=== design 1 ===
### config.mk
export PLATFORM = sky130hd
export DESIGN_NAME = instr_loader_flat
export DESIGN_NICKNAME = d
export VERILOG_FILES = /design/src/rtl/instr_loader_if.sv /design/src/rtl/instr_loader.sv /design/src/flat_wrapper.sv
export SDC_FILE = /design/constraint.sdc
export NUM_CORES = 1
export LEC_CHECK = 0
export CORE_ASPECT_RATIO = 1.2
export CORE_UTILIZATION = 55
export CTS_CLUSTER_SIZE = 12
export DETAILED_ROUTE_END_ITERATION = 6
export GPL_TIMING_DRIVEN = 0
export PLACE_DENSITY = 0.83
export SYNTH_ARGS = -nofsm -noshare
export SYNTH_HDL_FRONTEND = slang
export SYNTH_SLANG_ARGS = --single-unit
### constraint.sdc
create_clock -name clk -period 2.9 [get_ports clk]
set_clock_uncertainty 0.15 [all_clocks]
set_input_delay 0.725 -clock clk [delete_from_list [all_inputs] [get_ports clk]]
set_output_delay 0.725 -clock clk [all_outputs]
set_load 0.02 [all_outputs]
### src/rtl/instr_loader_if.sv
// Byte-stream in / instruction-memory write out bundle for the program loader.
interface instr_loader_if;
    logic        rx_valid;
    logic [7:0]  rx_data;
    logic        we;
    logic [31:0] addr;
    logic [31:0] dout;

    // master: UART/host side feeding bytes and watching the memory writes
    modport master (output rx_valid, output rx_data, input we, input addr, input dout);
    // slave: the loader itself
    modport slave  (input rx_valid, input rx_data, output we, output addr, output dout);
endinterface

### src/rtl/instr_loader.sv
// Program image loader: little-endian word count, then words written to instruction memory.
// Optional trailing checksum byte enabled with `define LOADER_CHECKSUM_EN.
//
// state  | meaning
// S_LEN  | collecting the 4 word-count bytes
// S_DATA | assembling and writing data words
// S_CHK  | waiting for checksum byte (LOADER_CHECKSUM_EN only)
// S_DONE | image in memory, held until restart
// S_ERR  | load failed, held until restart
module instr_loader #(
    parameter logic [31:0] ADDR_BASE = 32'h0,
    parameter int unsigned MAX_WORDS = 1024
) (
    input  logic              clk,
    input  logic              rstn,
    input  logic              restart,
    instr_loader_if.slave     bus,
    output logic              loading,
    output logic              done,
    output logic              err
);

`ifdef LOADER_CHECKSUM_EN
    typedef enum logic [2:0] {S_LEN, S_DATA, S_CHK, S_DONE, S_ERR} state_t;
`else
    typedef enum logic [2:0] {S_LEN, S_DATA, S_DONE, S_ERR} state_t;
`endif

    state_t      state;
    logic [1:0]  byte_cnt;
    logic [23:0] asm_buf;
    logic [31:0] word_idx;
    logic [31:0] words_left;
    logic [31:0] asm_word;
`ifdef LOADER_CHECKSUM_EN
    logic [7:0]  csum;
`endif

    // Bytes shift in from the top, so after three bytes asm_buf = {b2,b1,b0}.
    assign asm_word = {bus.rx_data, asm_buf};

    always_ff @(posedge clk or negedge rstn) begin
        if (!rstn) begin
            state      <= S_LEN;
            byte_cnt   <= 2'd0;
            asm_buf    <= '0;
            word_idx   <= '0;
            words_left <= '0;
            bus.we     <= 1'b0;
            bus.addr   <= ADDR_BASE;
            bus.dout   <= '0;
            loading    <= 1'b1;
            done       <= 1'b0;
            err        <= 1'b0;
`ifdef LOADER_CHECKSUM_EN
            csum       <= '0;
`endif
        end else begin
            bus.we <= 1'b0;
            case (state)
                S_LEN: begin
                    if (bus.rx_valid) begin
                        byte_cnt <= byte_cnt + 2'd1;
                        asm_buf  <= {bus.rx_data, asm_buf[23:8]};
                        if (byte_cnt == 2'd3) begin
                            asm_buf <= '0;
                            if (asm_word == 32'd0) begin
`ifdef LOADER_CHECKSUM_EN
                                state   <= S_CHK;
`else
                                state   <= S_DONE;
                                done    <= 1'b1;
                                loading <= 1'b0;
`endif
                            end else if (asm_word > MAX_WORDS) begin
                                state   <= S_ERR;
                                err     <= 1'b1;
                                loading <= 1'b0;
                            end else begin
                                state      <= S_DATA;
                                word_idx   <= '0;
                                words_left <= asm_word;
                            end
                        end
                    end
                end
                S_DATA: begin
                    if (bus.rx_valid) begin
                        byte_cnt <= byte_cnt + 2'd1;
                        asm_buf  <= {bus.rx_data, asm_buf[23:8]};
`ifdef LOADER_CHECKSUM_EN
                        csum     <= csum + bus.rx_data;
`endif
                        if (byte_cnt == 2'd3) begin
                            asm_buf    <= '0;
                            bus.we     <= 1'b1;
                            bus.addr   <= ADDR_BASE + (word_idx << 2);
                            bus.dout   <= asm_word;
                            word_idx   <= word_idx + 32'd1;
                            words_left <= words_left - 32'd1;
                            if (words_left == 32'd1) begin
`ifdef LOADER_CHECKSUM_EN
                                state   <= S_CHK;
`else
                                state   <= S_DONE;
                                done    <= 1'b1;
                                loading <= 1'b0;
`endif
                            end
                        end
                    end
                end
`ifdef LOADER_CHECKSUM_EN
                S_CHK: begin
                    if (bus.rx_valid) begin
                        loading <= 1'b0;
                        if (bus.rx_data == csum) begin
                            state <= S_DONE;
                            done  <= 1'b1;
                        end else begin
                            state <= S_ERR;
                            err   <= 1'b1;
                        end
                    end
                end
`endif
                S_DONE, S_ERR: begin
                    // Incoming bytes are dropped here; only restart leaves these states.
                    if (restart) begin
                        state      <= S_LEN;
                        byte_cnt   <= 2'd0;
                        asm_buf    <= '0;
                        word_idx   <= '0;
                        words_left <= '0;
                        loading    <= 1'b1;
                        done       <= 1'b0;
                        err        <= 1'b0;
`ifdef LOADER_CHECKSUM_EN
                        csum       <= '0;
`endif
                    end
                end
                default: begin
                    state <= S_LEN;
                end
            endcase
        end
    end

endmodule
### src/flat_wrapper.sv
// flat-port wrapper written by rule: the top's interface ports become plain ports
module instr_loader_flat 
#(
    parameter logic [31:0] ADDR_BASE = 32'h0,
    parameter int unsigned MAX_WORDS = 1024
)
  (clk, rstn, restart, loading, done, err, bus_rx_valid, bus_rx_data, bus_we, bus_addr, bus_dout);
  instr_loader_if bus_i ();
  input  logic clk;
  input  logic rstn;
  input  logic restart;
  output logic loading;
  output logic done;
  output logic err;
  input wire logic [$bits(bus_i.rx_valid)-1:0] bus_rx_valid;
  input wire logic [$bits(bus_i.rx_data)-1:0] bus_rx_data;
  output wire logic [$bits(bus_i.we)-1:0] bus_we;
  output wire logic [$bits(bus_i.addr)-1:0] bus_addr;
  output wire logic [$bits(bus_i.dout)-1:0] bus_dout;
  assign bus_i.rx_valid = bus_rx_valid;
  assign bus_i.rx_data = bus_rx_data;
  assign bus_we = bus_i.we;
  assign bus_addr = bus_i.addr;
  assign bus_dout = bus_i.dout;
  instr_loader #(.ADDR_BASE(ADDR_BASE), .MAX_WORDS(MAX_WORDS)) u_core (.clk(clk), .rstn(rstn), .restart(restart), .bus(bus_i), .loading(loading), .done(done), .err(err));
endmodule
**Design 1: metal layers overlaid**

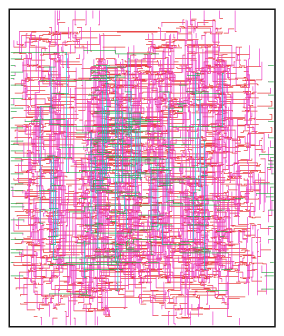
| layer | colour | wire length |
|---|---|---|
| M1 | red | 8880 um |
| M2 | magenta | 10800 um |
| M4 | cyan | 1040 um |
| M3 | green | 1560 um |
routed length per instance: 20.0 um
Post-Route WL: 22300 um

==> metrics.csv <==
metric;value;unit
top_reg_cell synth;dfrtp_1;
GRT overflow;0;
status;complete, no violations;
relative slew slack;0.341;
Syn Area/Cell;9.10;um2
design area;9340;um2
Non-clock buffering overhead;0.115;
Area contributors post-synth;dfrtp_1, nand2_1, a22o_1;
fa+ha+maj area frac;0.00659;
cell internal pwr;0.00495;W
Peak Freq;0.349;GHz
CTS tree;yes;
first-pass GRT wire length;35600;um
Post-Syn Area;7600;um2
placed inst area;8610;um2
count leader, synth;nand2_1;
Top pwr grp;registers;
busiest metal layer after global routing;met2;
Clock Root Buffer;clkbuf_16;
Log Warnings;28;
R2R depth;6;
**Design 1: pin map**

Pins as bars across the die edge, other pins in grey.
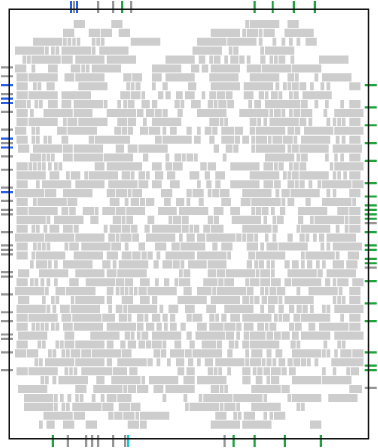
| port | colour | pins | direction | edge |
|---|---|---|---|---|
| restart | cyan | 1 | input | bottom |
| bus_rx_data | blue | 8 | input | 6 left, 2 top |
| bus_addr | green | 32 | output | 22 right, 5 bottom, 5 top |
all pins by edge: 31 left, 25 right, 13 bottom, 11 top
Die X: 109 um
PortBufs: 77


=== design 2 ===
### config.mk
export PLATFORM = sky130hd
export DESIGN_NAME = transformation_fsm_flat
export DESIGN_NICKNAME = d
export VERILOG_FILES = /design/src/rtl/gcn_pkg.sv /design/src/rtl/transformation_fsm_if.sv /design/src/rtl/transformation_fsm.sv /design/src/flat_wrapper.sv
export SDC_FILE = /design/constraint.sdc
export NUM_CORES = 1
export LEC_CHECK = 0
export ABC_AREA = 1
export CAP_MARGIN = 10
export CORE_AREA = 2 2 39 41
export CTS_CLUSTER_SIZE = 14
export DETAILED_ROUTE_END_ITERATION = 12
export DIE_AREA = 0 0 41 43
export PLACE_DENSITY = 0.45
export SLEW_MARGIN = 20
export SYNTH_ARGS = -nofsm -noshare
export SYNTH_HDL_FRONTEND = slang
export SYNTH_SLANG_ARGS = --single-unit
export TNS_END_PERCENT = 10
### constraint.sdc
create_clock -name clk -period 0.9 [get_ports clk]
set_input_delay 0.135 -clock clk [delete_from_list [all_inputs] [get_ports clk]]
set_output_delay 0.135 -clock clk [all_outputs]
set_load 0.01 [all_outputs]
### src/rtl/gcn_pkg.sv
// Shared types and constants for the GCN transformation control path.
package gcn_pkg;

    localparam int unsigned FEATURE_ROWS_DEFAULT          = 6;
    localparam int unsigned WEIGHT_COLS_DEFAULT           = 3;
    localparam int unsigned COUNTER_WEIGHT_WIDTH_DEFAULT  = $clog2(WEIGHT_COLS_DEFAULT);
    localparam int unsigned COUNTER_FEATURE_WIDTH_DEFAULT = $clog2(FEATURE_ROWS_DEFAULT);

    // Start of the feature region in the shared memory; weights sit at 0.
    localparam logic [9:0] FEATURE_BASE_ADDR = 10'b10_0000_0000;

    typedef enum logic [2:0] {
        IDLE    = 3'd0,
        READ_W  = 3'd1,
        LOAD_SP = 3'd2,
        READ_F  = 3'd3,
        COMPUTE = 3'd4,
        INC_W   = 3'd5,
        DONE    = 3'd6
    } state_t;

endpackage

### src/rtl/transformation_fsm_if.sv
// Control/status bundle between the transformation FSM and its surroundings.
interface transformation_fsm_if
    import gcn_pkg::*;
#(
    parameter int unsigned COUNTER_WEIGHT_WIDTH  = COUNTER_WEIGHT_WIDTH_DEFAULT,
    parameter int unsigned COUNTER_FEATURE_WIDTH = COUNTER_FEATURE_WIDTH_DEFAULT
);
    logic                             start;
    logic [COUNTER_WEIGHT_WIDTH-1:0]  weight_count;
    logic [COUNTER_FEATURE_WIDTH-1:0] feature_count;
    logic                             enable_weight_counter;
    logic                             enable_feature_counter;
    logic                             read_feature_or_weight;
    logic                             enable_scratch_pad;
    logic                             enable_write_fm_wm_prod;
    logic                             busy;
    logic                             done;

    // FSM side.
    modport master (
        input  start, weight_count, feature_count,
        output enable_weight_counter, enable_feature_counter, read_feature_or_weight,
               enable_scratch_pad, enable_write_fm_wm_prod, busy, done
    );

    // Counter / datapath / host side.
    modport slave (
        output start, weight_count, feature_count,
        input  enable_weight_counter, enable_feature_counter, read_feature_or_weight,
               enable_scratch_pad, enable_write_fm_wm_prod, busy, done
    );

endinterface

### src/rtl/transformation_fsm.sv
// Sequences one feature x weight pass: per weight column, load the column into
// the scratch pad, then read and multiply every feature row; holds done until reset.
module transformation_fsm
    import gcn_pkg::*;
#(
    parameter int unsigned FEATURE_ROWS          = FEATURE_ROWS_DEFAULT,
    parameter int unsigned WEIGHT_COLS           = WEIGHT_COLS_DEFAULT,
    parameter int unsigned COUNTER_WEIGHT_WIDTH  = $clog2(WEIGHT_COLS),
    parameter int unsigned COUNTER_FEATURE_WIDTH = $clog2(FEATURE_ROWS)
) (
    input  logic                 clk,
    input  logic                 reset,
    transformation_fsm_if.master bus
);

    localparam logic [COUNTER_FEATURE_WIDTH-1:0] LAST_F = COUNTER_FEATURE_WIDTH'(FEATURE_ROWS - 1);
    localparam logic [COUNTER_WEIGHT_WIDTH-1:0]  LAST_W = COUNTER_WEIGHT_WIDTH'(WEIGHT_COLS - 1);

    state_t state_q;
    state_t state_d;

    logic more_rows;
    logic more_cols;

    assign more_rows = (bus.feature_count < LAST_F);
    assign more_cols = (bus.weight_count < LAST_W);

    // State register; reset returns to IDLE together with the Counter.
    always_ff @(posedge clk or posedge reset) begin
        if (reset) begin
            state_q <= IDLE;
        end else begin
            state_q <= state_d;
        end
    end

    // Next-state: start only matters in IDLE; DONE is terminal until reset.
    always_comb begin
        state_d = IDLE;
        case (state_q)
            IDLE:    state_d = bus.start ? READ_W : IDLE;
            READ_W:  state_d = LOAD_SP;
            LOAD_SP: state_d = READ_F;
            READ_F:  state_d = COMPUTE;
            COMPUTE: begin
                if (more_rows) begin
                    state_d = READ_F;
                end else if (more_cols) begin
                    state_d = INC_W;
                end else begin
                    state_d = DONE;
                end
            end
            INC_W:   state_d = READ_W;
            DONE:    state_d = DONE;
            default: state_d = IDLE;
        endcase
    end

    // Output decode from the registered state (feature enable also looks at the row count).
    always_comb begin
        bus.enable_weight_counter   = 1'b0;
        bus.enable_feature_counter  = 1'b0;
        bus.read_feature_or_weight  = 1'b0;
        bus.enable_scratch_pad      = 1'b0;
        bus.enable_write_fm_wm_prod = 1'b0;
        bus.busy                    = 1'b0;
        bus.done                    = 1'b0;
        case (state_q)
            READ_W: begin
                bus.busy = 1'b1;
            end
            LOAD_SP: begin
                bus.busy               = 1'b1;
                bus.enable_scratch_pad = 1'b1;
            end
            READ_F: begin
                bus.busy                   = 1'b1;
                bus.read_feature_or_weight = 1'b1;
            end
            COMPUTE: begin
                bus.busy                    = 1'b1;
                bus.read_feature_or_weight  = 1'b1;
                bus.enable_write_fm_wm_prod = 1'b1;
                bus.enable_feature_counter  = more_rows;
            end
            INC_W: begin
                bus.busy                  = 1'b1;
                bus.enable_weight_counter = 1'b1;
            end
            DONE: begin
                bus.done = 1'b1;
            end
            default: ;
        endcase
    end

endmodule
### src/flat_wrapper.sv
// flat-port wrapper written by rule: the top's interface ports become plain ports
module transformation_fsm_flat import gcn_pkg::*;
#(
    parameter int unsigned FEATURE_ROWS          = FEATURE_ROWS_DEFAULT,
    parameter int unsigned WEIGHT_COLS           = WEIGHT_COLS_DEFAULT,
    parameter int unsigned COUNTER_WEIGHT_WIDTH  = $clog2(WEIGHT_COLS),
    parameter int unsigned COUNTER_FEATURE_WIDTH = $clog2(FEATURE_ROWS)
)
  (clk, reset, bus_start, bus_weight_count, bus_feature_count, bus_enable_weight_counter, bus_enable_feature_counter, bus_read_feature_or_weight, bus_enable_scratch_pad, bus_enable_write_fm_wm_prod, bus_busy, bus_done);
  transformation_fsm_if #(.COUNTER_WEIGHT_WIDTH(COUNTER_WEIGHT_WIDTH), .COUNTER_FEATURE_WIDTH(COUNTER_FEATURE_WIDTH)) bus_i ();
  input  logic clk;
  input  logic reset;
  input wire logic [$bits(bus_i.start)-1:0] bus_start;
  input wire logic [$bits(bus_i.weight_count)-1:0] bus_weight_count;
  input wire logic [$bits(bus_i.feature_count)-1:0] bus_feature_count;
  output wire logic [$bits(bus_i.enable_weight_counter)-1:0] bus_enable_weight_counter;
  output wire logic [$bits(bus_i.enable_feature_counter)-1:0] bus_enable_feature_counter;
  output wire logic [$bits(bus_i.read_feature_or_weight)-1:0] bus_read_feature_or_weight;
  output wire logic [$bits(bus_i.enable_scratch_pad)-1:0] bus_enable_scratch_pad;
  output wire logic [$bits(bus_i.enable_write_fm_wm_prod)-1:0] bus_enable_write_fm_wm_prod;
  output wire logic [$bits(bus_i.busy)-1:0] bus_busy;
  output wire logic [$bits(bus_i.done)-1:0] bus_done;
  assign bus_i.start = bus_start;
  assign bus_i.weight_count = bus_weight_count;
  assign bus_i.feature_count = bus_feature_count;
  assign bus_enable_weight_counter = bus_i.enable_weight_counter;
  assign bus_enable_feature_counter = bus_i.enable_feature_counter;
  assign bus_read_feature_or_weight = bus_i.read_feature_or_weight;
  assign bus_enable_scratch_pad = bus_i.enable_scratch_pad;
  assign bus_enable_write_fm_wm_prod = bus_i.enable_write_fm_wm_prod;
  assign bus_busy = bus_i.busy;
  assign bus_done = bus_i.done;
  transformation_fsm #(.FEATURE_ROWS(FEATURE_ROWS), .WEIGHT_COLS(WEIGHT_COLS), .COUNTER_WEIGHT_WIDTH(COUNTER_WEIGHT_WIDTH), .COUNTER_FEATURE_WIDTH(COUNTER_FEATURE_WIDTH)) u_core (.clk(clk), .reset(reset), .bus(bus_i));
endmodule
==> metrics.csv <==
metric;value;unit
max reg flops;3;
Comb gate area;146;um2
Leading cell kind;non-clock buffers;
detailed-route via count;327;
top_reg_cell synth;dfrtp_1;
Finished Layout Cells;85;
Simple Share, Synth;0.456;
met2 wire length;354;um
clk cell area share;0.0512;
met1 Usage GRT;0.0742;
bufs w/o clock;24;
post-synthesis chip area from yosys;244;um2
Post-Route WL;620;um
multi-input combinational area share;0.285;
M1 WL;234;um
count leader, synth;inv_1;
critical path's slowest cell;dfrtp_1;
Comb pwr share;0.654;
fa+ha+maj area frac;0;
most frequent logic cell in the layout;inv_1;
syn nets;49;
routability cong.;0.621;
PD cells;2990;nW/um2
clk buf depth;2;
first-pass iteration count of the detailed router;1;
worst setup margin;-0.355;ns
TritonCTS Buffers;3;
comb pwr;0.00100;W
Setup violations, final;10;
CP peak stage delay;0.37;ns
flip-flops;3;
CP Depth;6;
area share, top type;0.308;
number of enable flip-flop cells;0;
cell internal pwr;0.000899;W
skew final;0.00236;ns
Clk power;0.000236;W
Max Slew Vio Count;0;
Layout Nets;78;
violated checks;setup timing;
# IOs;15;
status;finished with violations;
Clk pwr share;0.154;
Syn Area/Cell;5.95;um2
**Design 2: pin map**

Pins as bars across the die edge, other pins in grey.
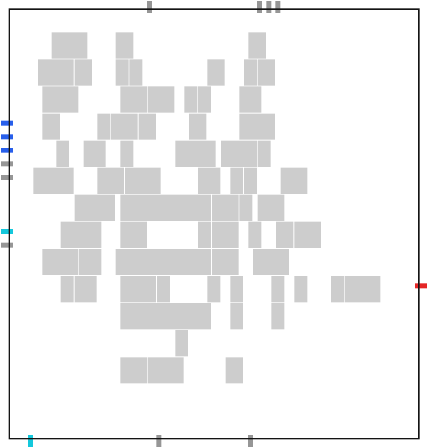
| port | colour | pins | direction | edge |
|---|---|---|---|---|
| bus_feature_count | blue | 3 | input | left |
| bus_weight_count | cyan | 2 | input | 1 bottom, 1 left |
| bus_start | red | 1 | input | right |
all pins by edge: 7 left, 4 top, 3 bottom, 1 right
PortBufs: 13
Die X: 41 um
height of the die: 43 um

**Design 2: metal layers overlaid**

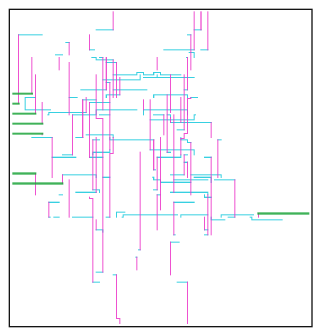
| layer | colour | wire length |
|---|---|---|
| M1 | cyan | 235 um |
| M3 | green | 30.5 um |
| M2 | magenta | 355 um |
Tot GR Track Use: 0.0824
routed length per instance: 7.29 um

**Design 2: placed cells, one colour a class**

Fill, decap, tap and diode cells in grey.
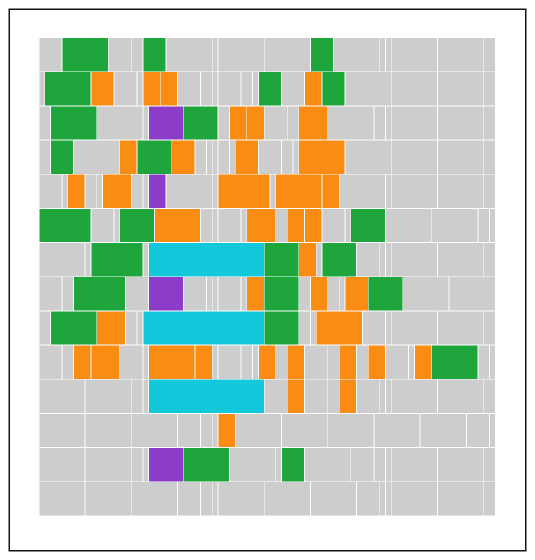
| class | colour | cells | share of their area |
|---|---|---|---|
| registers | cyan | 3 | 15% |
| remaining logic cells | orange | 38 | 40% |
| remaining buffers and delay cells | green | 24 | 39% |
| clock drivers and dummy loads | purple | 4 | 5.3% |
core footprint: 1380 um2
design area: 513 um2
Final Util: 0.371
flop share of the area: 0.149


=== design 3 ===
==> src/rtl/ifetch_unit.sv <==
// Instruction-fetch initiator: issues sequential PCs and buffers returned instructions for decode.
// Optional IFETCH_MISALIGN_CHECK_EN adds fetch_fault for misaligned redirect targets.
module ifetch_unit #(
    parameter int unsigned           ADDR_WIDTH = 32,
    parameter int unsigned           DATA_WIDTH = 32,
    parameter logic [ADDR_WIDTH-1:0] RESET_PC   = '0,
    parameter int unsigned           DEPTH      = 4
) (
    input  logic                  clk,
    input  logic                  async_rst_n,
    input  logic                  redirect_valid,
    input  logic [ADDR_WIDTH-1:0] redirect_pc,
    output logic [ADDR_WIDTH-1:0] pc,
    output logic                  pc_valid_out,
    input  logic                  pc_ready_in,
    input  logic [DATA_WIDTH-1:0] instruction,
    input  logic                  instruction_valid_in,
    output logic                  instruction_ready_out,
    output logic [DATA_WIDTH-1:0] dec_instr,
    output logic [ADDR_WIDTH-1:0] dec_pc,
    output logic                  dec_valid_out,
    input  logic                  dec_ready_in
`ifdef IFETCH_MISALIGN_CHECK_EN
    ,
    output logic                  fetch_fault
`endif
);
    localparam int unsigned      PTR_W = $clog2(DEPTH);
    localparam int unsigned      CNT_W = PTR_W + 1;
    localparam logic [CNT_W-1:0] FULL  = CNT_W'(DEPTH);
    localparam logic [CNT_W-1:0] ONE   = CNT_W'(1);

    logic [ADDR_WIDTH-1:0] fetch_pc_q, fetch_pc_d;
    logic [CNT_W-1:0]      alloc_q, alloc_d;
    logic [CNT_W-1:0]      fill_q, fill_d;
    logic [CNT_W-1:0]      head_q, head_d;
    logic [CNT_W-1:0]      discard_q, discard_d;
    logic [ADDR_WIDTH-1:0] pc_buf_q [DEPTH];
    logic [ADDR_WIDTH-1:0] pc_buf_d [DEPTH];
    logic [DATA_WIDTH-1:0] ins_buf_q [DEPTH];
    logic [DATA_WIDTH-1:0] ins_buf_d [DEPTH];
    logic [DEPTH-1:0]      filled_q, filled_d;
    logic                  fault_q, fault_d;

    logic [CNT_W-1:0]      count, unfilled;
    logic [PTR_W-1:0]      alloc_idx, fill_idx, head_idx;
    logic                  issue, take, drop, deq;
    logic [ADDR_WIDTH-1:0] redirect_target;
    logic                  redirect_misaligned;

    // Pointers carry one extra wrap bit so full and empty are distinguishable.
    assign count     = alloc_q - head_q;
    assign unfilled  = alloc_q - fill_q;
    assign alloc_idx = alloc_q[PTR_W-1:0];
    assign fill_idx  = fill_q[PTR_W-1:0];
    assign head_idx  = head_q[PTR_W-1:0];

`ifdef IFETCH_MISALIGN_CHECK_EN
    assign redirect_target     = redirect_pc;
    assign redirect_misaligned = |redirect_pc[1:0];
    assign fetch_fault         = fault_q;
`else
    assign redirect_target     = redirect_pc & ~ADDR_WIDTH'(3);
    assign redirect_misaligned = 1'b0;
`endif

    assign instruction_ready_out = 1'b1;
    assign pc                    = fetch_pc_q;
    assign pc_valid_out          = async_rst_n && !redirect_valid
                                   && (count != FULL)
                                   && (discard_q == '0) && !fault_q;
    assign dec_valid_out         = !redirect_valid && (count != '0)
                                   && filled_q[head_idx];
    assign dec_pc                = pc_buf_q[head_idx];
    assign dec_instr             = ins_buf_q[head_idx];

    assign issue = pc_valid_out && pc_ready_in;
    assign take  = instruction_valid_in && (discard_q == '0);
    assign drop  = instruction_valid_in && (discard_q != '0);
    assign deq   = dec_valid_out && dec_ready_in;

    always_comb begin
        fetch_pc_d = fetch_pc_q;
        alloc_d    = alloc_q;
        fill_d     = fill_q;
        head_d     = head_q;
        discard_d  = discard_q;
        pc_buf_d   = pc_buf_q;
        ins_buf_d  = ins_buf_q;
        filled_d   = filled_q;
        fault_d    = fault_q;
        if (redirect_valid) begin
            fetch_pc_d = redirect_target;
            fault_d    = redirect_misaligned;
            alloc_d    = '0;
            fill_d     = '0;
            head_d     = '0;
            filled_d   = '0;
            // Every request still owed by memory must be swallowed later.
            discard_d  = discard_q + unfilled
                         - CNT_W'(instruction_valid_in);
        end else begin
            if (issue) begin
                pc_buf_d[alloc_idx] = fetch_pc_q;
                filled_d[alloc_idx] = 1'b0;
                alloc_d             = alloc_q + ONE;
                fetch_pc_d          = fetch_pc_q + ADDR_WIDTH'(4);
            end
            if (take) begin
                ins_buf_d[fill_idx] = instruction;
                filled_d[fill_idx]  = 1'b1;
                fill_d              = fill_q + ONE;
            end
            if (drop) begin
                discard_d = discard_q - ONE;
            end
            if (deq) begin
                filled_d[head_idx] = 1'b0;
                head_d             = head_q + ONE;
            end
        end
    end

    always_ff @(posedge clk or negedge async_rst_n) begin
        if (!async_rst_n) begin
            fetch_pc_q <= RESET_PC;
            alloc_q    <= '0;
            fill_q     <= '0;
            head_q     <= '0;
            discard_q  <= '0;
            filled_q   <= '0;
            fault_q    <= 1'b0;
            for (int i = 0; i < int'(DEPTH); i++) begin
                pc_buf_q[i]  <= '0;
                ins_buf_q[i] <= '0;
            end
        end else begin
            fetch_pc_q <= fetch_pc_d;
            alloc_q    <= alloc_d;
            fill_q     <= fill_d;
            head_q     <= head_d;
            discard_q  <= discard_d;
            filled_q   <= filled_d;
            fault_q    <= fault_d;
            pc_buf_q   <= pc_buf_d;
            ins_buf_q  <= ins_buf_d;
        end
    end

    resp_has_owner: assert property (
        @(posedge clk) disable iff (!async_rst_n)
        instruction_valid_in |-> (discard_q != '0 || unfilled != '0));

endmodule

==> config.mk <==
export PLATFORM = sky130hd
export DESIGN_NAME = ifetch_unit
export DESIGN_NICKNAME = d
export VERILOG_FILES = /design/src/rtl/ifetch_unit.sv
export SDC_FILE = /design/constraint.sdc
export NUM_CORES = 1
export LEC_CHECK = 0
export ABC_AREA = 1
export CAP_MARGIN = 20
export CORE_MARGIN = 2
export CORE_UTILIZATION = 56
export CTS_CLUSTER_DIAMETER = 50
export DETAILED_ROUTE_END_ITERATION = 7
export PLACE_DENSITY = 0.82
export SKIP_LAST_GASP = 1
export SLEW_MARGIN = 10
export SYNTH_ARGS = -nofsm -noshare
export SYNTH_HDL_FRONTEND = slang
export SYNTH_SLANG_ARGS = --single-unit
export TNS_END_PERCENT = 10
==> constraint.sdc <==
create_clock -name clk -period 3 [get_ports clk]
set_input_delay 0.6 -clock clk [delete_from_list [all_inputs] [get_ports clk]]
set_output_delay 0.6 -clock clk [all_outputs]
set_load 0.03 [all_outputs]
**Design 3: placed cells, one colour a class**

Fill, decap, tap and diode cells in grey.
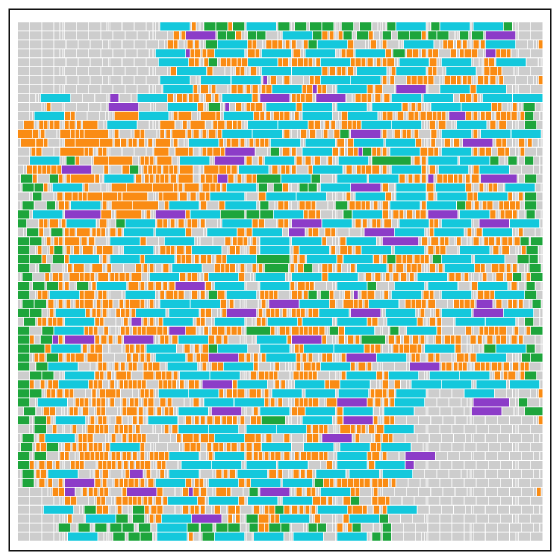
| class | colour | cells | share of their area |
|---|---|---|---|
| remaining logic cells | orange | 1365 | 38% |
| clock drivers and dummy loads | purple | 63 | 7.4% |
| registers | cyan | 294 | 44% |
| remaining buffers and delay cells | green | 188 | 11% |
flop share of the area: 0.427
core footprint: 25200 um2
Rows: 58
design area: 17300 um2

==> metrics.csv <==
metric;value;unit
status;finished with violations;
violated checks;setup timing;
Leak;8.41;nW
Worst-path clk slew;0.06;ns
placed instance count;2176;
register area;7360;um2
GR Util met3;0.0525;
Die X;164;um
Comb pwr share;0.282;
drt drc;0;
Setup violations, final;3;
Peak Freq;0.327;GHz
crit path capture type;output pin;
CP required;2.40;ns
busiest metal layer after global routing;met2;
M1 WL;16100;um
final hold violation count;0;
CTS Hold Bufs;0;
largest net degree at the start of global routing;127;
worst setup margin;-0.0551;ns
**Design 3: clock network drawn from the DEF**

Scale bar: 50 um.
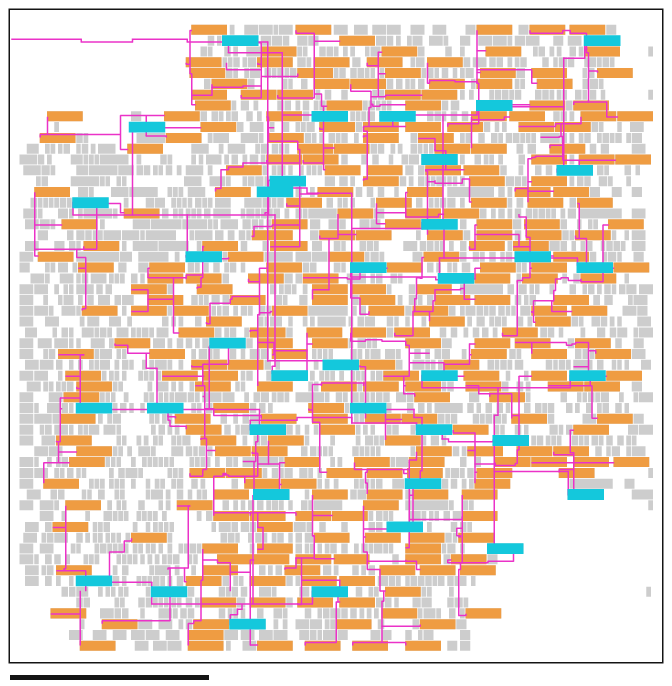
[flip-flops] orange | count: 294
[clock-net drivers] cyan | count: 37
[clock wires] magenta | length: 3530 um
routed clock nets: 38
Clk power: 0.00451 W
Clk pwr share: 0.334
Latency at later pin: 0.52 ns
skew final: 0.0140 ns


=== design 4 ===
### config.mk
export PLATFORM = sky130hd
export DESIGN_NAME = hmmm_control_seq
export DESIGN_NICKNAME = d
export VERILOG_FILES = /design/src/rtl/hmmm_pkg.sv /design/src/rtl/hmmm_decode.sv /design/src/rtl/hmmm_control_seq.sv
export SDC_FILE = /design/constraint.sdc
export NUM_CORES = 1
export LEC_CHECK = 0
export CORE_MARGIN = 4
export CORE_UTILIZATION = 45
export CTS_BUF_LIST = sky130_fd_sc_hd__clkbuf_16
export DETAILED_ROUTE_END_ITERATION = 8
export PLACE_DENSITY = 0.76
export SLEW_MARGIN = 0
export SYNTH_ARGS = -nofsm -noshare
export SYNTH_HDL_FRONTEND = slang
export SYNTH_SLANG_ARGS = --single-unit
### constraint.sdc
create_clock -name clk -period 2.6 [get_ports clk]
set_input_delay 0.65 -clock clk [delete_from_list [all_inputs] [get_ports clk]]
set_output_delay 0.65 -clock clk [all_outputs]
set_load 0.05 [all_outputs]
### src/rtl/hmmm_pkg.sv
// hmmm_pkg: shared state, instruction-class and encoding definitions for the HMMM control sequencer
package hmmm_pkg;
  typedef enum logic [2:0] {FETCH_A, FETCH_B, DECODE, EX1, EX2, EX3, HALTED} state_e;
  typedef enum logic [3:0] {CL_HALT, CL_READ, CL_WRITE, CL_SETN, CL_LOADN, CL_STOREN, CL_ALU, CL_JUMPN, CL_ILL} class_e;
  localparam logic [3:0] OP_HALT   = 4'h0;
  localparam logic [3:0] OP_IO     = 4'h1;
  localparam logic [3:0] OP_SETN   = 4'h2;
  localparam logic [3:0] OP_LOADN  = 4'h3;
  localparam logic [3:0] OP_STOREN = 4'h4;
  localparam logic [3:0] OP_ADD    = 4'h6;
  localparam logic [3:0] OP_SUB    = 4'h7;
  localparam logic [3:0] OP_MUL    = 4'h8;
  localparam logic [3:0] OP_DIV    = 4'h9;
  localparam logic [3:0] OP_MOD    = 4'hA;
  localparam logic [3:0] OP_JUMPN  = 4'hB;
  localparam logic [2:0] ALU_ADD = 3'd0;
  localparam logic [2:0] ALU_SUB = 3'd1;
  localparam logic [2:0] ALU_MUL = 3'd2;
  localparam logic [2:0] ALU_DIV = 3'd3;
  localparam logic [2:0] ALU_MOD = 3'd4;
  localparam logic [7:0] IO_READ  = 8'h01;
  localparam logic [7:0] IO_WRITE = 8'h02;
  // ALU opcodes are contiguous, so the ALU encoding is the offset from ADD
  function automatic logic [2:0] alu_enc(logic [3:0] op);
    return 3'(op - OP_ADD);
  endfunction
endpackage

### src/rtl/hmmm_decode.sv
// hmmm_decode: classifies an HMMM instruction word and flags illegal encodings
module hmmm_decode import hmmm_pkg::*; #(
  parameter int NREG = 16
) (
  input  logic [15:0] ir_i,
  output logic [3:0]  cls_o,
  output logic        illegal_o
);
  logic [3:0] op;
  logic bad_x, bad_yz;
  class_e c;
  assign op = ir_i[15:12];
  assign bad_x = int'(ir_i[11:8]) >= NREG;
  assign bad_yz = int'(ir_i[7:4]) >= NREG || int'(ir_i[3:0]) >= NREG;
  always_comb begin
    c = CL_ILL;
    case (op)
      OP_HALT:   c = (ir_i[11:0] == '0) ? CL_HALT : CL_ILL;
      OP_IO:     c = (ir_i[7:0] == IO_READ) ? CL_READ : (ir_i[7:0] == IO_WRITE) ? CL_WRITE : CL_ILL;
      OP_SETN:   c = CL_SETN;
      OP_LOADN:  c = CL_LOADN;
      OP_STOREN: c = CL_STOREN;
      OP_ADD, OP_SUB, OP_MUL, OP_DIV, OP_MOD: c = CL_ALU;
      OP_JUMPN:  c = CL_JUMPN;
      default:   c = CL_ILL;
    endcase
    // only register fields the instruction actually uses are range-checked
    if ((c inside {CL_READ, CL_WRITE, CL_SETN, CL_LOADN, CL_STOREN, CL_ALU} && bad_x) || (c == CL_ALU && bad_yz))
      c = CL_ILL;
  end
  assign cls_o = c;
  assign illegal_o = c == CL_ILL;
endmodule

### src/rtl/hmmm_control_seq.sv
// hmmm_control_seq: fetch/decode/execute strobe sequencer for an HMMM datapath
// Strobes come from the registered state and IR fields; only handshake inputs gate them within a state.
module hmmm_control_seq import hmmm_pkg::*; #(
  parameter int DATA_W   = 16,
  parameter int NREG     = 16,
  parameter int MEM_WAIT = 1
) (
  input  logic                    clk,
  input  logic                    rst,
  input  logic [DATA_W-1:0]       ir_data,
  input  logic                    mem_ready,
  input  logic                    in_valid,
  input  logic                    step_en,
  input  logic                    step,
  input  logic                    resume,
  output logic                    mar_in,
  output logic                    mdr_in,
  output logic                    mdr_out,
  output logic                    mem_req,
  output logic                    mem_we,
  output logic                    pc_out,
  output logic                    pc_jump,
  output logic                    pc_increment,
  output logic                    tmp0_in,
  output logic                    tmp1_in,
  output logic                    alu_out,
  output logic                    reg_in,
  output logic                    reg_out,
  output logic                    ir_in,
  output logic                    ir_out,
  output logic                    in_out,
  output logic                    out_in,
  output logic                    halt,
  output logic                    illegal,
  output logic [2:0]              alu_op,
  output logic [$clog2(NREG)-1:0] reg_sel
);
  localparam int REGW = $clog2(NREG);
  state_e state_q, state_d;
  class_e cls_q, cls_d;
  logic [3:0] op_q, op_d, rx_q, rx_d, ry_q, ry_d, rz_q, rz_d;
  logic illegal_q, illegal_d;
  logic [3:0] dec_cls;
  logic dec_ill, rdy, go, unused_hi;
  logic [REGW-1:0] rx, ry, rz;
  assign rdy = (MEM_WAIT != 0) ? mem_ready : 1'b1;
  assign go = !(step_en && !step);
  assign rx = rx_q[REGW-1:0];
  assign ry = ry_q[REGW-1:0];
  assign rz = rz_q[REGW-1:0];
  assign unused_hi = ^ir_data;
  hmmm_decode #(.NREG(NREG)) u_decode (
    .ir_i      (ir_data[15:0]),
    .cls_o     (dec_cls),
    .illegal_o (dec_ill)
  );
  always_ff @(posedge clk or negedge rst)
    if (!rst) begin
      state_q   <= FETCH_A;
      cls_q     <= CL_HALT;
      {op_q, rx_q, ry_q, rz_q} <= '0;
      illegal_q <= 1'b0;
    end else begin
      state_q   <= state_d;
      cls_q     <= cls_d;
      {op_q, rx_q, ry_q, rz_q} <= {op_d, rx_d, ry_d, rz_d};
      illegal_q <= illegal_d;
    end
  always_comb begin
    state_d = state_q;
    cls_d = cls_q;
    {op_d, rx_d, ry_d, rz_d} = {op_q, rx_q, ry_q, rz_q};
    illegal_d = illegal_q;
    case (state_q)
      FETCH_A: state_d = go ? FETCH_B : FETCH_A;
      FETCH_B: state_d = rdy ? DECODE : FETCH_B;
      DECODE: begin
        {op_d, rx_d, ry_d, rz_d} = ir_data[15:0];
        cls_d = class_e'(dec_cls);
        illegal_d = dec_ill;
        state_d = (class_e'(dec_cls) == CL_HALT || dec_ill) ? HALTED : EX1;
      end
      EX1: state_d = (cls_q == CL_READ && !in_valid) ? EX1 :
                     (cls_q inside {CL_LOADN, CL_STOREN, CL_ALU}) ? EX2 : FETCH_A;
      EX2: state_d = (cls_q != CL_LOADN) ? EX3 : rdy ? FETCH_A : EX2;
      EX3: state_d = (cls_q == CL_STOREN && !rdy) ? EX3 : FETCH_A;
      HALTED: begin
        state_d = resume ? FETCH_A : HALTED;
        illegal_d = illegal_q && !resume;
      end
      default: state_d = FETCH_A;
    endcase
  end
  // reset gates every output combinationally so it takes effect before the next edge
  always_comb begin
    {mar_in, mdr_in, mdr_out, mem_req, mem_we, pc_out, pc_jump, pc_increment, tmp0_in, tmp1_in,
     alu_out, reg_in, reg_out, ir_in, ir_out, in_out, out_in, halt, illegal} = '0;
    alu_op = '0;
    reg_sel = '0;
    if (rst)
      case (state_q)
        FETCH_A: {pc_out, mar_in, mem_req} = {3{go}};
        FETCH_B: begin
          mem_req = 1'b1;
          {mdr_out, ir_in, pc_increment} = {3{rdy}};
        end
        EX1:
          case (cls_q)
            CL_READ: begin
              {in_out, reg_in} = {2{in_valid}};
              reg_sel = in_valid ? rx : '0;
            end
            CL_WRITE: begin
              {reg_out, out_in} = 2'b11;
              reg_sel = rx;
            end
            CL_SETN: begin
              {ir_out, reg_in} = 2'b11;
              reg_sel = rx;
            end
            CL_LOADN, CL_STOREN: {ir_out, mar_in} = 2'b11;
            CL_ALU: begin
              {reg_out, tmp0_in} = 2'b11;
              reg_sel = ry;
            end
            CL_JUMPN: {ir_out, pc_jump} = 2'b11;
            default: ;
          endcase
        EX2:
          case (cls_q)
            CL_LOADN: begin
              mem_req = 1'b1;
              {mdr_out, reg_in} = {2{rdy}};
              reg_sel = rdy ? rx : '0;
            end
            CL_STOREN: begin
              {reg_out, mdr_in} = 2'b11;
              reg_sel = rx;
            end
            CL_ALU: begin
              {reg_out, tmp1_in} = 2'b11;
              reg_sel = rz;
            end
            default: ;
          endcase
        EX3:
          case (cls_q)
            CL_STOREN: {mem_req, mem_we} = 2'b11;
            CL_ALU: begin
              {alu_out, reg_in} = 2'b11;
              alu_op = alu_enc(op_q);
              reg_sel = rx;
            end
            default: ;
          endcase
        HALTED: begin
          halt = 1'b1;
          illegal = illegal_q;
        end
        default: ;
      endcase
  end
endmodule

**Design 4: pin map**

Pins as bars across the die edge, other pins in grey.
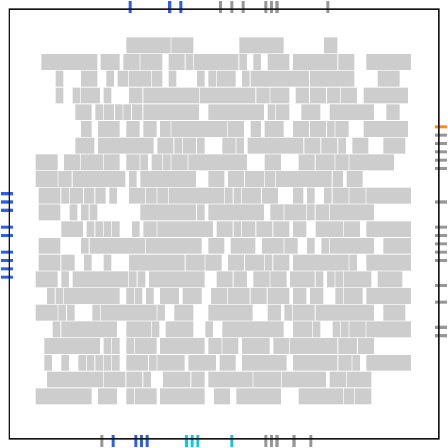
| port | colour | pins | direction | edge |
|---|---|---|---|---|
| ir_data | blue | 16 | input | 9 left, 4 bottom, 3 top |
| reg_sel | cyan | 4 | output | bottom |
| halt | orange | 1 | output | right |
Die X: 69.7 um
height of the die: 69.7 um
PortBufs: 48

==> metrics.csv <==
metric;value;unit
status;complete, no violations;
flip-flops;23;
Critical Path, Cell by Cell;clkdlybuf4s50_1 -> a21oi_2 -> a2bb2oi_4 -> o22ai_2 -> buf_12;
RR Startpoint;state_q[2]$_DFF_PN0_;
post-synthesis chip area from yosys;1710;um2
Main logic family;simple AND/OR/NAND/NOR gates;
DP Worst Slack;-0.220;ns
fin crit share;0.986;
drt first-iter violations;156;
count leader, synth;nand2_1;
crit path capture type;output pin;
first-pass iteration count of the detailed router;4;
Setup violations, final;0;
post-CTS setup buffer count;0;
busiest metal layer after global routing;met2;
**Design 4: placed cells, one colour a class**

Fill, decap, tap and diode cells in grey.
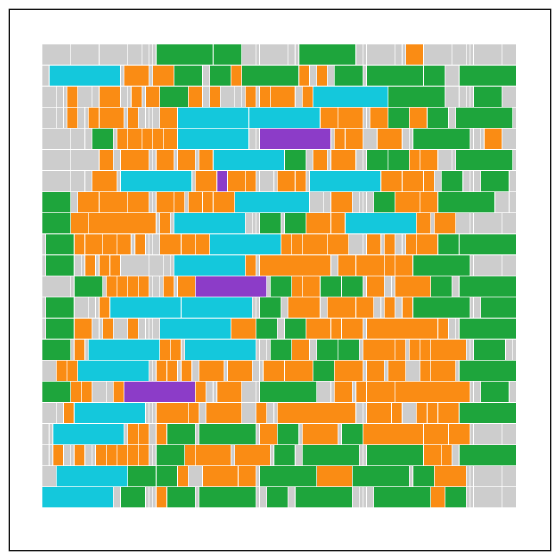
| class | colour | cells | share of their area |
|---|---|---|---|
| clock drivers and dummy loads | purple | 4 | 2.7% |
| remaining buffers and delay cells | green | 81 | 35% |
| registers | cyan | 23 | 20% |
| remaining logic cells | orange | 190 | 43% |
Rows: 22
Final Util: 0.807
design area: 2960 um2


=== design 5 ===
**Design 5: clock network drawn from the DEF**

Scale bar: 20 um.
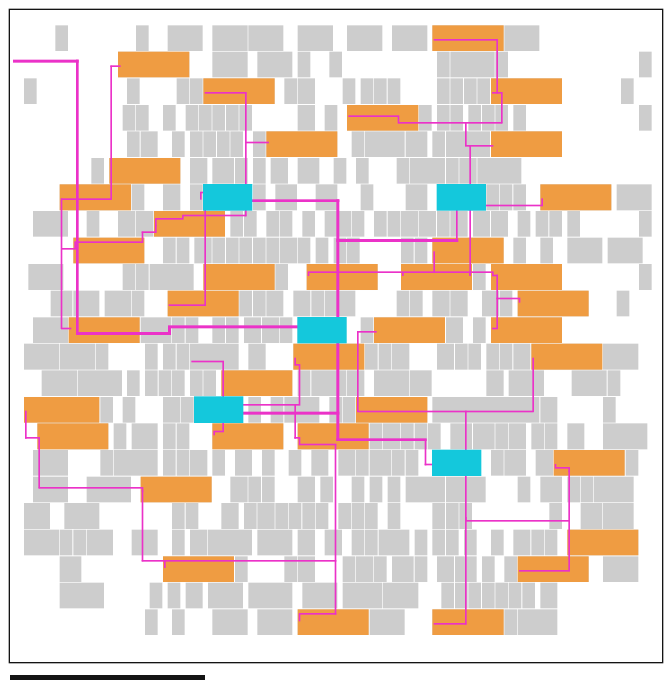
**Design 5: cell placement**

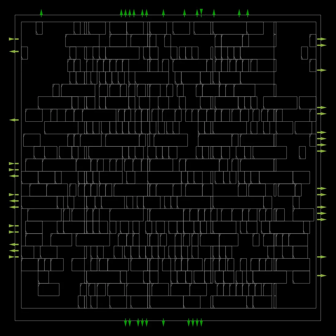
<file path="src/rtl/pipe_run_if.sv">
// Run-control bundle between the pipeline sequencer (slave) and the requester
// that issues start/step/halt and reports pipeline status (master).
interface pipe_run_if #(
    parameter int CNT_W = 16
);
    logic             start;
    logic             step_req;
    logic             halt_req;
    logic             jump_taken;
    logic             wb_valid;
    logic             clear_counts;
    logic             pc_en;
    logic             ifid_flush;
    logic [7:0]       ifid_nop_code;
    logic             busy;
    logic             done;
    logic [1:0]       state;
    logic [CNT_W-1:0] cycle_count;
    logic [CNT_W-1:0] retired_count;

    modport master (
        output start, step_req, halt_req, jump_taken, wb_valid, clear_counts,
        input  pc_en, ifid_flush, ifid_nop_code, busy, done, state,
               cycle_count, retired_count
    );

    modport slave (
        input  start, step_req, halt_req, jump_taken, wb_valid, clear_counts,
        output pc_en, ifid_flush, ifid_nop_code, busy, done, state,
               cycle_count, retired_count
    );
endinterface

</file>
<file path="src/rtl/pipe_run_controller.sv">
// Run/halt/single-step sequencer for the IF -> ID -> EX/WB pipeline: gates
// fetch, injects NOP bubbles, drains in-flight work and keeps run counters.
//
//   state | meaning
//   IDLE  | stopped, IF/ID fed bubbles, PC frozen unless a jump resolves
//   RUN   | fetch every cycle until halt_req
//   STEP  | single fetch cycle, then drain
//   DRAIN | PIPE_DEPTH bubble cycles so the last fetched op retires
module pipe_run_controller #(
    parameter int         PIPE_DEPTH = 3,
    parameter int         CNT_W      = 16,
    parameter logic [7:0] NOP_CODE   = 8'h80
) (
    input  logic        clk,
    input  logic        reset,
    pipe_run_if.slave   bus
);
    localparam int DW = (PIPE_DEPTH > 1) ? $clog2(PIPE_DEPTH) : 1;
    localparam logic [DW-1:0]    DRAIN_LOAD = DW'(PIPE_DEPTH - 1);
    localparam logic [CNT_W-1:0] CNT_MAX    = '1;

    typedef enum logic [1:0] {
        IDLE  = 2'b00,
        RUN   = 2'b01,
        STEP  = 2'b10,
        DRAIN = 2'b11
    } state_t;

    state_t           state_q;
    logic [DW-1:0]    drain_cnt;
    logic             done_q;
    logic [CNT_W-1:0] cycle_q;
    logic [CNT_W-1:0] retired_q;

    always_ff @(posedge clk) begin
        if (reset) begin
            state_q   <= IDLE;
            drain_cnt <= '0;
            done_q    <= 1'b0;
            cycle_q   <= '0;
            retired_q <= '0;
        end else begin
            done_q <= 1'b0;
            case (state_q)
                IDLE: begin
                    if (bus.start)
                        state_q <= RUN;
                    else if (bus.step_req)
                        state_q <= STEP;
                end
                RUN: begin
                    if (bus.halt_req) begin
                        state_q   <= DRAIN;
                        drain_cnt <= DRAIN_LOAD;
                    end
                end
                STEP: begin
                    state_q   <= DRAIN;
                    drain_cnt <= DRAIN_LOAD;
                end
                DRAIN: begin
                    // requests arriving here are dropped, not queued
                    if (drain_cnt == '0) begin
                        state_q <= IDLE;
                        done_q  <= 1'b1;
                    end else begin
                        drain_cnt <= drain_cnt - DW'(1);
                    end
                end
                default: state_q <= IDLE;
            endcase

            if (bus.clear_counts) begin
                cycle_q   <= '0;
                retired_q <= '0;
            end else begin
                if (state_q != IDLE && cycle_q != CNT_MAX)
                    cycle_q <= cycle_q + CNT_W'(1);
                if (bus.wb_valid && retired_q != CNT_MAX)
                    retired_q <= retired_q + CNT_W'(1);
            end
        end
    end

    // a jump resolving while stopped still moves the PC so the next run resumes there
    assign bus.pc_en         = (state_q == RUN) || (state_q == STEP) || bus.jump_taken;
    assign bus.ifid_flush    = (state_q == IDLE) || (state_q == DRAIN) || bus.jump_taken;
    assign bus.ifid_nop_code = NOP_CODE;
    assign bus.busy          = (state_q != IDLE);
    assign bus.done          = done_q;
    assign bus.state         = state_q;
    assign bus.cycle_count   = cycle_q;
    assign bus.retired_count = retired_q;
endmodule

</file>
<file path="src/flat_wrapper.sv">
// flat-port wrapper written by rule: the top's interface ports become plain ports
module pipe_run_controller_flat 
#(
    parameter int         PIPE_DEPTH = 3,
    parameter int         CNT_W      = 16,
    parameter logic [7:0] NOP_CODE   = 8'h80
)
  (clk, reset, bus_start, bus_step_req, bus_halt_req, bus_jump_taken, bus_wb_valid, bus_clear_counts, bus_pc_en, bus_ifid_flush, bus_ifid_nop_code, bus_busy, bus_done, bus_state, bus_cycle_count, bus_retired_count);
  pipe_run_if #(.CNT_W(CNT_W)) bus_i ();
  input  logic clk;
  input  logic reset;
  input wire logic [$bits(bus_i.start)-1:0] bus_start;
  input wire logic [$bits(bus_i.step_req)-1:0] bus_step_req;
  input wire logic [$bits(bus_i.halt_req)-1:0] bus_halt_req;
  input wire logic [$bits(bus_i.jump_taken)-1:0] bus_jump_taken;
  input wire logic [$bits(bus_i.wb_valid)-1:0] bus_wb_valid;
  input wire logic [$bits(bus_i.clear_counts)-1:0] bus_clear_counts;
  output wire logic [$bits(bus_i.pc_en)-1:0] bus_pc_en;
  output wire logic [$bits(bus_i.ifid_flush)-1:0] bus_ifid_flush;
  output wire logic [$bits(bus_i.ifid_nop_code)-1:0] bus_ifid_nop_code;
  output wire logic [$bits(bus_i.busy)-1:0] bus_busy;
  output wire logic [$bits(bus_i.done)-1:0] bus_done;
  output wire logic [$bits(bus_i.state)-1:0] bus_state;
  output wire logic [$bits(bus_i.cycle_count)-1:0] bus_cycle_count;
  output wire logic [$bits(bus_i.retired_count)-1:0] bus_retired_count;
  assign bus_i.start = bus_start;
  assign bus_i.step_req = bus_step_req;
  assign bus_i.halt_req = bus_halt_req;
  assign bus_i.jump_taken = bus_jump_taken;
  assign bus_i.wb_valid = bus_wb_valid;
  assign bus_i.clear_counts = bus_clear_counts;
  assign bus_pc_en = bus_i.pc_en;
  assign bus_ifid_flush = bus_i.ifid_flush;
  assign bus_ifid_nop_code = bus_i.ifid_nop_code;
  assign bus_busy = bus_i.busy;
  assign bus_done = bus_i.done;
  assign bus_state = bus_i.state;
  assign bus_cycle_count = bus_i.cycle_count;
  assign bus_retired_count = bus_i.retired_count;
  pipe_run_controller #(.PIPE_DEPTH(PIPE_DEPTH), .CNT_W(CNT_W), .NOP_CODE(NOP_CODE)) u_core (.clk(clk), .reset(reset), .bus(bus_i));
endmodule
</file>
<file path="config.mk">
export PLATFORM = sky130hd
export DESIGN_NAME = pipe_run_controller_flat
export DESIGN_NICKNAME = d
export VERILOG_FILES = /design/src/rtl/pipe_run_if.sv /design/src/rtl/pipe_run_controller.sv /design/src/flat_wrapper.sv
export SDC_FILE = /design/constraint.sdc
export NUM_CORES = 1
export LEC_CHECK = 0
export ABC_AREA = 1
export CAP_MARGIN = 5
export CORE_UTILIZATION = 54
export DETAILED_ROUTE_END_ITERATION = 7
export PLACE_DENSITY = 0.92
export RECOVER_POWER = 50
export SETUP_SLACK_MARGIN = 0.4
export SYNTH_ARGS = -nofsm -noshare
export SYNTH_HDL_FRONTEND = slang
export SYNTH_SLANG_ARGS = --single-unit
</file>
<file path="constraint.sdc">
create_clock -name clk -period 2.51 [get_ports clk]
set_input_delay 0.502 -clock clk [delete_from_list [all_inputs] [get_ports clk]]
set_output_delay 0.502 -clock clk [all_outputs]
set_load 0.05 [all_outputs]
</file>
==> metrics.csv <==
metric;value;unit
status;complete, no violations;
TritonCTS Buffers;5;
fa+ha+maj area frac;0.0386;
comb pwr;0.000647;W
Synth area leader;dfxtp_1;
net switching power;0.000697;W
design area;2750;um2
post-synthesis chip area from yosys;2270;um2
Hold EP;u_core.drain_cnt[0]$_SDFFE_PP0P_;
clk buf depth;2;
yosys xor share;0;
worst setup margin;0.401;ns
Final Util;0.683;
area share, top type;0.327;
vias in the first global route;2118;
# IOs;54;
cell internal pwr;0.00115;W
Non-clock buffering overhead;0.160;
PD cells;671;nW/um2
CP Depth;4;
Synth Seq Share;0.327;
CTS Hold Bufs;0;
CP endpoint;bus_pc_en;
Final Hold Slack;0.496;ns
## Picture notes: 'clock network drawn from the DEF' of design 5
[flip-flops] orange | count: 37
[clock-net drivers] cyan | count: 5
[clock wires] magenta | length: 513 um
routed clock nets: 6
Clk pwr share: 0.294
skew final: 0.00451 ns
Clk power: 0.000543 W
Latency at later pin: 0.29 ns

## Picture notes: 'cell placement' of design 5
flip-flops: 37
FILL cells: 349
core footprint: 4030 um2


=== design 6 ===
**Design 6: cell placement**

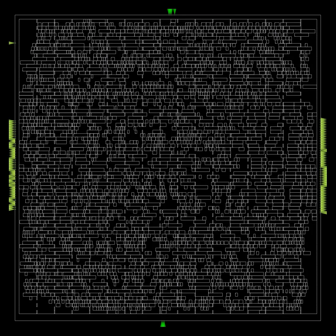
**Design 6: metal layers overlaid**

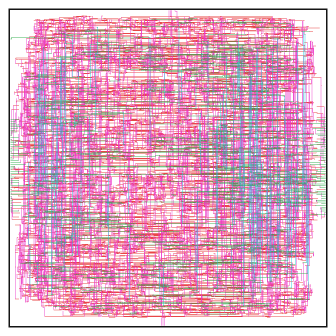
### config.mk
export PLATFORM = sky130hd
export DESIGN_NAME = register_file
export DESIGN_NICKNAME = d
export VERILOG_FILES = /design/src/rtl/register_file.sv
export SDC_FILE = /design/constraint.sdc
export NUM_CORES = 1
export LEC_CHECK = 0
export ABC_CLOCK_PERIOD_IN_PS = 22200
export CAP_MARGIN = 20
export CORE_MARGIN = 3
export CORE_UTILIZATION = 51
export DETAILED_ROUTE_END_ITERATION = 10
export PLACE_DENSITY = 0.69
export SYNTH_ARGS = -nofsm -noshare
export SYNTH_HDL_FRONTEND = slang
export SYNTH_SLANG_ARGS = --single-unit
### constraint.sdc
create_clock -name Clock -period 22.2 [get_ports Clock]
set_input_delay 3.33 -clock Clock [delete_from_list [all_inputs] [get_ports Clock]]
set_output_delay 3.33 -clock Clock [all_outputs]
set_load 0.01 [all_outputs]
### src/rtl/register_file.sv
// rtl/register_file.sv - operand register file, R1-R4 and S1-S4 with per-cycle write functions
module register_file #(
    parameter int DATA_W  = 32,
    parameter int NUM_GP  = 4,
    parameter int NUM_SCR = 4
) (
    input  logic              Clock,
    input  logic              Reset,
    input  logic [DATA_W-1:0] I,
    input  logic [2:0]        FunSel,
    input  logic [NUM_GP-1:0] RegSel,
    input  logic [NUM_SCR-1:0] ScrSel,
    input  logic [2:0]        OutASel,
    input  logic [2:0]        OutBSel,
    output logic [DATA_W-1:0] OutA,
    output logic [DATA_W-1:0] OutB
);

    typedef enum logic [2:0] {
        FN_DEC  = 3'b000,
        FN_INC  = 3'b001,
        FN_LOAD = 3'b010,
        FN_CLR  = 3'b011,
        FN_LDB  = 3'b100,
        FN_LDH  = 3'b101,
        FN_SHB  = 3'b110,
        FN_SXH  = 3'b111
    } fun_t;

    logic [DATA_W-1:0] gp  [NUM_GP];
    logic [DATA_W-1:0] scr [NUM_SCR];

    // Next value of one register under the selected function; every encoding is listed
    function automatic logic [DATA_W-1:0] apply_fun(
        input logic [DATA_W-1:0] q,
        input logic [DATA_W-1:0] d,
        input logic [2:0]        fs
    );
        logic [DATA_W-1:0] r;
        r = q;
        case (fun_t'(fs))
            FN_DEC:  r = q - 1'b1;
            FN_INC:  r = q + 1'b1;
            FN_LOAD: r = d;
            FN_CLR:  r = '0;
            FN_LDB:  r = {24'h0, d[7:0]};
            FN_LDH:  r = {q[31:16], d[15:0]};
            FN_SHB:  r = {q[23:0], d[7:0]};
            FN_SXH:  r = {{16{d[15]}}, d[15:0]};
        endcase
        return r;
    endfunction

    // General registers: reset wins, otherwise each enabled register updates from its own value
    always_ff @(posedge Clock) begin
        for (int k = 0; k < NUM_GP; k++) begin
            if (!Reset) begin
                gp[k] <= '0;
            end else if (RegSel[k]) begin
                gp[k] <= apply_fun(gp[k], I, FunSel);
            end
        end
    end

    // Scratch registers: same write behaviour, independent enables
    always_ff @(posedge Clock) begin
        for (int k = 0; k < NUM_SCR; k++) begin
            if (!Reset) begin
                scr[k] <= '0;
            end else if (ScrSel[k]) begin
                scr[k] <= apply_fun(scr[k], I, FunSel);
            end
        end
    end

    // Port A read mux: no bypass, shows the registered value
    always_comb begin
        OutA = '0;
        if (OutASel[2]) begin
            OutA = scr[OutASel[1:0]];
        end else begin
            OutA = gp[OutASel[1:0]];
        end
    end

    // Port B read mux, identical encoding to port A
    always_comb begin
        OutB = '0;
        if (OutBSel[2]) begin
            OutB = scr[OutBSel[1:0]];
        end else begin
            OutB = gp[OutBSel[1:0]];
        end
    end

endmodule

==> metrics.csv <==
metric;value;unit
area share, top type;0.275;
clk cell area share;0.0371;
Die X;240;um
most frequent logic cell in the layout;a21oi_1;
yosys xor share;0.0650;
DRT antenna net count;0;
final hold violation count;0;
status;complete, no violations;
GRT overflow;0;
Top Layer Used;met4;
Hold EP;scr[1][10]$_SDFFCE_PN0P_;
clk buf depth;3;
Simple Share, Synth;0.123;
Synth Register Bits;256;
Post-CTS Resized;0;
count of multi-input gates;2480;
critical path peak fanout;47;
CTS sink cnt;256;
CTS Hold Bufs;0;
vias in the first global route;24600;
relative slew slack;0.170;
Top pwr grp;combinational logic;
initial antenna violation count;0;
drt drc;0;
routability cong.;1.01;
M1 WL;47000;um
yosys aoi share;0.253;
max_cap viols;0;
## Picture notes: 'cell placement' of design 6
flop share of the area: 0.249
Finished Layout Cells: 3712
Final Util: 0.570
Rows: 85

## Picture notes: 'metal layers overlaid' of design 6
| layer | colour | wire length |
|---|---|---|
| M1 | red | 47.0 mm |
| M2 | magenta | 44.8 mm |
| M4 | cyan | 7060 um |
| M3 | green | 12900 um |
detailed-route via count: 26700
routed length per instance: 30.1 um


=== design 7 ===
**Design 7: metal layers overlaid**

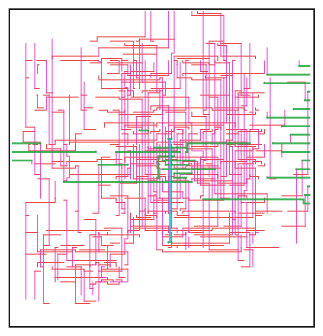
**Design 7: clock network drawn from the DEF**

Scale bar: 10 um.
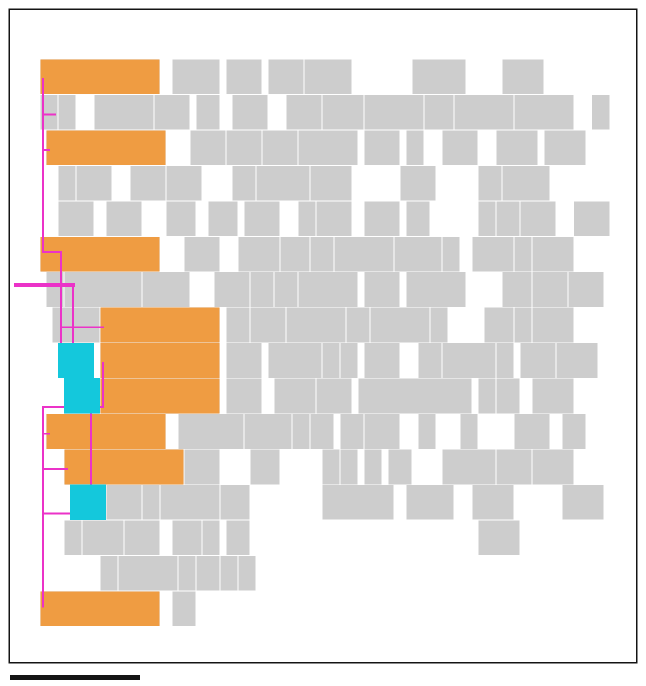
<file path="config.mk">
export PLATFORM = sky130hd
export DESIGN_NAME = main_fsm_m
export DESIGN_NICKNAME = d
export VERILOG_FILES = /design/src/rtl/main_fsm_pkg.sv /design/src/rtl/main_fsm_m_wait_timer.sv /design/src/rtl/main_fsm_m.sv
export SDC_FILE = /design/constraint.sdc
export NUM_CORES = 1
export LEC_CHECK = 0
export CORE_AREA = 2 2 46 48
export DETAILED_ROUTE_END_ITERATION = 16
export DIE_AREA = 0 0 48 50
export PLACE_DENSITY = 0.77
export SYNTH_ARGS = -nofsm -noshare
export SYNTH_HDL_FRONTEND = slang
export SYNTH_SLANG_ARGS = --single-unit
</file>
<file path="constraint.sdc">
create_clock -name clk -period 2 [get_ports clk]
set_input_delay 0.3 -clock clk [delete_from_list [all_inputs] [get_ports clk]]
set_output_delay 0.3 -clock clk [all_outputs]
set_load 0.03 [all_outputs]
</file>
<file path="src/rtl/main_fsm_pkg.sv">
// main_fsm_pkg: shared types and constants for the multi-cycle MIPS main
// controller (main_fsm_m) and its wait-timer sub-module.
//   state_t      - controller state encoding
//   OP_*         - 6-bit opcode values of IR[31:26]
//   SRCB_*       - alu_src_b select encodings
//   ALUOP_*      - alu_op encodings
//   PCSRC_*      - pc_src select encodings
package main_fsm_pkg;

    typedef enum logic [3:0] {
        ST_FETCH,
        ST_DECODE,
        ST_MEMADR,
        ST_MEMRD,
        ST_MEMWB,
        ST_MEMWR,
        ST_EXECUTE,
        ST_ALUWB,
        ST_BRANCH,
        ST_ADDIEX,
        ST_ADDIWB,
        ST_JUMP,
        ST_ERROR
    } state_t;

    localparam logic [5:0] OP_RTYPE = 6'b000000;
    localparam logic [5:0] OP_LW    = 6'b100011;
    localparam logic [5:0] OP_SW    = 6'b101011;
    localparam logic [5:0] OP_BEQ   = 6'b000100;
    localparam logic [5:0] OP_BNE   = 6'b000101;
    localparam logic [5:0] OP_ADDI  = 6'b001000;
    localparam logic [5:0] OP_J     = 6'b000010;

    localparam logic [1:0] SRCB_REG     = 2'b00;
    localparam logic [1:0] SRCB_FOUR    = 2'b01;
    localparam logic [1:0] SRCB_IMM     = 2'b10;
    localparam logic [1:0] SRCB_IMM_SH2 = 2'b11;

    localparam logic [1:0] ALUOP_ADD   = 2'b00;
    localparam logic [1:0] ALUOP_SUB   = 2'b01;
    localparam logic [1:0] ALUOP_FUNCT = 2'b10;

    localparam logic [1:0] PCSRC_ALU    = 2'b00;
    localparam logic [1:0] PCSRC_ALUOUT = 2'b01;
    localparam logic [1:0] PCSRC_JUMP   = 2'b10;

    // States that stall on the memory handshake and are watched by the timer.
    function automatic logic is_wait_state(input state_t s);
        return (s == ST_FETCH) || (s == ST_MEMRD) || (s == ST_MEMWR);
    endfunction

endpackage

</file>
<file path="src/rtl/main_fsm_m_wait_timer.sv">
// wait_timer_m: saturating wait counter for the memory-ready watchdog.
//   clk_i     - clock, rising edge
//   rst_ni    - asynchronous active-low reset
//   clear_i   - return the count to zero
//   inc_i     - one more not-ready cycle
//   expired_o - this increment makes the count reach all-ones
module wait_timer_m #(
    parameter int unsigned W = 4
) (
    input  logic clk_i,
    input  logic rst_ni,
    input  logic clear_i,
    input  logic inc_i,
    output logic expired_o
);

    localparam logic [W-1:0] LAST = W'((1 << W) - 2);

    logic [W-1:0] count_q;
    logic [W-1:0] count_d;

    always_comb begin
        count_d = count_q;
        if (clear_i) begin
            count_d = '0;
        end else if (inc_i && (count_q != '1)) begin
            count_d = count_q + 1'b1;
        end
    end

    // Fires combinationally on the increment that would land on all-ones,
    // so the controller leaves for ERROR on that same edge.
    assign expired_o = inc_i && !clear_i && (count_q == LAST);

    always_ff @(posedge clk_i or negedge rst_ni) begin
        if (!rst_ni) begin
            count_q <= '0;
        end else begin
            count_q <= count_d;
        end
    end

endmodule

</file>
<file path="src/rtl/main_fsm_m.sv">
// main_fsm_m: multi-cycle MIPS main controller with memory-ready handshake
// and timeout watchdog.
// Optional feature macro: MAIN_FSM_BNE_EN (adds bne via the BRANCH state).
// Ports:
//   clk         - clock, rising edge
//   rst         - asynchronous active-low reset
//   opcode      - IR[31:26], held stable by IR after fetch
//   mem_ready   - memory access completes this cycle
//   iord, mem_write, ir_write, reg_dst, mem_to_reg, reg_write,
//   alu_src_a, alu_src_b, alu_op, pc_src, branch, branch_ne, pc_write
//               - datapath controls, decoded from the current state
//   illegal_op  - one-cycle pulse in DECODE on an undecodable opcode
//   mem_timeout - sticky watchdog error flag
module main_fsm_m
    import main_fsm_pkg::*;
#(
    parameter int unsigned TIMEOUT_W = 4,
    parameter int unsigned OP_W      = 6
) (
    input  logic            clk,
    input  logic            rst,
    input  logic [OP_W-1:0] opcode,
    input  logic            mem_ready,
    output logic            iord,
    output logic            mem_write,
    output logic            ir_write,
    output logic            reg_dst,
    output logic            mem_to_reg,
    output logic            reg_write,
    output logic            alu_src_a,
    output logic [1:0]      alu_src_b,
    output logic [1:0]      alu_op,
    output logic [1:0]      pc_src,
    output logic            branch,
    output logic            branch_ne,
    output logic            pc_write,
    output logic            illegal_op,
    output logic            mem_timeout
);

    state_t     state_q;
    state_t     state_d;
    logic       mem_timeout_q;
    logic [5:0] op;
    logic       op_legal;
    logic       wt_inc;
    logic       wt_clear;
    logic       wt_expired;

    assign op = 6'(opcode);

    always_comb begin
        op_legal = 1'b0;
        case (op)
            OP_LW, OP_SW, OP_RTYPE, OP_BEQ, OP_ADDI, OP_J: op_legal = 1'b1;
`ifdef MAIN_FSM_BNE_EN
            OP_BNE:                                        op_legal = 1'b1;
`endif
            default:                                       op_legal = 1'b0;
        endcase
    end

    // The count only advances while stalled in a wait state; any other cycle
    // (ready, or a non-wait state) clears it, which covers every state change.
    assign wt_inc   = is_wait_state(state_q) && !mem_ready;
    assign wt_clear = !wt_inc;

    wait_timer_m #(
        .W(TIMEOUT_W)
    ) u_wait_timer (
        .clk_i    (clk),
        .rst_ni   (rst),
        .clear_i  (wt_clear),
        .inc_i    (wt_inc),
        .expired_o(wt_expired)
    );

    always_comb begin
        state_d = state_q;
        case (state_q)
            ST_FETCH: begin
                if (wt_expired)     state_d = ST_ERROR;
                else if (mem_ready) state_d = ST_DECODE;
            end
            ST_DECODE: begin
                if (!op_legal) begin
                    state_d = ST_FETCH;
                end else begin
                    case (op)
                        OP_LW, OP_SW: state_d = ST_MEMADR;
                        OP_RTYPE:     state_d = ST_EXECUTE;
                        OP_ADDI:      state_d = ST_ADDIEX;
                        OP_J:         state_d = ST_JUMP;
                        default:      state_d = ST_BRANCH;
                    endcase
                end
            end
            ST_MEMADR:  state_d = (op == OP_SW) ? ST_MEMWR : ST_MEMRD;
            ST_MEMRD: begin
                if (wt_expired)     state_d = ST_ERROR;
                else if (mem_ready) state_d = ST_MEMWB;
            end
            ST_MEMWB:   state_d = ST_FETCH;
            ST_MEMWR: begin
                if (wt_expired)     state_d = ST_ERROR;
                else if (mem_ready) state_d = ST_FETCH;
            end
            ST_EXECUTE: state_d = ST_ALUWB;
            ST_ALUWB:   state_d = ST_FETCH;
            ST_BRANCH:  state_d = ST_FETCH;
            ST_ADDIEX:  state_d = ST_ADDIWB;
            ST_ADDIWB:  state_d = ST_FETCH;
            ST_JUMP:    state_d = ST_FETCH;
            ST_ERROR:   state_d = ST_ERROR;
            default:    state_d = ST_FETCH;
        endcase
    end

    always_ff @(posedge clk or negedge rst) begin
        if (!rst) begin
            state_q       <= ST_FETCH;
            mem_timeout_q <= 1'b0;
        end else begin
            state_q <= state_d;
            if (state_d == ST_ERROR) begin
                mem_timeout_q <= 1'b1;
            end
        end
    end

    always_comb begin
        iord       = 1'b0;
        mem_write  = 1'b0;
        ir_write   = 1'b0;
        reg_dst    = 1'b0;
        mem_to_reg = 1'b0;
        reg_write  = 1'b0;
        alu_src_a  = 1'b0;
        alu_src_b  = SRCB_REG;
        alu_op     = ALUOP_ADD;
        pc_src     = PCSRC_ALU;
        branch     = 1'b0;
        branch_ne  = 1'b0;
        pc_write   = 1'b0;
        illegal_op = 1'b0;
        case (state_q)
            ST_FETCH: begin
                alu_src_b = SRCB_FOUR;
                // Reset forces FETCH; the rst term keeps the fetch strobes
                // quiet while reset is held even if mem_ready is high.
                ir_write  = mem_ready && rst;
                pc_write  = mem_ready && rst;
            end
            ST_DECODE: begin
                alu_src_b  = SRCB_IMM_SH2;
                illegal_op = !op_legal;
            end
            ST_MEMADR: begin
                alu_src_a = 1'b1;
                alu_src_b = SRCB_IMM;
            end
            ST_MEMRD: begin
                iord = 1'b1;
            end
            ST_MEMWB: begin
                reg_write  = 1'b1;
                mem_to_reg = 1'b1;
            end
            ST_MEMWR: begin
                iord      = 1'b1;
                mem_write = 1'b1;
            end
            ST_EXECUTE: begin
                alu_src_a = 1'b1;
                alu_op    = ALUOP_FUNCT;
            end
            ST_ALUWB: begin
                reg_dst   = 1'b1;
                reg_write = 1'b1;
            end
            ST_BRANCH: begin
                alu_src_a = 1'b1;
                alu_op    = ALUOP_SUB;
                pc_src    = PCSRC_ALUOUT;
`ifdef MAIN_FSM_BNE_EN
                branch    = (op != OP_BNE);
                branch_ne = (op == OP_BNE);
`else
                branch    = 1'b1;
`endif
            end
            ST_ADDIEX: begin
                alu_src_a = 1'b1;
                alu_src_b = SRCB_IMM;
            end
            ST_ADDIWB: begin
                reg_write = 1'b1;
            end
            ST_JUMP: begin
                pc_src   = PCSRC_JUMP;
                pc_write = 1'b1;
            end
            default: ;
        endcase
    end

    assign mem_timeout = mem_timeout_q;

endmodule
</file>
==> metrics.csv <==
metric;value;unit
Critical Path, Cell by Cell;clkdlybuf4s50_1 -> buf_4 -> xnor2_1 -> buf_4 -> o21ba_1 -> o31ai_2 -> a211oi_2 -> buf_4 -> buf_4 -> inv_1;
post-CTS setup buffer count;0;
Synth Register Bits;9;
CP peak stage delay;0.43;ns
area fraction in mux cells;0.0273;
status;complete, no violations;
Buffers & Inverters on Critical Path;6;
Leading cell kind;combinational gates;
r2r setup slk;0.18;ns
Unique cell types;39;
Setup violations, final;0;
syn nets;117;
Syn Area/Cell;7.79;um2
Final Util;0.700;
most common logic cells in the final layout;buf_4, nor2_1, dfrtp_1, dlygate4sd2_1, nand2_1;
core footprint;1900;um2
Starting Density;0.434;
sequential power;0.000256;W
Final Hold Slack;0.420;ns
Non-clock buffering overhead;0.317;
placed instance count;175;
clkbuf count;4;
WL met3;173;um
most instantiated cells after synthesis;nor2_1, dfrtp_1, nand2_1, nor3_1;
Finished Layout Cells;180;
CTS tree;yes;
Post-CTS Resized;15;
Layout Nets;165;
H-tree depth;1;
register area;225;um2
crit path from;opcode[1];
CTS sink cnt;9;
Syn Inst Count;106;
critical path peak fanout;3;
count leader, synth;nor2_1;
Chip Area;2400;um2
largest net degree at the start of global routing;16;
sequential power share;0.202;
Log Warnings;28;
kind of critical path;in -> reg;
Notes on 'metal layers overlaid' of design 7 above:
| layer | colour | wire length |
|---|---|---|
| M2 | magenta | 1260 um |
| M1 | red | 1070 um |
| M3 | green | 173 um |
| M4 | cyan | 16.3 um |
Post-Route WL: 2530 um
detailed-route via count: 970

Notes on 'clock network drawn from the DEF' of design 7 above:
[clock wires] magenta | length: 82.8 um
[flip-flops] orange | count: 9
[clock-net drivers] cyan | count: 3
routed clock nets: 4
Clk pwr share: 0.101
Clk power: 0.000128 W
Latency at later pin: 0.24 ns
skew final: 0.000558 ns


=== design 8 ===
**Design 8: cell placement**

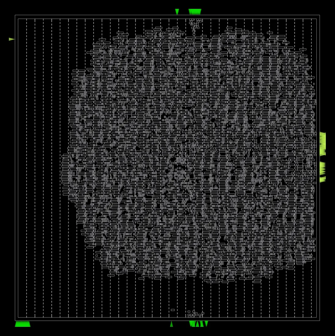
**Design 8: clock network drawn from the DEF**

Scale bar: 200 um.
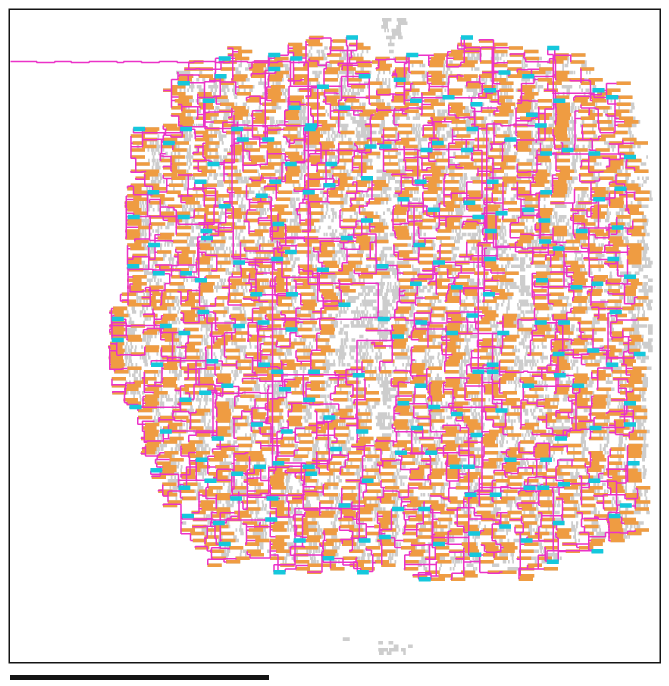
==> src/rtl/data_mem_resp.sv <==
// Purpose: MEM-stage data memory with fixed wait states, byte/word access and fault reporting.
// Latency: a request first seen in cycle t completes in cycle t+WAIT_CYCLES+2 (MemValid pulse).
// Backpressure: MemBusy stalls the pipeline from request until completion; DONE always returns via IDLE.
//
// Ports:
//   clk, reset       - core clock, asynchronous active-low reset
//   MemReadM         - load request (held while MemBusy=1)
//   MemWriteM        - store request (held while MemBusy=1)
//   MemByteM         - 1 = byte access, 0 = word access
//   ALUResultM[31:0] - byte address
//   WriteDataM[31:0] - store data (byte stores use [7:0])
//   ReadData[31:0]   - registered load result
//   MemBusy          - combinational stall request
//   MemValid         - one-cycle completion pulse
//   MemErr           - one-cycle fault pulse, coincident with MemValid
module data_mem_resp #(
  parameter int WAIT_CYCLES = 2,
  parameter int DEPTH_LOG2  = 6
) (
  input  logic        clk,
  input  logic        reset,
  input  logic        MemReadM,
  input  logic        MemWriteM,
  input  logic        MemByteM,
  input  logic [31:0] ALUResultM,
  input  logic [31:0] WriteDataM,
  output logic [31:0] ReadData,
  output logic        MemBusy,
  output logic        MemValid,
  output logic        MemErr
);

  localparam int DEPTH = 1 << DEPTH_LOG2;

  typedef enum logic [1:0] {
    IDLE = 2'd0,
    WAIT = 2'd1,
    DONE = 2'd2
  } state_t;

  state_t      state_q, state_d;
  logic [3:0]  cnt_q, cnt_d;
  logic        commit;

  logic [31:0] mem [DEPTH];

  logic                  req;
  logic [DEPTH_LOG2-1:0] word_idx;
  logic [1:0]            lane;
  logic [4:0]            lane_bit;
  logic                  misaligned;
  logic                  rw_conflict;
  logic                  do_store;
  logic                  do_load;
  logic [31:0]           cur_word;
  logic [31:0]           load_val;

  // Address bits above the storage window are deliberately ignored (wrap-around).
  logic unused_addr;
  assign unused_addr = ^ALUResultM[31:DEPTH_LOG2+2];

  assign req         = MemReadM | MemWriteM;
  assign word_idx    = ALUResultM[DEPTH_LOG2+1:2];
  assign lane        = ALUResultM[1:0];
  assign lane_bit    = {lane, 3'b000};
  assign misaligned  = !MemByteM && (lane != 2'b00);
  assign rw_conflict = MemReadM & MemWriteM;

  // Store wins over load when both are asserted; misaligned words never touch storage.
  assign do_store = commit & MemWriteM & !misaligned;
  assign do_load  = commit & MemReadM & !MemWriteM;

  assign cur_word = mem[word_idx];

  always_comb begin
    load_val = cur_word;
    if (misaligned) begin
      load_val = 32'h0;
    end else if (MemByteM) begin
      load_val = {24'h0, cur_word[lane_bit +: 8]};
    end
  end

  // State register
  always_ff @(posedge clk or negedge reset) begin
    if (!reset) begin
      state_q <= IDLE;
      cnt_q   <= 4'd0;
    end else begin
      state_q <= state_d;
      cnt_q   <= cnt_d;
    end
  end

  // Next-state and stall logic
  always_comb begin
    state_d = state_q;
    cnt_d   = cnt_q;
    MemBusy = 1'b0;
    commit  = 1'b0;
    case (state_q)
      IDLE: begin
        if (req) begin
          MemBusy = 1'b1;
          cnt_d   = 4'(WAIT_CYCLES);
          state_d = WAIT;
        end
      end
      WAIT: begin
        MemBusy = 1'b1;
        if (cnt_q == 4'd0) begin
          commit  = 1'b1;
          state_d = DONE;
        end else begin
          cnt_d = 4'(cnt_q - 4'd1);
        end
      end
      // The request still visible in DONE is the one just completed.
      DONE: begin
        state_d = IDLE;
      end
      default: begin
        state_d = IDLE;
      end
    endcase
  end

  // Storage is not reset; contents survive reset.
  always_ff @(posedge clk) begin
    if (do_store) begin
      if (MemByteM) begin
        mem[word_idx][lane_bit +: 8] <= WriteDataM[7:0];
      end else begin
        mem[word_idx] <= WriteDataM;
      end
    end
  end

  // Completion flags are registered so they are high exactly for the DONE cycle.
  always_ff @(posedge clk or negedge reset) begin
    if (!reset) begin
      ReadData <= 32'h0;
      MemValid <= 1'b0;
      MemErr   <= 1'b0;
    end else begin
      MemValid <= commit;
      MemErr   <= commit & (misaligned | rw_conflict);
      if (do_load) begin
        ReadData <= load_val;
      end
    end
  end

endmodule
==> config.mk <==
export PLATFORM = sky130hd
export DESIGN_NAME = data_mem_resp
export DESIGN_NICKNAME = d
export VERILOG_FILES = /design/src/rtl/data_mem_resp.sv
export SDC_FILE = /design/constraint.sdc
export NUM_CORES = 2
export LEC_CHECK = 0
export ABC_AREA = 1
export CAP_MARGIN = 20
export CORE_AREA = 5 5 497 499
export DETAILED_ROUTE_END_ITERATION = 8
export DIE_AREA = 0 0 502 504
export HOLD_SLACK_MARGIN = 0.12
export SYNTH_ARGS = -nofsm -noshare
export SYNTH_HDL_FRONTEND = slang
export SYNTH_SLANG_ARGS = --single-unit
==> constraint.sdc <==
create_clock -name clk -period 6.6 [get_ports clk]
set_input_delay 1.98 -clock clk [delete_from_list [all_inputs] [get_ports clk]]
set_output_delay 1.98 -clock clk [all_outputs]
set_load 0.005 [all_outputs]
==> metrics.csv <==
metric;value;unit
post-CTS setup buffer count;0;
kind of critical path;in -> out;
vias in the first global route;53800;
syn nets;8129;
Chip Area;253000;um2
routability cong.;0.893;
cell repeated most along the worst path;clkdlybuf4s50_1;
Buffers & Inverters on Critical Path;2;
Post-Syn Area;88900;um2
crit path capture type;output pin;
Final Hold Slack;0.516;ns
Final Util;0.414;
post-synthesis chip area from yosys;88900;um2
Peak Freq;0.187;GHz
GRT overflow;0;
startpoint types;input port;
PD cells;280;nW/um2
Worst-path clk slew;0.06;ns
top_reg_cell synth;edfxtp_1;
area share, top type;0.692;
status;complete, no violations;
Synth area leader;edfxtp_1;
first-pass GRT wire length;358000;um
count of multi-input gates;4380;
Synth Register Bits;2088;
r2r setup slk;2.72;ns
initial antenna violation count;22;
Top pwr grp;registers;
switch share;0.230;
PortBufs;79;
design area;100000;um2
yosys aoi share;0.0523;
About 'cell placement' of design 8:
Tap Count: 3202
FILL cells: 22500
Rows: 181
flop share of the area: 0.623
Finished Layout Cells: 11500

About 'clock network drawn from the DEF' of design 8:
[clock wires] magenta | length: 23.9 mm
[clock-net drivers] cyan | count: 211
[flip-flops] orange | count: 2088
flops lie: widely spread
skew final: 0.0315 ns
Clk power: 0.0116 W
Latency at later pin: 0.86 ns
Clk pwr share: 0.413


=== design 9 ===
`src/rtl/common_types_pkg.sv`:
```
// Shared types for the RAM subsystem: RAM status, arbiter state and owner encodings.
package common_types_pkg;

    typedef enum logic [1:0] {RAM_IDLE, RAM_BUSY, RAM_DONE, RAM_ERR} ram_state_t;

    typedef enum logic {ARB_IDLE, ARB_ACCESS} arb_state_t;

    typedef enum logic [1:0] {OWN_NONE, OWN_D, OWN_DMA, OWN_I} arb_owner_t;

    // A data-style requester is active on any byte write enable or a read.
    function automatic logic req_active(input logic [3:0] wen, input logic ren);
        return (|wen) | ren;
    endfunction

endpackage

```
`src/rtl/ram_arb_pick.sv`:
```
// Combinational winner selection: D > DMA > I, with a starvation override for I.
module ram_arb_pick
    import common_types_pkg::*;
(
    input  logic       d_act,
    input  logic       dma_act,
    input  logic       i_act,
    input  logic       force_i,
    output arb_owner_t pick
);

    always_comb begin
        pick = OWN_NONE;
        if (force_i)      pick = OWN_I;
        else if (d_act)   pick = OWN_D;
        else if (dma_act) pick = OWN_DMA;
        else if (i_act)   pick = OWN_I;
    end

endmodule

```
`src/rtl/ram_arbiter.sv`:
```
// Non-preemptive arbiter for the shared RAM port (CPU data, DMA, instruction fetch).
// The owner is locked until RAM_DONE or until it drops its request.
module ram_arbiter
    import common_types_pkg::*;
#(
    parameter int ADDR_W       = 32,
    parameter int STARVE_LIMIT = 4
) (
    input  logic              clk,
    input  logic              rst,
    input  logic              iren,
    input  logic [ADDR_W-1:0] iaddr,
    output logic              iwait,
    output logic [31:0]       iload,
    input  logic              dren,
    input  logic [3:0]        dwen,
    input  logic [ADDR_W-1:0] daddr,
    input  logic [31:0]       dstore,
    output logic              dwait,
    output logic [31:0]       dload,
    input  logic              dma_ren,
    input  logic [3:0]        dma_wen,
    input  logic [ADDR_W-1:0] dma_addr,
    input  logic [31:0]       dma_store,
    output logic              dma_wait,
    output logic [31:0]       dma_load,
    output logic              ram_ren,
    output logic [3:0]        ram_wen,
    output logic [ADDR_W-1:0] ram_addr,
    output logic [31:0]       ram_store,
    input  logic [31:0]       ram_load,
    input  ram_state_t        ram_state
);

    localparam int SW = $clog2(STARVE_LIMIT + 1);
    localparam logic [SW-1:0] LIMIT = SW'(STARVE_LIMIT);

    arb_state_t        state;
    arb_owner_t        owner;
    arb_owner_t        pick;
    logic [SW-1:0]     starve_cnt;

    logic              d_act;
    logic              dma_act;
    logic              force_i;
    logic              owner_act;
    logic [3:0]        sel_wen;
    logic              sel_ren;
    logic [ADDR_W-1:0] sel_addr;
    logic [31:0]       sel_store;

    assign d_act   = req_active(dwen, dren);
    assign dma_act = req_active(dma_wen, dma_ren);
    assign force_i = iren && (starve_cnt == LIMIT);

    ram_arb_pick u_pick (
        .d_act   (d_act),
        .dma_act (dma_act),
        .i_act   (iren),
        .force_i (force_i),
        .pick    (pick)
    );

    always_ff @(posedge clk) begin
        if (rst) begin
            state      <= ARB_IDLE;
            owner      <= OWN_NONE;
            starve_cnt <= '0;
        end else begin
            if (!iren) starve_cnt <= '0;
            case (state)
                ARB_IDLE: begin
                    if (pick != OWN_NONE) begin
                        owner <= pick;
                        state <= ARB_ACCESS;
                        if (iren) begin
                            if (pick == OWN_I)             starve_cnt <= '0;
                            else if (starve_cnt != LIMIT) starve_cnt <= starve_cnt + 1'b1;
                        end
                    end
                end
                ARB_ACCESS: begin
                    // Completion or abort both release the port for one idle cycle.
                    if (ram_state == RAM_DONE || !owner_act) begin
                        state <= ARB_IDLE;
                        owner <= OWN_NONE;
                    end
                end
                default: begin
                    state <= ARB_IDLE;
                    owner <= OWN_NONE;
                end
            endcase
        end
    end

    always_comb begin
        sel_wen   = '0;
        sel_ren   = 1'b0;
        sel_addr  = '0;
        sel_store = '0;
        case (owner)
            OWN_D: begin
                sel_wen   = dwen;
                sel_ren   = dren;
                sel_addr  = daddr;
                sel_store = dstore;
            end
            OWN_DMA: begin
                sel_wen   = dma_wen;
                sel_ren   = dma_ren;
                sel_addr  = dma_addr;
                sel_store = dma_store;
            end
            OWN_I: begin
                sel_ren  = iren;
                sel_addr = iaddr;
            end
            default: ;
        endcase
        owner_act = (|sel_wen) | sel_ren;

        iwait     = 1'b1;
        dwait     = 1'b1;
        dma_wait  = 1'b1;
        ram_ren   = 1'b0;
        ram_wen   = '0;
        ram_addr  = '0;
        ram_store = '0;
        if (!rst && state == ARB_ACCESS) begin
            ram_addr  = sel_addr;
            ram_store = sel_store;
            if (owner_act) begin
                if (|sel_wen) ram_wen = sel_wen;
                else          ram_ren = 1'b1;
            end
            if (ram_state == RAM_DONE) begin
                case (owner)
                    OWN_D:   dwait    = 1'b0;
                    OWN_DMA: dma_wait = 1'b0;
                    OWN_I:   iwait    = 1'b0;
                    default: ;
                endcase
            end
        end
    end

    assign iload    = ram_load;
    assign dload    = ram_load;
    assign dma_load = ram_load;

endmodule
```
`config.mk`:
```
export PLATFORM = sky130hd
export DESIGN_NAME = ram_arbiter
export DESIGN_NICKNAME = d
export VERILOG_FILES = /design/src/rtl/common_types_pkg.sv /design/src/rtl/ram_arb_pick.sv /design/src/rtl/ram_arbiter.sv
export SDC_FILE = /design/constraint.sdc
export NUM_CORES = 1
export LEC_CHECK = 0
export ABC_AREA = 1
export CORE_AREA = 2 2 145 147
export DETAILED_ROUTE_END_ITERATION = 10
export DIE_AREA = 0 0 147 149
export PLACE_DENSITY = 0.53
export SYNTH_ARGS = -nofsm -noshare
export SYNTH_HDL_FRONTEND = slang
export SYNTH_SLANG_ARGS = --single-unit
```
`constraint.sdc`:
```
create_clock -name clk -period 2 [get_ports clk]
set_input_delay 0.4 -clock clk [delete_from_list [all_inputs] [get_ports clk]]
set_output_delay 0.4 -clock clk [all_outputs]
set_load 0.01 [all_outputs]
```
==> metrics.csv <==
metric;value;unit
clk buf depth;2;
Worst-Margin Slew;0.291;ns
core footprint;20600;um2
most instantiated cells after synthesis;nand2_1, buf_4, inv_1, nand3_1, a21oi_1;
critical path's slowest cell;dfxtp_2;
Synth Register Bits;6;
Layout area overhead;119;%
HP Start;rst;
drt drc;0;
DPL Wire Length;9590;um
Starting Density;0.127;
status;finished with violations;
violated checks;setup timing;
Max Slew Vio Count;0;
Peak Freq;0.492;GHz
top_reg_cell synth;dfxtp_1;
area share, top type;0.326;
H-tree depth;1;
worst setup margin;-0.0332;ns
Setup violations, final;4;
CP peak stage delay;0.32;ns
Unique cell types;23;
yosys synthesis warning count;0;
Syn Area/Cell;5.16;um2
count of multi-input gates;336;
Top Layer Used;met4;
startpoint types;flip-flop;
cell repeated most along the worst path;buf_12;
kind of critical path;reg -> out;
**Design 9: metal layers overlaid**

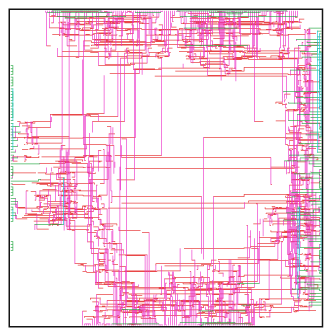
| layer | colour | wire length |
|---|---|---|
| M3 | green | 1110 um |
| M1 | red | 6280 um |
| M4 | cyan | 297 um |
| M2 | magenta | 6940 um |
routed length per instance: 15.0 um
Tot GR Track Use: 0.124
detailed-route via count: 3638
Post-Route WL: 14600 um

**Design 9: pin map**

Pins as bars across the die edge, other pins in grey.
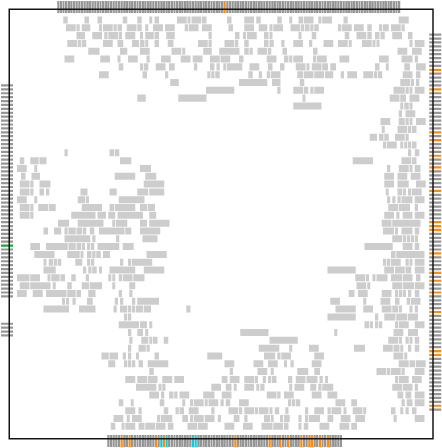
| port | colour | pins | direction | edge |
|---|---|---|---|---|
| iren | green | 1 | input | left |
| ram_wen | cyan | 4 | output | bottom |
| ram_addr | orange | 32 | output | 18 right, 13 bottom, 1 top |
all pins by edge: 130 top, 97 right, 89 bottom, 59 left
height of the die: 149 um
PortBufs: 246


=== design 10 ===
**Design 10: cell placement**

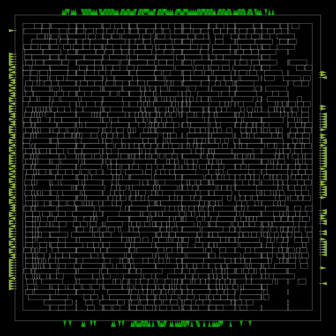
**Design 10: metal layers overlaid**

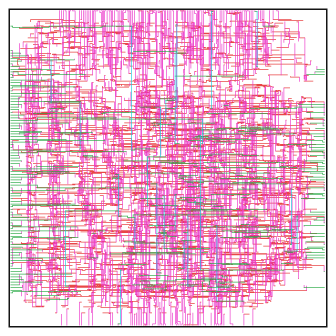
**config.mk**
```make
export PLATFORM = sky130hd
export DESIGN_NAME = ram_arbiter
export DESIGN_NICKNAME = d
export VERILOG_FILES = /design/src/rtl/ram_arbiter.sv
export SDC_FILE = /design/constraint.sdc
export NUM_CORES = 1
export LEC_CHECK = 0
export ABC_CLOCK_PERIOD_IN_PS = 6830
export CORE_MARGIN = 4
export CORE_UTILIZATION = 54
export CTS_CLUSTER_SIZE = 28
export DETAILED_ROUTE_END_ITERATION = 8
export GPL_ROUTABILITY_DRIVEN = 0
export PLACE_DENSITY_LB_ADDON = 0.15
export REMOVE_ABC_BUFFERS = 1
export SYNTH_ARGS = -nofsm -noshare
export SYNTH_HDL_FRONTEND = slang
export SYNTH_SLANG_ARGS = --single-unit
```
**constraint.sdc**
```tcl
create_clock -name clk -period 6.83 [get_ports clk]
set_input_delay 0.683 -clock clk [delete_from_list [all_inputs] [get_ports clk]]
set_output_delay 0.683 -clock clk [all_outputs]
set_load 0.05 [all_outputs]
```
**src/rtl/ram_arbiter.sv**
```systemverilog
// ram_arbiter: round-robin arbiter and sequencer between the instruction
// cache (port 0), the data cache (port 1) and the shared word RAM.
// The RAM only acts when its command changes, so the arbiter keeps a shadow
// of the last command the RAM completed. A request identical to that shadow
// is answered locally. After reset the RAM's latched command is unknown, so
// the first access is preceded by a deliberately different "prime" command.
module ram_arbiter #(
    parameter int RAM_SIZE = 4096
) (
    input  logic        clk,
    input  logic        rst_n,
    input  logic        req0,
    input  logic        we0,
    input  logic [31:0] addr0,
    input  logic [31:0] wdata0,
    output logic        ack0,
    output logic        err0,
    output logic [31:0] rdata0,
    input  logic        req1,
    input  logic        we1,
    input  logic [31:0] addr1,
    input  logic [31:0] wdata1,
    output logic        ack1,
    output logic        err1,
    output logic [31:0] rdata1,
    output logic [31:0] ram_address,
    output logic [31:0] ram_data,
    output logic        ram_write,
    input  logic        ram_response,
    input  logic [31:0] ram_out
);

    typedef enum logic [2:0] {
        IDLE   = 3'd0,
        PRIME  = 3'd1,
        ISSUE  = 3'd2,
        EXEC   = 3'd3,
        BYPASS = 3'd4,
        DONE   = 3'd5
    } state_t;

    // The RAM decodes addresses modulo its depth, so aliases must compare equal.
    function automatic logic [31:0] wrap_addr(input logic [31:0] a);
        return a % 32'(RAM_SIZE);
    endfunction

    state_t      state;
    state_t      state_n;

    // gnt is the port currently being served and, once idle, the port served
    // last; it resets to 1 so that port 0 wins the first tie.
    logic        gnt;
    logic        wait_cnt;
    logic        seen_resp;
    logic        err_flag;
    logic        sh_valid;

    // Effective command captured at accept; replayed after a prime.
    logic [31:0] cmd_addr;
    logic [31:0] cmd_data;
    logic        cmd_write;

    // Last command completed by a full RAM handshake.
    logic [31:0] sh_addr;
    logic [31:0] sh_data;
    logic        sh_write;

    // Arbitration and effective-command decode.
    logic        arb_any;
    logic        arb_sel;
    logic        sel_we;
    logic [31:0] sel_addr;
    logic [31:0] sel_wdata;
    logic [31:0] eff_data;
    logic        shadow_hit;

    // FSM strobes.
    logic        accept;
    logic        ld_eff;
    logic        ld_prime;
    logic        ld_cmd;
    logic        wait_inc;
    logic        prime_seen;
    logic        err_set;
    logic        exec_done;
    logic        byp_done;
    logic        ack_fire;

    assign arb_any   = req0 | req1;
    // On a tie the port not granted last wins; otherwise whoever is asking.
    assign arb_sel   = (req0 & req1) ? ~gnt : req1;
    assign sel_we    = arb_sel ? we1    : we0;
    assign sel_addr  = arb_sel ? addr1  : addr0;
    assign sel_wdata = arb_sel ? wdata1 : wdata0;
    // Reads carry the current data bus so a repeated read is an unchanged command.
    assign eff_data  = sel_we ? sel_wdata : ram_data;
    assign shadow_hit = sh_valid
                        && (wrap_addr(sel_addr) == wrap_addr(sh_addr))
                        && (eff_data == sh_data)
                        && (sel_we == sh_write);

    // Next-state logic and per-cycle action strobes.
    always_comb begin
        state_n    = state;
        accept     = 1'b0;
        ld_eff     = 1'b0;
        ld_prime   = 1'b0;
        ld_cmd     = 1'b0;
        wait_inc   = 1'b0;
        prime_seen = 1'b0;
        err_set    = 1'b0;
        exec_done  = 1'b0;
        byp_done   = 1'b0;
        ack_fire   = 1'b0;
        case (state)
            IDLE: begin
                if (arb_any) begin
                    accept = 1'b1;
                    if (shadow_hit) begin
                        state_n = BYPASS;
                    end else if (!sh_valid) begin
                        ld_prime = 1'b1;
                        state_n  = PRIME;
                    end else begin
                        ld_eff  = 1'b1;
                        state_n = ISSUE;
                    end
                end
            end
            PRIME: begin
                // A missing response means the prime already matched the
                // RAM latch; the real command differs from it either way.
                if (!seen_resp) begin
                    if (ram_response) begin
                        prime_seen = 1'b1;
                    end else if (wait_cnt) begin
                        ld_cmd  = 1'b1;
                        state_n = ISSUE;
                    end else begin
                        wait_inc = 1'b1;
                    end
                end else if (!ram_response) begin
                    ld_cmd  = 1'b1;
                    state_n = ISSUE;
                end
            end
            ISSUE: begin
                if (ram_response) begin
                    state_n = EXEC;
                end else if (wait_cnt) begin
                    err_set = 1'b1;
                    state_n = DONE;
                end else begin
                    wait_inc = 1'b1;
                end
            end
            EXEC: begin
                if (!ram_response) begin
                    exec_done = 1'b1;
                    state_n   = DONE;
                end
            end
            BYPASS: begin
                byp_done = 1'b1;
                state_n  = DONE;
            end
            DONE: begin
                ack_fire = 1'b1;
                state_n  = IDLE;
            end
            default: begin
                state_n = IDLE;
            end
        endcase
    end

    // State, grant, handshake tracking, RAM command and requester outputs.
    always_ff @(posedge clk or negedge rst_n) begin
        if (!rst_n) begin
            state       <= IDLE;
            gnt         <= 1'b1;
            wait_cnt    <= 1'b0;
            seen_resp   <= 1'b0;
            err_flag    <= 1'b0;
            sh_valid    <= 1'b0;
            ack0        <= 1'b0;
            ack1        <= 1'b0;
            err0        <= 1'b0;
            err1        <= 1'b0;
            rdata0      <= 32'd0;
            rdata1      <= 32'd0;
            ram_address <= 32'd0;
            ram_data    <= 32'd0;
            ram_write   <= 1'b0;
        end else begin
            state <= state_n;

            ack0 <= ack_fire & ~gnt;
            ack1 <= ack_fire &  gnt;
            err0 <= ack_fire & ~gnt & err_flag;
            err1 <= ack_fire &  gnt & err_flag;

            if (accept) begin
                gnt      <= arb_sel;
                err_flag <= 1'b0;
            end
            if (err_set) begin
                err_flag <= 1'b1;
            end

            // Every fresh drive restarts the response watch.
            if (ld_eff || ld_prime || ld_cmd) begin
                wait_cnt  <= 1'b0;
                seen_resp <= 1'b0;
            end else begin
                if (wait_inc) begin
                    wait_cnt <= 1'b1;
                end
                if (prime_seen) begin
                    seen_resp <= 1'b1;
                end
            end

            // Inverted data guarantees the prime differs from whatever the
            // bus held, and hence from the real read that follows.
            if (ld_prime) begin
                ram_address <= sel_addr;
                ram_data    <= ~ram_data;
                ram_write   <= 1'b0;
            end
            if (ld_eff) begin
                ram_address <= sel_addr;
                ram_data    <= eff_data;
                ram_write   <= sel_we;
            end
            if (ld_cmd) begin
                ram_address <= cmd_addr;
                ram_data    <= cmd_data;
                ram_write   <= cmd_write;
            end

            if ((exec_done || byp_done) && !cmd_write) begin
                if (gnt) begin
                    rdata1 <= ram_out;
                end else begin
                    rdata0 <= ram_out;
                end
            end

            if (exec_done) begin
                sh_valid <= 1'b1;
            end
        end
    end

    // Command capture at accept and shadow update on handshake completion.
    always_ff @(posedge clk) begin
        if (accept) begin
            cmd_addr  <= sel_addr;
            cmd_data  <= eff_data;
            cmd_write <= sel_we;
        end
        if (exec_done) begin
            sh_addr  <= ram_address;
            sh_data  <= ram_data;
            sh_write <= ram_write;
        end
    end

endmodule
```
==> metrics.csv <==
metric;value;unit
status;complete, no violations;
Clk power;0.00142;W
fin crit share;0.667;
Finished Layout Cells;1654;
flip-flops;251;
Top Layer Used;met4;
multi-input combinational area share;0.307;
setup_tns;0;ns
clkbuf count;39;
most common logic cells in the final layout;clkdlybuf4s50_1, dfrtp_1, edfxtp_1;
Starting Density;0.549;
Syn Inst Count;1085;
most frequent logic cell in the layout;clkdlybuf4s50_1;
Post-Syn Area;12400;um2
GR Util met3;0.0707;
cell repeated most along the worst path;buf_4;
Comb gate area;5040;um2
relative slew slack;0.227;
fa+ha+maj area frac;0;
FILL cells;1652;
clk cell area share;0.0522;
max_cap viols;0;
Setup violations, final;0;
Layout area overhead;32.3;%
post-synthesis chip area from yosys;12400;um2
first-pass GRT wire length;56400;um
Leak;6.52;nW
switch share;0.441;
drt drc;0;
PortBufs;299;
Notes on 'cell placement' of design 10 above:
flop share of the area: 0.417
Final Util: 0.726

Notes on 'metal layers overlaid' of design 10 above:
| layer | colour | wire length |
|---|---|---|
| M3 | green | 3590 um |
| M2 | magenta | 17600 um |
| M1 | red | 13800 um |
| M4 | cyan | 735 um |
Post-Route WL: 35700 um
routed length per instance: 21.6 um
Tot GR Track Use: 0.272
detailed-route via count: 10300


=== design 11 ===
**Design 11: cell placement**

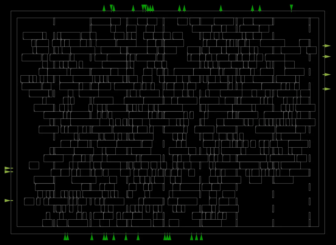
## config.mk

```make
export PLATFORM = sky130hd
export DESIGN_NAME = seven_seg_scan_display
export DESIGN_NICKNAME = d
export VERILOG_FILES = /design/src/rtl/seven_seg_scan_display.sv
export SDC_FILE = /design/constraint.sdc
export NUM_CORES = 1
export LEC_CHECK = 0
export CAP_MARGIN = 5
export CORE_ASPECT_RATIO = 0.7
export CORE_MARGIN = 2
export CORE_UTILIZATION = 45
export DETAILED_ROUTE_END_ITERATION = 10
export PLACE_DENSITY = 0.63
export SYNTH_ARGS = -nofsm -noshare
export SYNTH_HDL_FRONTEND = slang
export SYNTH_SLANG_ARGS = --single-unit
```

## constraint.sdc

```tcl
create_clock -name clk -period 3.1 [get_ports clk]
set_clock_uncertainty 0.05 [all_clocks]
set_input_delay 0.62 -clock clk [delete_from_list [all_inputs] [get_ports clk]]
set_output_delay 0.62 -clock clk [all_outputs]
set_load 0.02 [all_outputs]
```

## src/rtl/seven_seg_scan_display.sv

```systemverilog
// 6-digit multiplexed seven-segment driver for the clock's sec/min/hour bus, with blinking edit field.
// Optional: define HOUR_ZERO_BLANK_EN to suppress the leading zero of the hour tens digit.
`ifndef KILO
`define KILO 1000
`endif
`ifndef SELECT_NONE
`define SELECT_NONE 2'd0
`endif
`ifndef SELECT_SEC
`define SELECT_SEC 2'd1
`endif
`ifndef SELECT_MIN
`define SELECT_MIN 2'd2
`endif
`ifndef SELECT_HOUR
`define SELECT_HOUR 2'd3
`endif

module seven_seg_scan_display #(
   parameter int CLK_FREQ_HZ       = `KILO,
   parameter int DIGIT_HOLD_CYCLES = 4,
   parameter int BLINK_HZ          = 2
) (
   input  logic       clk,
   input  logic       reset,
   input  logic [5:0] sec_in,
   input  logic [5:0] min_in,
   input  logic [4:0] hour_in,
   input  logic [1:0] select,
   output logic [5:0] an_out,
   output logic [6:0] seg_out,
   output logic       dp_out,
   output logic       frame_out
);
   localparam int BLINK_HALF = CLK_FREQ_HZ / (2 * BLINK_HZ);
   localparam int HOLD_W     = $clog2(DIGIT_HOLD_CYCLES);
   localparam int BLINK_W    = $clog2(BLINK_HALF + 1);
   localparam logic [HOLD_W-1:0]  HOLD_LAST  = HOLD_W'(DIGIT_HOLD_CYCLES - 1);
   localparam logic [BLINK_W-1:0] BLINK_LAST = BLINK_W'(BLINK_HALF - 1);

   typedef enum logic [2:0] {ST_IDLE, ST_LOAD, ST_SEC, ST_MIN, ST_HOUR, ST_COMMIT} conv_state_t;

   conv_state_t          state, state_nxt;
   logic [HOLD_W-1:0]    hold_cnt;
   logic [2:0]           digit_idx;
   logic [BLINK_W-1:0]   blink_cnt;
   logic                 blink_vis;
   logic [5:0]           work;
   logic [2:0]           tens;
   logic [5:0]           min_w;
   logic [4:0]           hour_w;
   logic [5:0][3:0]      stage;
   logic [5:0][3:0]      disp;
   logic                 field_done;
   logic [3:0]           digit_val;
   logic [1:0]           field;
   logic                 blank;
   logic [5:0]           an_nxt;
   logic [6:0]           seg_nxt;
   logic                 dp_nxt;

   function automatic logic [6:0] seg_decode(input logic [3:0] d);
      case (d)
         4'd0:    return 7'h3F;
         4'd1:    return 7'h06;
         4'd2:    return 7'h5B;
         4'd3:    return 7'h4F;
         4'd4:    return 7'h66;
         4'd5:    return 7'h6D;
         4'd6:    return 7'h7D;
         4'd7:    return 7'h07;
         4'd8:    return 7'h7F;
         4'd9:    return 7'h6F;
         default: return 7'h00;
      endcase
   endfunction

   // Scan, blink timebase and registered display outputs
   always_ff @(posedge clk) begin
      if (reset) begin
         hold_cnt  <= '0;
         digit_idx <= '0;
         blink_cnt <= '0;
         blink_vis <= 1'b1;
         an_out    <= '0;
         seg_out   <= '0;
         dp_out    <= 1'b0;
      end else begin
         if (hold_cnt == HOLD_LAST) begin
            hold_cnt  <= '0;
            digit_idx <= (digit_idx == 3'd5) ? 3'd0 : digit_idx + 3'd1;
         end else begin
            hold_cnt <= hold_cnt + HOLD_W'(1);
         end
         if (blink_cnt == BLINK_LAST) begin
            blink_cnt <= '0;
            blink_vis <= ~blink_vis;
         end else begin
            blink_cnt <= blink_cnt + BLINK_W'(1);
         end
         an_out  <= an_nxt;
         seg_out <= seg_nxt;
         dp_out  <= dp_nxt;
      end
   end

   always_comb begin
      digit_val = '0;
      case (digit_idx)
         3'd0:    digit_val = disp[0];
         3'd1:    digit_val = disp[1];
         3'd2:    digit_val = disp[2];
         3'd3:    digit_val = disp[3];
         3'd4:    digit_val = disp[4];
         3'd5:    digit_val = disp[5];
         default: digit_val = '0;
      endcase
      // Digit pairs map onto select codes: 0/1 -> SEC, 2/3 -> MIN, 4/5 -> HOUR
      field   = digit_idx[2:1] + 2'd1;
      blank   = !blink_vis && (select != `SELECT_NONE) && (select == field);
      an_nxt  = 6'b000001 << digit_idx;
      seg_nxt = seg_decode(digit_val);
`ifdef HOUR_ZERO_BLANK_EN
      if ((digit_idx == 3'd5) && (disp[5] == 4'd0)) seg_nxt = 7'h00;
`endif
      if (blank) seg_nxt = 7'h00;
      dp_nxt  = ((digit_idx == 3'd2) || (digit_idx == 3'd4)) && !blank;
   end

   // Binary-to-BCD converter: one subtract-by-ten per cycle per field
   assign field_done = (work < 6'd10);

   always_ff @(posedge clk) begin
      if (reset) state <= ST_IDLE;
      else       state <= state_nxt;
   end

   always_comb begin
      state_nxt = state;
      case (state)
         ST_IDLE:   if ((digit_idx == 3'd0) && (hold_cnt == '0)) state_nxt = ST_LOAD;
         ST_LOAD:   state_nxt = ST_SEC;
         ST_SEC:    if (field_done) state_nxt = ST_MIN;
         ST_MIN:    if (field_done) state_nxt = ST_HOUR;
         ST_HOUR:   if (field_done) state_nxt = ST_COMMIT;
         ST_COMMIT: state_nxt = ST_IDLE;
         default:   state_nxt = ST_IDLE;
      endcase
   end

   always_ff @(posedge clk) begin
      if (reset) begin
         work      <= '0;
         tens      <= '0;
         min_w     <= '0;
         hour_w    <= '0;
         stage     <= '0;
         disp      <= '0;
         frame_out <= 1'b0;
      end else begin
         frame_out <= (state == ST_COMMIT);
         case (state)
            ST_LOAD: begin
               work   <= sec_in;
               min_w  <= min_in;
               hour_w <= hour_in;
               tens   <= '0;
            end
            ST_SEC, ST_MIN, ST_HOUR: begin
               if (!field_done) begin
                  work <= work - 6'd10;
                  tens <= tens + 3'd1;
               end else begin
                  tens <= '0;
                  if (state == ST_SEC) begin
                     stage[1] <= {1'b0, tens};
                     stage[0] <= work[3:0];
                     work     <= min_w;
                  end else if (state == ST_MIN) begin
                     stage[3] <= {1'b0, tens};
                     stage[2] <= work[3:0];
                     work     <= {1'b0, hour_w};
                  end else begin
                     stage[5] <= {1'b0, tens};
                     stage[4] <= work[3:0];
                  end
               end
            end
            ST_COMMIT: disp <= stage;
            default: ;
         endcase
      end
   end

endmodule

```

==> metrics.csv <==
metric;value;unit
status;complete, no violations;
placed inst area;4570;um2
Setup violations, final;0;
H-tree depth;3;
crit path from;digit_idx[1]$_SDFFE_PP0P_;
clkbuf count;11;
detailed-route via count;3449;
Starting Density;0.460;
switch share;0.311;
sequential power;0.00147;W
Critical Path, Cell by Cell;and2_1 -> ha_1 -> a32oi_1 -> o211a_2 -> or2_1 -> ha_1 -> nand2_1 -> o31ai_1 -> a221o_1 -> a21oi_1;
met2 wire length;3990;um
Antenna Cells;0;
Final Util;0.548;
final hold violation count;0;
maximum vdd ir drop;0.000300;V
crit path capture type;flip-flop;
Synth Seq Share;0.455;
Non-clock buffering overhead;0.0837;
Worst Path Arrival;2.84;ns
initial antenna violation count;0;
clk cell area share;0.0726;
Layout area overhead;19.2;%
grt met2 use;0.270;
FILL cells;884;
Synth area leader;dfxtp_1;
Max Slew Vio Count;0;
Top Layer Used;met4;
HP Start;stage[3]$_SDFFE_PP0P_;
cell repeated most along the worst path;ha_1;
Top pwr grp;registers;
startpoint types;flip-flop;
fin crit share;0.845;
yosys stat cell total;487;
routed length per instance;14.7;um
## Picture notes: 'cell placement' of design 11
Tap Count: 124
core footprint: 9000 um2
flop share of the area: 0.382
Rows: 29


=== design 12 ===
**Design 12: clock network drawn from the DEF**

Scale bar: 50 um.
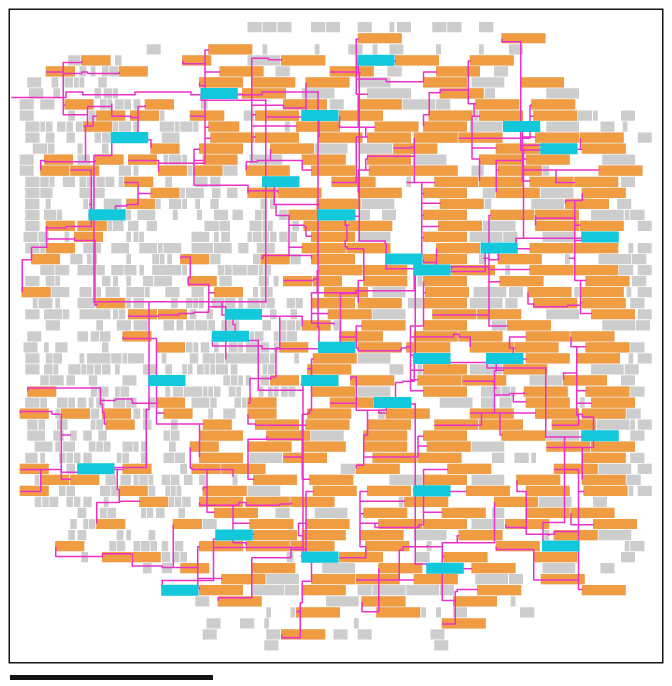
**Design 12: placed cells, one colour a class**

Fill, decap, tap and diode cells in grey.
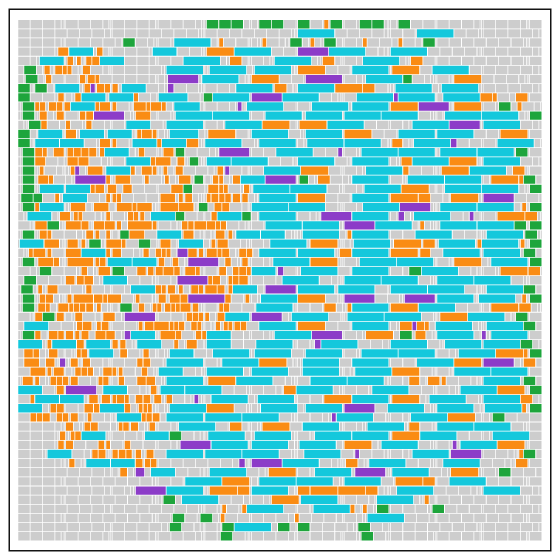
==> src/rtl/lenet_batch_ctrl_pkg.sv <==
// Shared types for the LeNet frame sequencer.
//   state_e : sequencer FSM states
//   MODE_*  : run-mode encodings on the mode port (3 is reserved and runs as SINGLE)
//   res_t   : one buffered result {frame index, predicted digit, reference label}
package lenet_pkg;

  typedef enum logic [2:0] {
    IDLE,
    ISSUE,
    WAIT,
    DONE,
    ERR
  } state_e;

  localparam logic [1:0] MODE_SINGLE = 2'd0;
  localparam logic [1:0] MODE_BATCH  = 2'd1;
  localparam logic [1:0] MODE_CONT   = 2'd2;

  // Field widths of a stored result; these match the default DIGIT_W/CNT_W of the top.
  localparam int unsigned RES_DIGIT_W = 6;
  localparam int unsigned RES_CNT_W   = 16;

  typedef struct packed {
    logic [RES_CNT_W-1:0]   idx;
    logic [RES_DIGIT_W-1:0] digit;
    logic [RES_DIGIT_W-1:0] label;
  } res_t;

endpackage

==> src/rtl/lenet_batch_ctrl_if.sv <==
// Result stream from the sequencer to its consumer.
//   res_valid : head entry present
//   res_ready : consumer pops when res_valid & res_ready
//   res_idx/res_digit/res_label : head entry fields (0 while empty)
// master = sequencer side, slave = consumer side.
interface lenet_batch_ctrl_if #(
  parameter int unsigned DIGIT_W = 6,
  parameter int unsigned CNT_W   = 16
);

  logic               res_valid;
  logic               res_ready;
  logic [CNT_W-1:0]   res_idx;
  logic [DIGIT_W-1:0] res_digit;
  logic [DIGIT_W-1:0] res_label;

  modport master (
    output res_valid, res_idx, res_digit, res_label,
    input  res_ready
  );

  modport slave (
    input  res_valid, res_idx, res_digit, res_label,
    output res_ready
  );

endinterface

==> src/rtl/lenet_batch_ctrl_res_fifo.sv <==
// Synchronous result FIFO.
//   clk, rst   : clock, synchronous active-high reset
//   clr        : synchronous clear (same effect as rst)
//   push, din  : write request and data; accepted when not full or when popping
//   pop        : read request; ignored while empty
//   dout       : head entry, driven 0 while empty
//   count      : number of stored entries
//   full/empty : status flags
// DEPTH must be a power of two (pointers wrap naturally).
module lenet_res_fifo #(
  parameter int unsigned WIDTH = 8,
  parameter int unsigned DEPTH = 8
) (
  input  logic                     clk,
  input  logic                     rst,
  input  logic                     clr,
  input  logic                     push,
  input  logic [WIDTH-1:0]         din,
  input  logic                     pop,
  output logic [WIDTH-1:0]         dout,
  output logic [$clog2(DEPTH):0]   count,
  output logic                     full,
  output logic                     empty
);

  localparam int unsigned AW = $clog2(DEPTH);
  localparam int unsigned CW = AW + 1;

  logic [WIDTH-1:0] mem_q [DEPTH];
  logic [AW-1:0]    wr_q;
  logic [AW-1:0]    rd_q;
  logic [CW-1:0]    count_q;
  logic             do_push;
  logic             do_pop;

  assign empty = (count_q == '0);
  assign full  = (count_q == CW'(DEPTH));
  assign count = count_q;

  // Pop is gated by empty, so a push+pop on an empty FIFO just stores the push.
  assign do_pop  = pop && !empty;
  assign do_push = push && (!full || do_pop);

  assign dout = empty ? '0 : mem_q[rd_q];

  always_ff @(posedge clk) begin
    if (rst || clr) begin
      wr_q    <= '0;
      rd_q    <= '0;
      count_q <= '0;
    end else begin
      if (do_push) wr_q <= wr_q + AW'(1);
      if (do_pop)  rd_q <= rd_q + AW'(1);
      count_q <= count_q + CW'(do_push) - CW'(do_pop);
    end
  end

  always_ff @(posedge clk) begin
    if (do_push) mem_q[wr_q] <= din;
  end

endmodule

==> src/rtl/lenet_batch_ctrl.sv <==
// Frame sequencer for the LeNet chain (source -> src_rom -> lenet -> text_lcd).
// Issues one frame_go per frame, waits for lenet's frame_ready, scores the digit
// against the label and queues {idx,digit,label} for a consumer.
//   clk, rst            : clock, synchronous active-high reset
//   start, stop, mode   : run control (SINGLE / BATCH / CONT)
//   frame_go            : 1-cycle pulse to the upstream source
//   frame_ready, digit_in, label_in : lenet result handshake
//   res                 : result stream (master side)
//   frame_cnt, hit_cnt  : frames completed / correct this run
//   busy, done, timeout_err : run status levels
module lenet_batch_ctrl
  import lenet_pkg::*;
#(
  parameter int unsigned DIGIT_W    = 6,
  parameter int unsigned N_FRAMES   = 16,
  parameter int unsigned CNT_W      = 16,
  parameter int unsigned TIMEOUT    = 2**20,
  parameter int unsigned FIFO_DEPTH = 8
) (
  input  logic                       clk,
  input  logic                       rst,
  input  logic                       start,
  input  logic                       stop,
  input  logic [1:0]                 mode,
  output logic                       frame_go,
  input  logic                       frame_ready,
  input  logic [DIGIT_W-1:0]         digit_in,
  input  logic [DIGIT_W-1:0]         label_in,
  lenet_batch_ctrl_if.master         res,
  output logic [CNT_W-1:0]           frame_cnt,
  output logic [CNT_W-1:0]           hit_cnt,
  output logic                       busy,
  output logic                       done,
  output logic                       timeout_err
);

  localparam int unsigned WD_W = (TIMEOUT > 2) ? $clog2(TIMEOUT) : 1;
  localparam int unsigned CW   = $clog2(FIFO_DEPTH) + 1;

  state_e           state_q, state_d;
  logic [1:0]       mode_q, mode_d;
  logic [CNT_W-1:0] frame_cnt_q, frame_cnt_d;
  logic [CNT_W-1:0] hit_cnt_q, hit_cnt_d;
  logic [WD_W-1:0]  wd_q, wd_d;

  res_t             push_data;
  res_t             head;
  logic             fifo_push;
  logic             fifo_clr;
  logic             fifo_full;
  logic             fifo_empty;
  logic [CW-1:0]    fifo_count;
  logic             pop_eff;
  logic             slot_free;

  assign push_data = '{idx:   RES_CNT_W'(frame_cnt_q),
                       digit: RES_DIGIT_W'(digit_in),
                       label: RES_DIGIT_W'(label_in)};

  lenet_res_fifo #(
    .WIDTH ($bits(res_t)),
    .DEPTH (FIFO_DEPTH)
  ) u_fifo (
    .clk   (clk),
    .rst   (rst),
    .clr   (fifo_clr),
    .push  (fifo_push),
    .din   (push_data),
    .pop   (res.res_ready),
    .dout  (head),
    .count (fifo_count),
    .full  (fifo_full),
    .empty (fifo_empty)
  );

  // A frame is only launched when its result is guaranteed a slot, counting
  // the pop that retires at this same edge.
  assign pop_eff   = res.res_ready && !fifo_empty;
  assign slot_free = (fifo_count - CW'(pop_eff)) < CW'(FIFO_DEPTH);

  always_comb begin
    state_d     = state_q;
    mode_d      = mode_q;
    frame_cnt_d = frame_cnt_q;
    hit_cnt_d   = hit_cnt_q;
    wd_d        = wd_q;
    frame_go    = 1'b0;
    fifo_push   = 1'b0;
    fifo_clr    = 1'b0;
    case (state_q)
      IDLE, DONE, ERR: begin
        if (start) begin
          fifo_clr    = 1'b1;
          frame_cnt_d = '0;
          hit_cnt_d   = '0;
          wd_d        = '0;
          mode_d      = mode;
          state_d     = ISSUE;
        end
      end
      ISSUE: begin
        if (slot_free) begin
          frame_go = 1'b1;
          wd_d     = '0;
          state_d  = WAIT;
        end
      end
      WAIT: begin
        if (frame_ready) begin
          fifo_push   = !fifo_full;
          frame_cnt_d = frame_cnt_q + CNT_W'(1);
          hit_cnt_d   = hit_cnt_q + CNT_W'(digit_in == label_in);
          case (mode_q)
            MODE_BATCH: state_d = (frame_cnt_d == CNT_W'(N_FRAMES)) ? DONE : ISSUE;
            MODE_CONT:  state_d = stop ? DONE : ISSUE;
            default:    state_d = DONE;
          endcase
        end else if (wd_q == WD_W'(TIMEOUT - 2)) begin
          // Leave on the edge where the watchdog would reach TIMEOUT-1.
          state_d = ERR;
        end else begin
          wd_d = wd_q + WD_W'(1);
        end
      end
      default: state_d = IDLE;
    endcase
  end

  always_ff @(posedge clk) begin
    if (rst) begin
      state_q     <= IDLE;
      mode_q      <= MODE_SINGLE;
      frame_cnt_q <= '0;
      hit_cnt_q   <= '0;
      wd_q        <= '0;
    end else begin
      state_q     <= state_d;
      mode_q      <= mode_d;
      frame_cnt_q <= frame_cnt_d;
      hit_cnt_q   <= hit_cnt_d;
      wd_q        <= wd_d;
    end
  end

  assign frame_cnt   = frame_cnt_q;
  assign hit_cnt     = hit_cnt_q;
  assign busy        = (state_q == ISSUE) || (state_q == WAIT);
  assign done        = (state_q == DONE);
  assign timeout_err = (state_q == ERR);

  assign res.res_valid = !fifo_empty;
  assign res.res_idx   = CNT_W'(head.idx);
  assign res.res_digit = DIGIT_W'(head.digit);
  assign res.res_label = DIGIT_W'(head.label);

endmodule
==> src/flat_wrapper.sv <==
// flat-port wrapper written by rule: the top's interface ports become plain ports
module lenet_batch_ctrl_flat import lenet_pkg::*;
#(
  parameter int unsigned DIGIT_W    = 6,
  parameter int unsigned N_FRAMES   = 16,
  parameter int unsigned CNT_W      = 16,
  parameter int unsigned TIMEOUT    = 2**20,
  parameter int unsigned FIFO_DEPTH = 8
)
  (clk, rst, start, stop, mode, frame_go, frame_ready, digit_in, label_in, frame_cnt, hit_cnt, busy, done, timeout_err, res_res_valid, res_res_idx, res_res_digit, res_res_label, res_res_ready);
  lenet_batch_ctrl_if #(.DIGIT_W(DIGIT_W), .CNT_W(CNT_W)) res_i ();
  input  logic clk;
  input  logic rst;
  input  logic start;
  input  logic stop;
  input  logic [1:0] mode;
  output logic frame_go;
  input  logic frame_ready;
  input  logic [DIGIT_W-1:0] digit_in;
  input  logic [DIGIT_W-1:0] label_in;
  output logic [CNT_W-1:0] frame_cnt;
  output logic [CNT_W-1:0] hit_cnt;
  output logic busy;
  output logic done;
  output logic timeout_err;
  output wire logic [$bits(res_i.res_valid)-1:0] res_res_valid;
  output wire logic [$bits(res_i.res_idx)-1:0] res_res_idx;
  output wire logic [$bits(res_i.res_digit)-1:0] res_res_digit;
  output wire logic [$bits(res_i.res_label)-1:0] res_res_label;
  input wire logic [$bits(res_i.res_ready)-1:0] res_res_ready;
  assign res_res_valid = res_i.res_valid;
  assign res_res_idx = res_i.res_idx;
  assign res_res_digit = res_i.res_digit;
  assign res_res_label = res_i.res_label;
  assign res_i.res_ready = res_res_ready;
  lenet_batch_ctrl #(.DIGIT_W(DIGIT_W), .N_FRAMES(N_FRAMES), .CNT_W(CNT_W), .TIMEOUT(TIMEOUT), .FIFO_DEPTH(FIFO_DEPTH)) u_core (.clk(clk), .rst(rst), .start(start), .stop(stop), .mode(mode), .frame_go(frame_go), .frame_ready(frame_ready), .digit_in(digit_in), .label_in(label_in), .res(res_i), .frame_cnt(frame_cnt), .hit_cnt(hit_cnt), .busy(busy), .done(done), .timeout_err(timeout_err));
endmodule
==> config.mk <==
export PLATFORM = sky130hd
export DESIGN_NAME = lenet_batch_ctrl_flat
export DESIGN_NICKNAME = d
export VERILOG_FILES = /design/src/rtl/lenet_batch_ctrl_pkg.sv /design/src/rtl/lenet_batch_ctrl_if.sv /design/src/rtl/lenet_batch_ctrl_res_fifo.sv /design/src/rtl/lenet_batch_ctrl.sv /design/src/flat_wrapper.sv
export SDC_FILE = /design/constraint.sdc
export NUM_CORES = 1
export LEC_CHECK = 0
export CORE_MARGIN = 2
export CORE_UTILIZATION = 50
export DETAILED_ROUTE_END_ITERATION = 10
export HOLD_SLACK_MARGIN = 0.1
export PLACE_DENSITY = 0.69
export REMOVE_ABC_BUFFERS = 1
export SLEW_MARGIN = 10
export SYNTH_ARGS = -nofsm -noshare
export SYNTH_HDL_FRONTEND = slang
export SYNTH_SLANG_ARGS = --single-unit
==> constraint.sdc <==
create_clock -name clk -period 7.1 [get_ports clk]
set_clock_uncertainty 0.1 [all_clocks]
set_input_delay 1.775 -clock clk [delete_from_list [all_inputs] [get_ports clk]]
set_output_delay 1.775 -clock clk [all_outputs]
set_load 0.01 [all_outputs]
==> metrics.csv <==
metric;value;unit
worst setup margin;1.64;ns
Die X;161;um
status;complete, no violations;
Final Hold Slack;0.384;ns
most frequent logic cell in the layout;edfxtp_1;
clk buf depth;3;
drt drc;0;
Top Family by Delay on Critical Path;buffers and inverters;
Largest regs;u_core.u_fifo.mem_q: 224 flops, u_core.wd_q: 20 flops;
max reg flops;224;
largest net degree at the start of global routing;57;
yosys stat cell total;838;
number of enable flip-flop cells;224;
post-synthesis chip area from yosys;12300;um2
drt first-iter violations;447;
cell internal pwr;0.00296;W
HP Start;u_core.wd_q[18]$_SDFFE_PP0P_;
Total Power;0.00393;W
# IOs;85;
bufs w/o clock;96;
Area contributors post-synth;edfxtp_1, dfxtp_1, mux4_2;
Notes on 'clock network drawn from the DEF' of design 12 above:
[clock wires] magenta | length: 3280 um
[flip-flops] orange | count: 294
[clock-net drivers] cyan | count: 29
flops lie: widely spread
routed clock nets: 30
Clk power: 0.00145 W
Latency at later pin: 0.55 ns
Clk pwr share: 0.368

Notes on 'placed cells, one colour a class' of design 12 above:
| class | colour | cells | share of their area |
|---|---|---|---|
| remaining buffers and delay cells | green | 96 | 6.7% |
| remaining logic cells | orange | 501 | 29% |
| clock drivers and dummy loads | purple | 54 | 6.4% |
| registers | cyan | 294 | 58% |
core footprint: 24200 um2
flop share of the area: 0.566
Rows: 57



## Gallery

Pin map.
Pins as bars across the die edge, other pins in grey.
picture 1
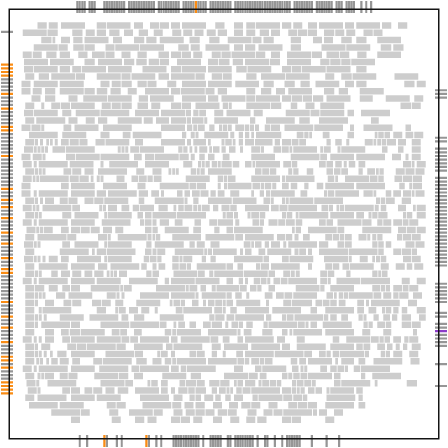
picture 2
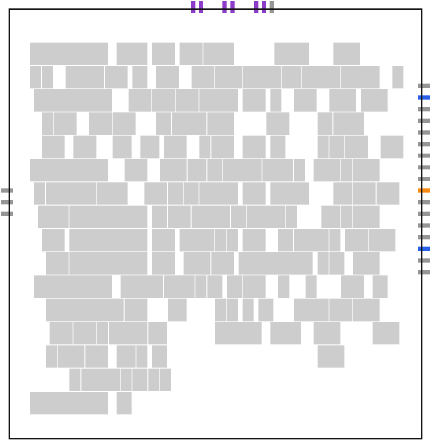
picture 3
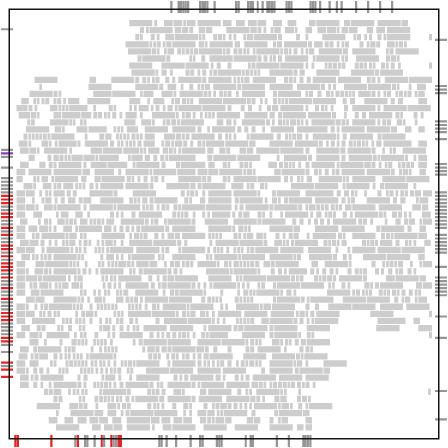
picture 4
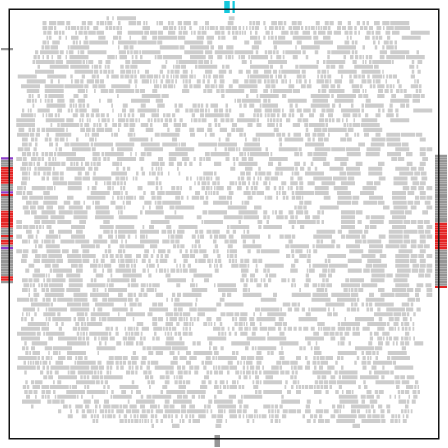
picture 5
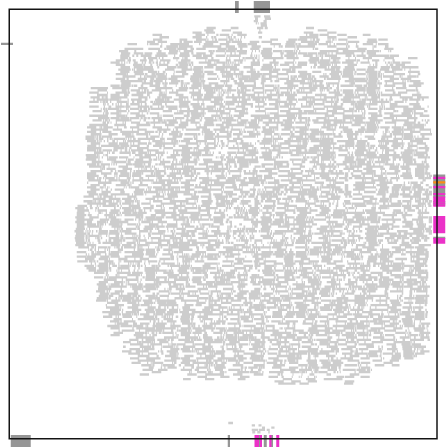
picture 6
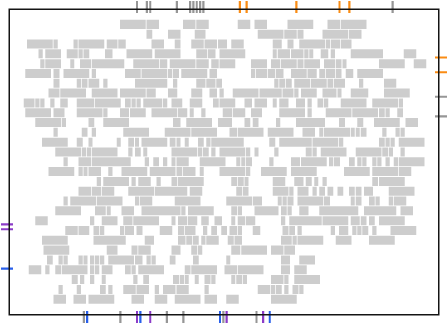
| from | picture |
|---|---|
| design 7 | picture 2 |
| design 3 | picture 3 |
| design 6 | picture 4 |
| design 10 | picture 1 |
| design 11 | picture 6 |
| design 8 | picture 5 |


==> notes/layouts.md <==
Pictures saved along the way, in no particular order.

Placed cells, one colour a class.
Fill, decap, tap and diode cells in grey.
(a)
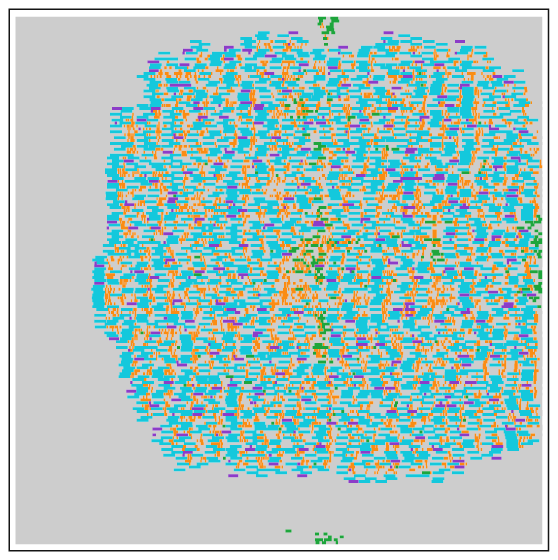
(b)
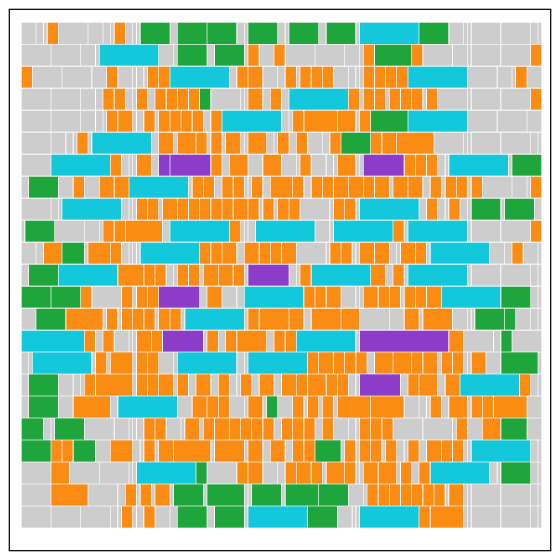
(c)
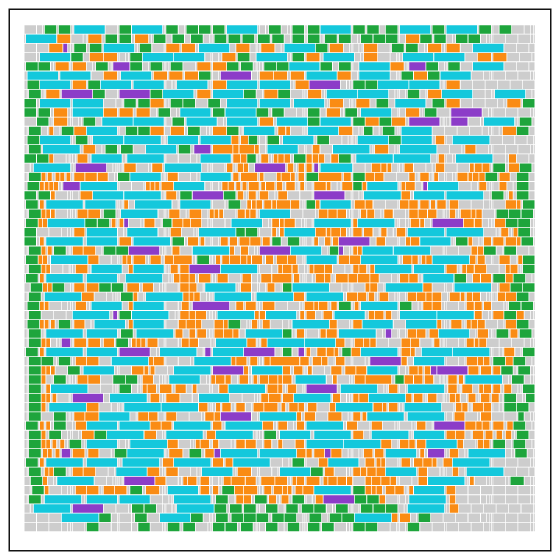
(d)
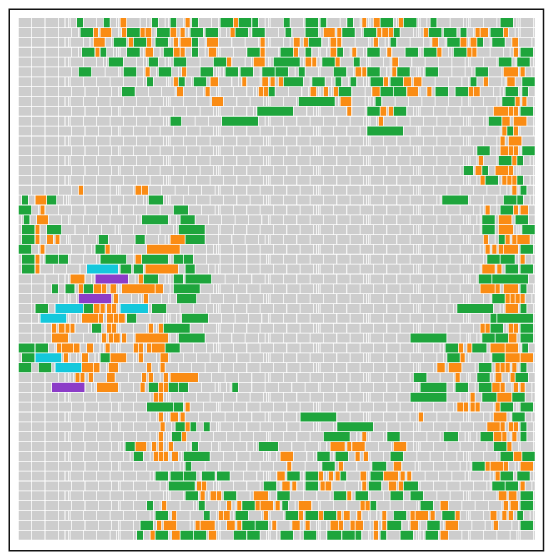
(e)
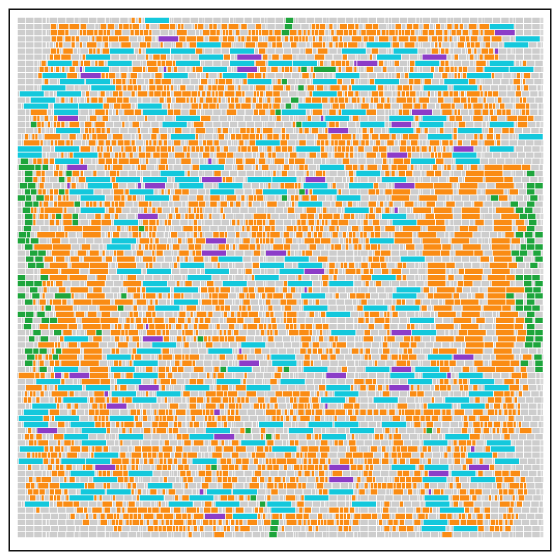
(f)
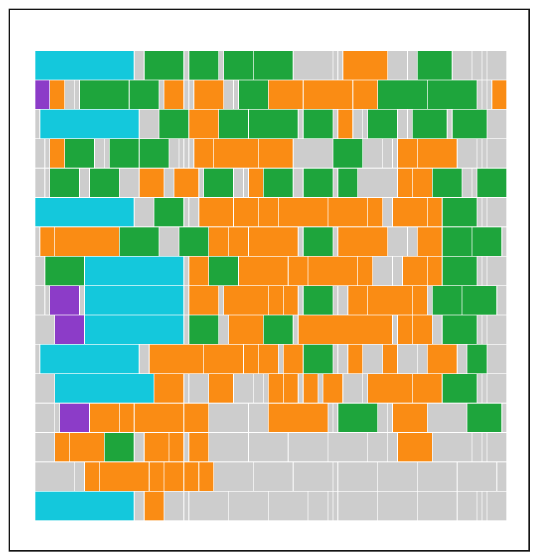
The one with the fewest cells is (f).
(b) is design 5.
(a) is design 8.
(c) is design 10.
(e) is design 6.
(d) is design 9.
(f) is design 7.

Key to (e):
| class | colour | cells | share of their area |
|---|---|---|---|
| clock drivers and dummy loads | purple | 62 | 3.8% |
| remaining buffers and delay cells | green | 154 | 4.9% |
| registers | cyan | 256 | 26% |
| remaining logic cells | orange | 2544 | 66% |

Power and IR drop assume default switching activity.
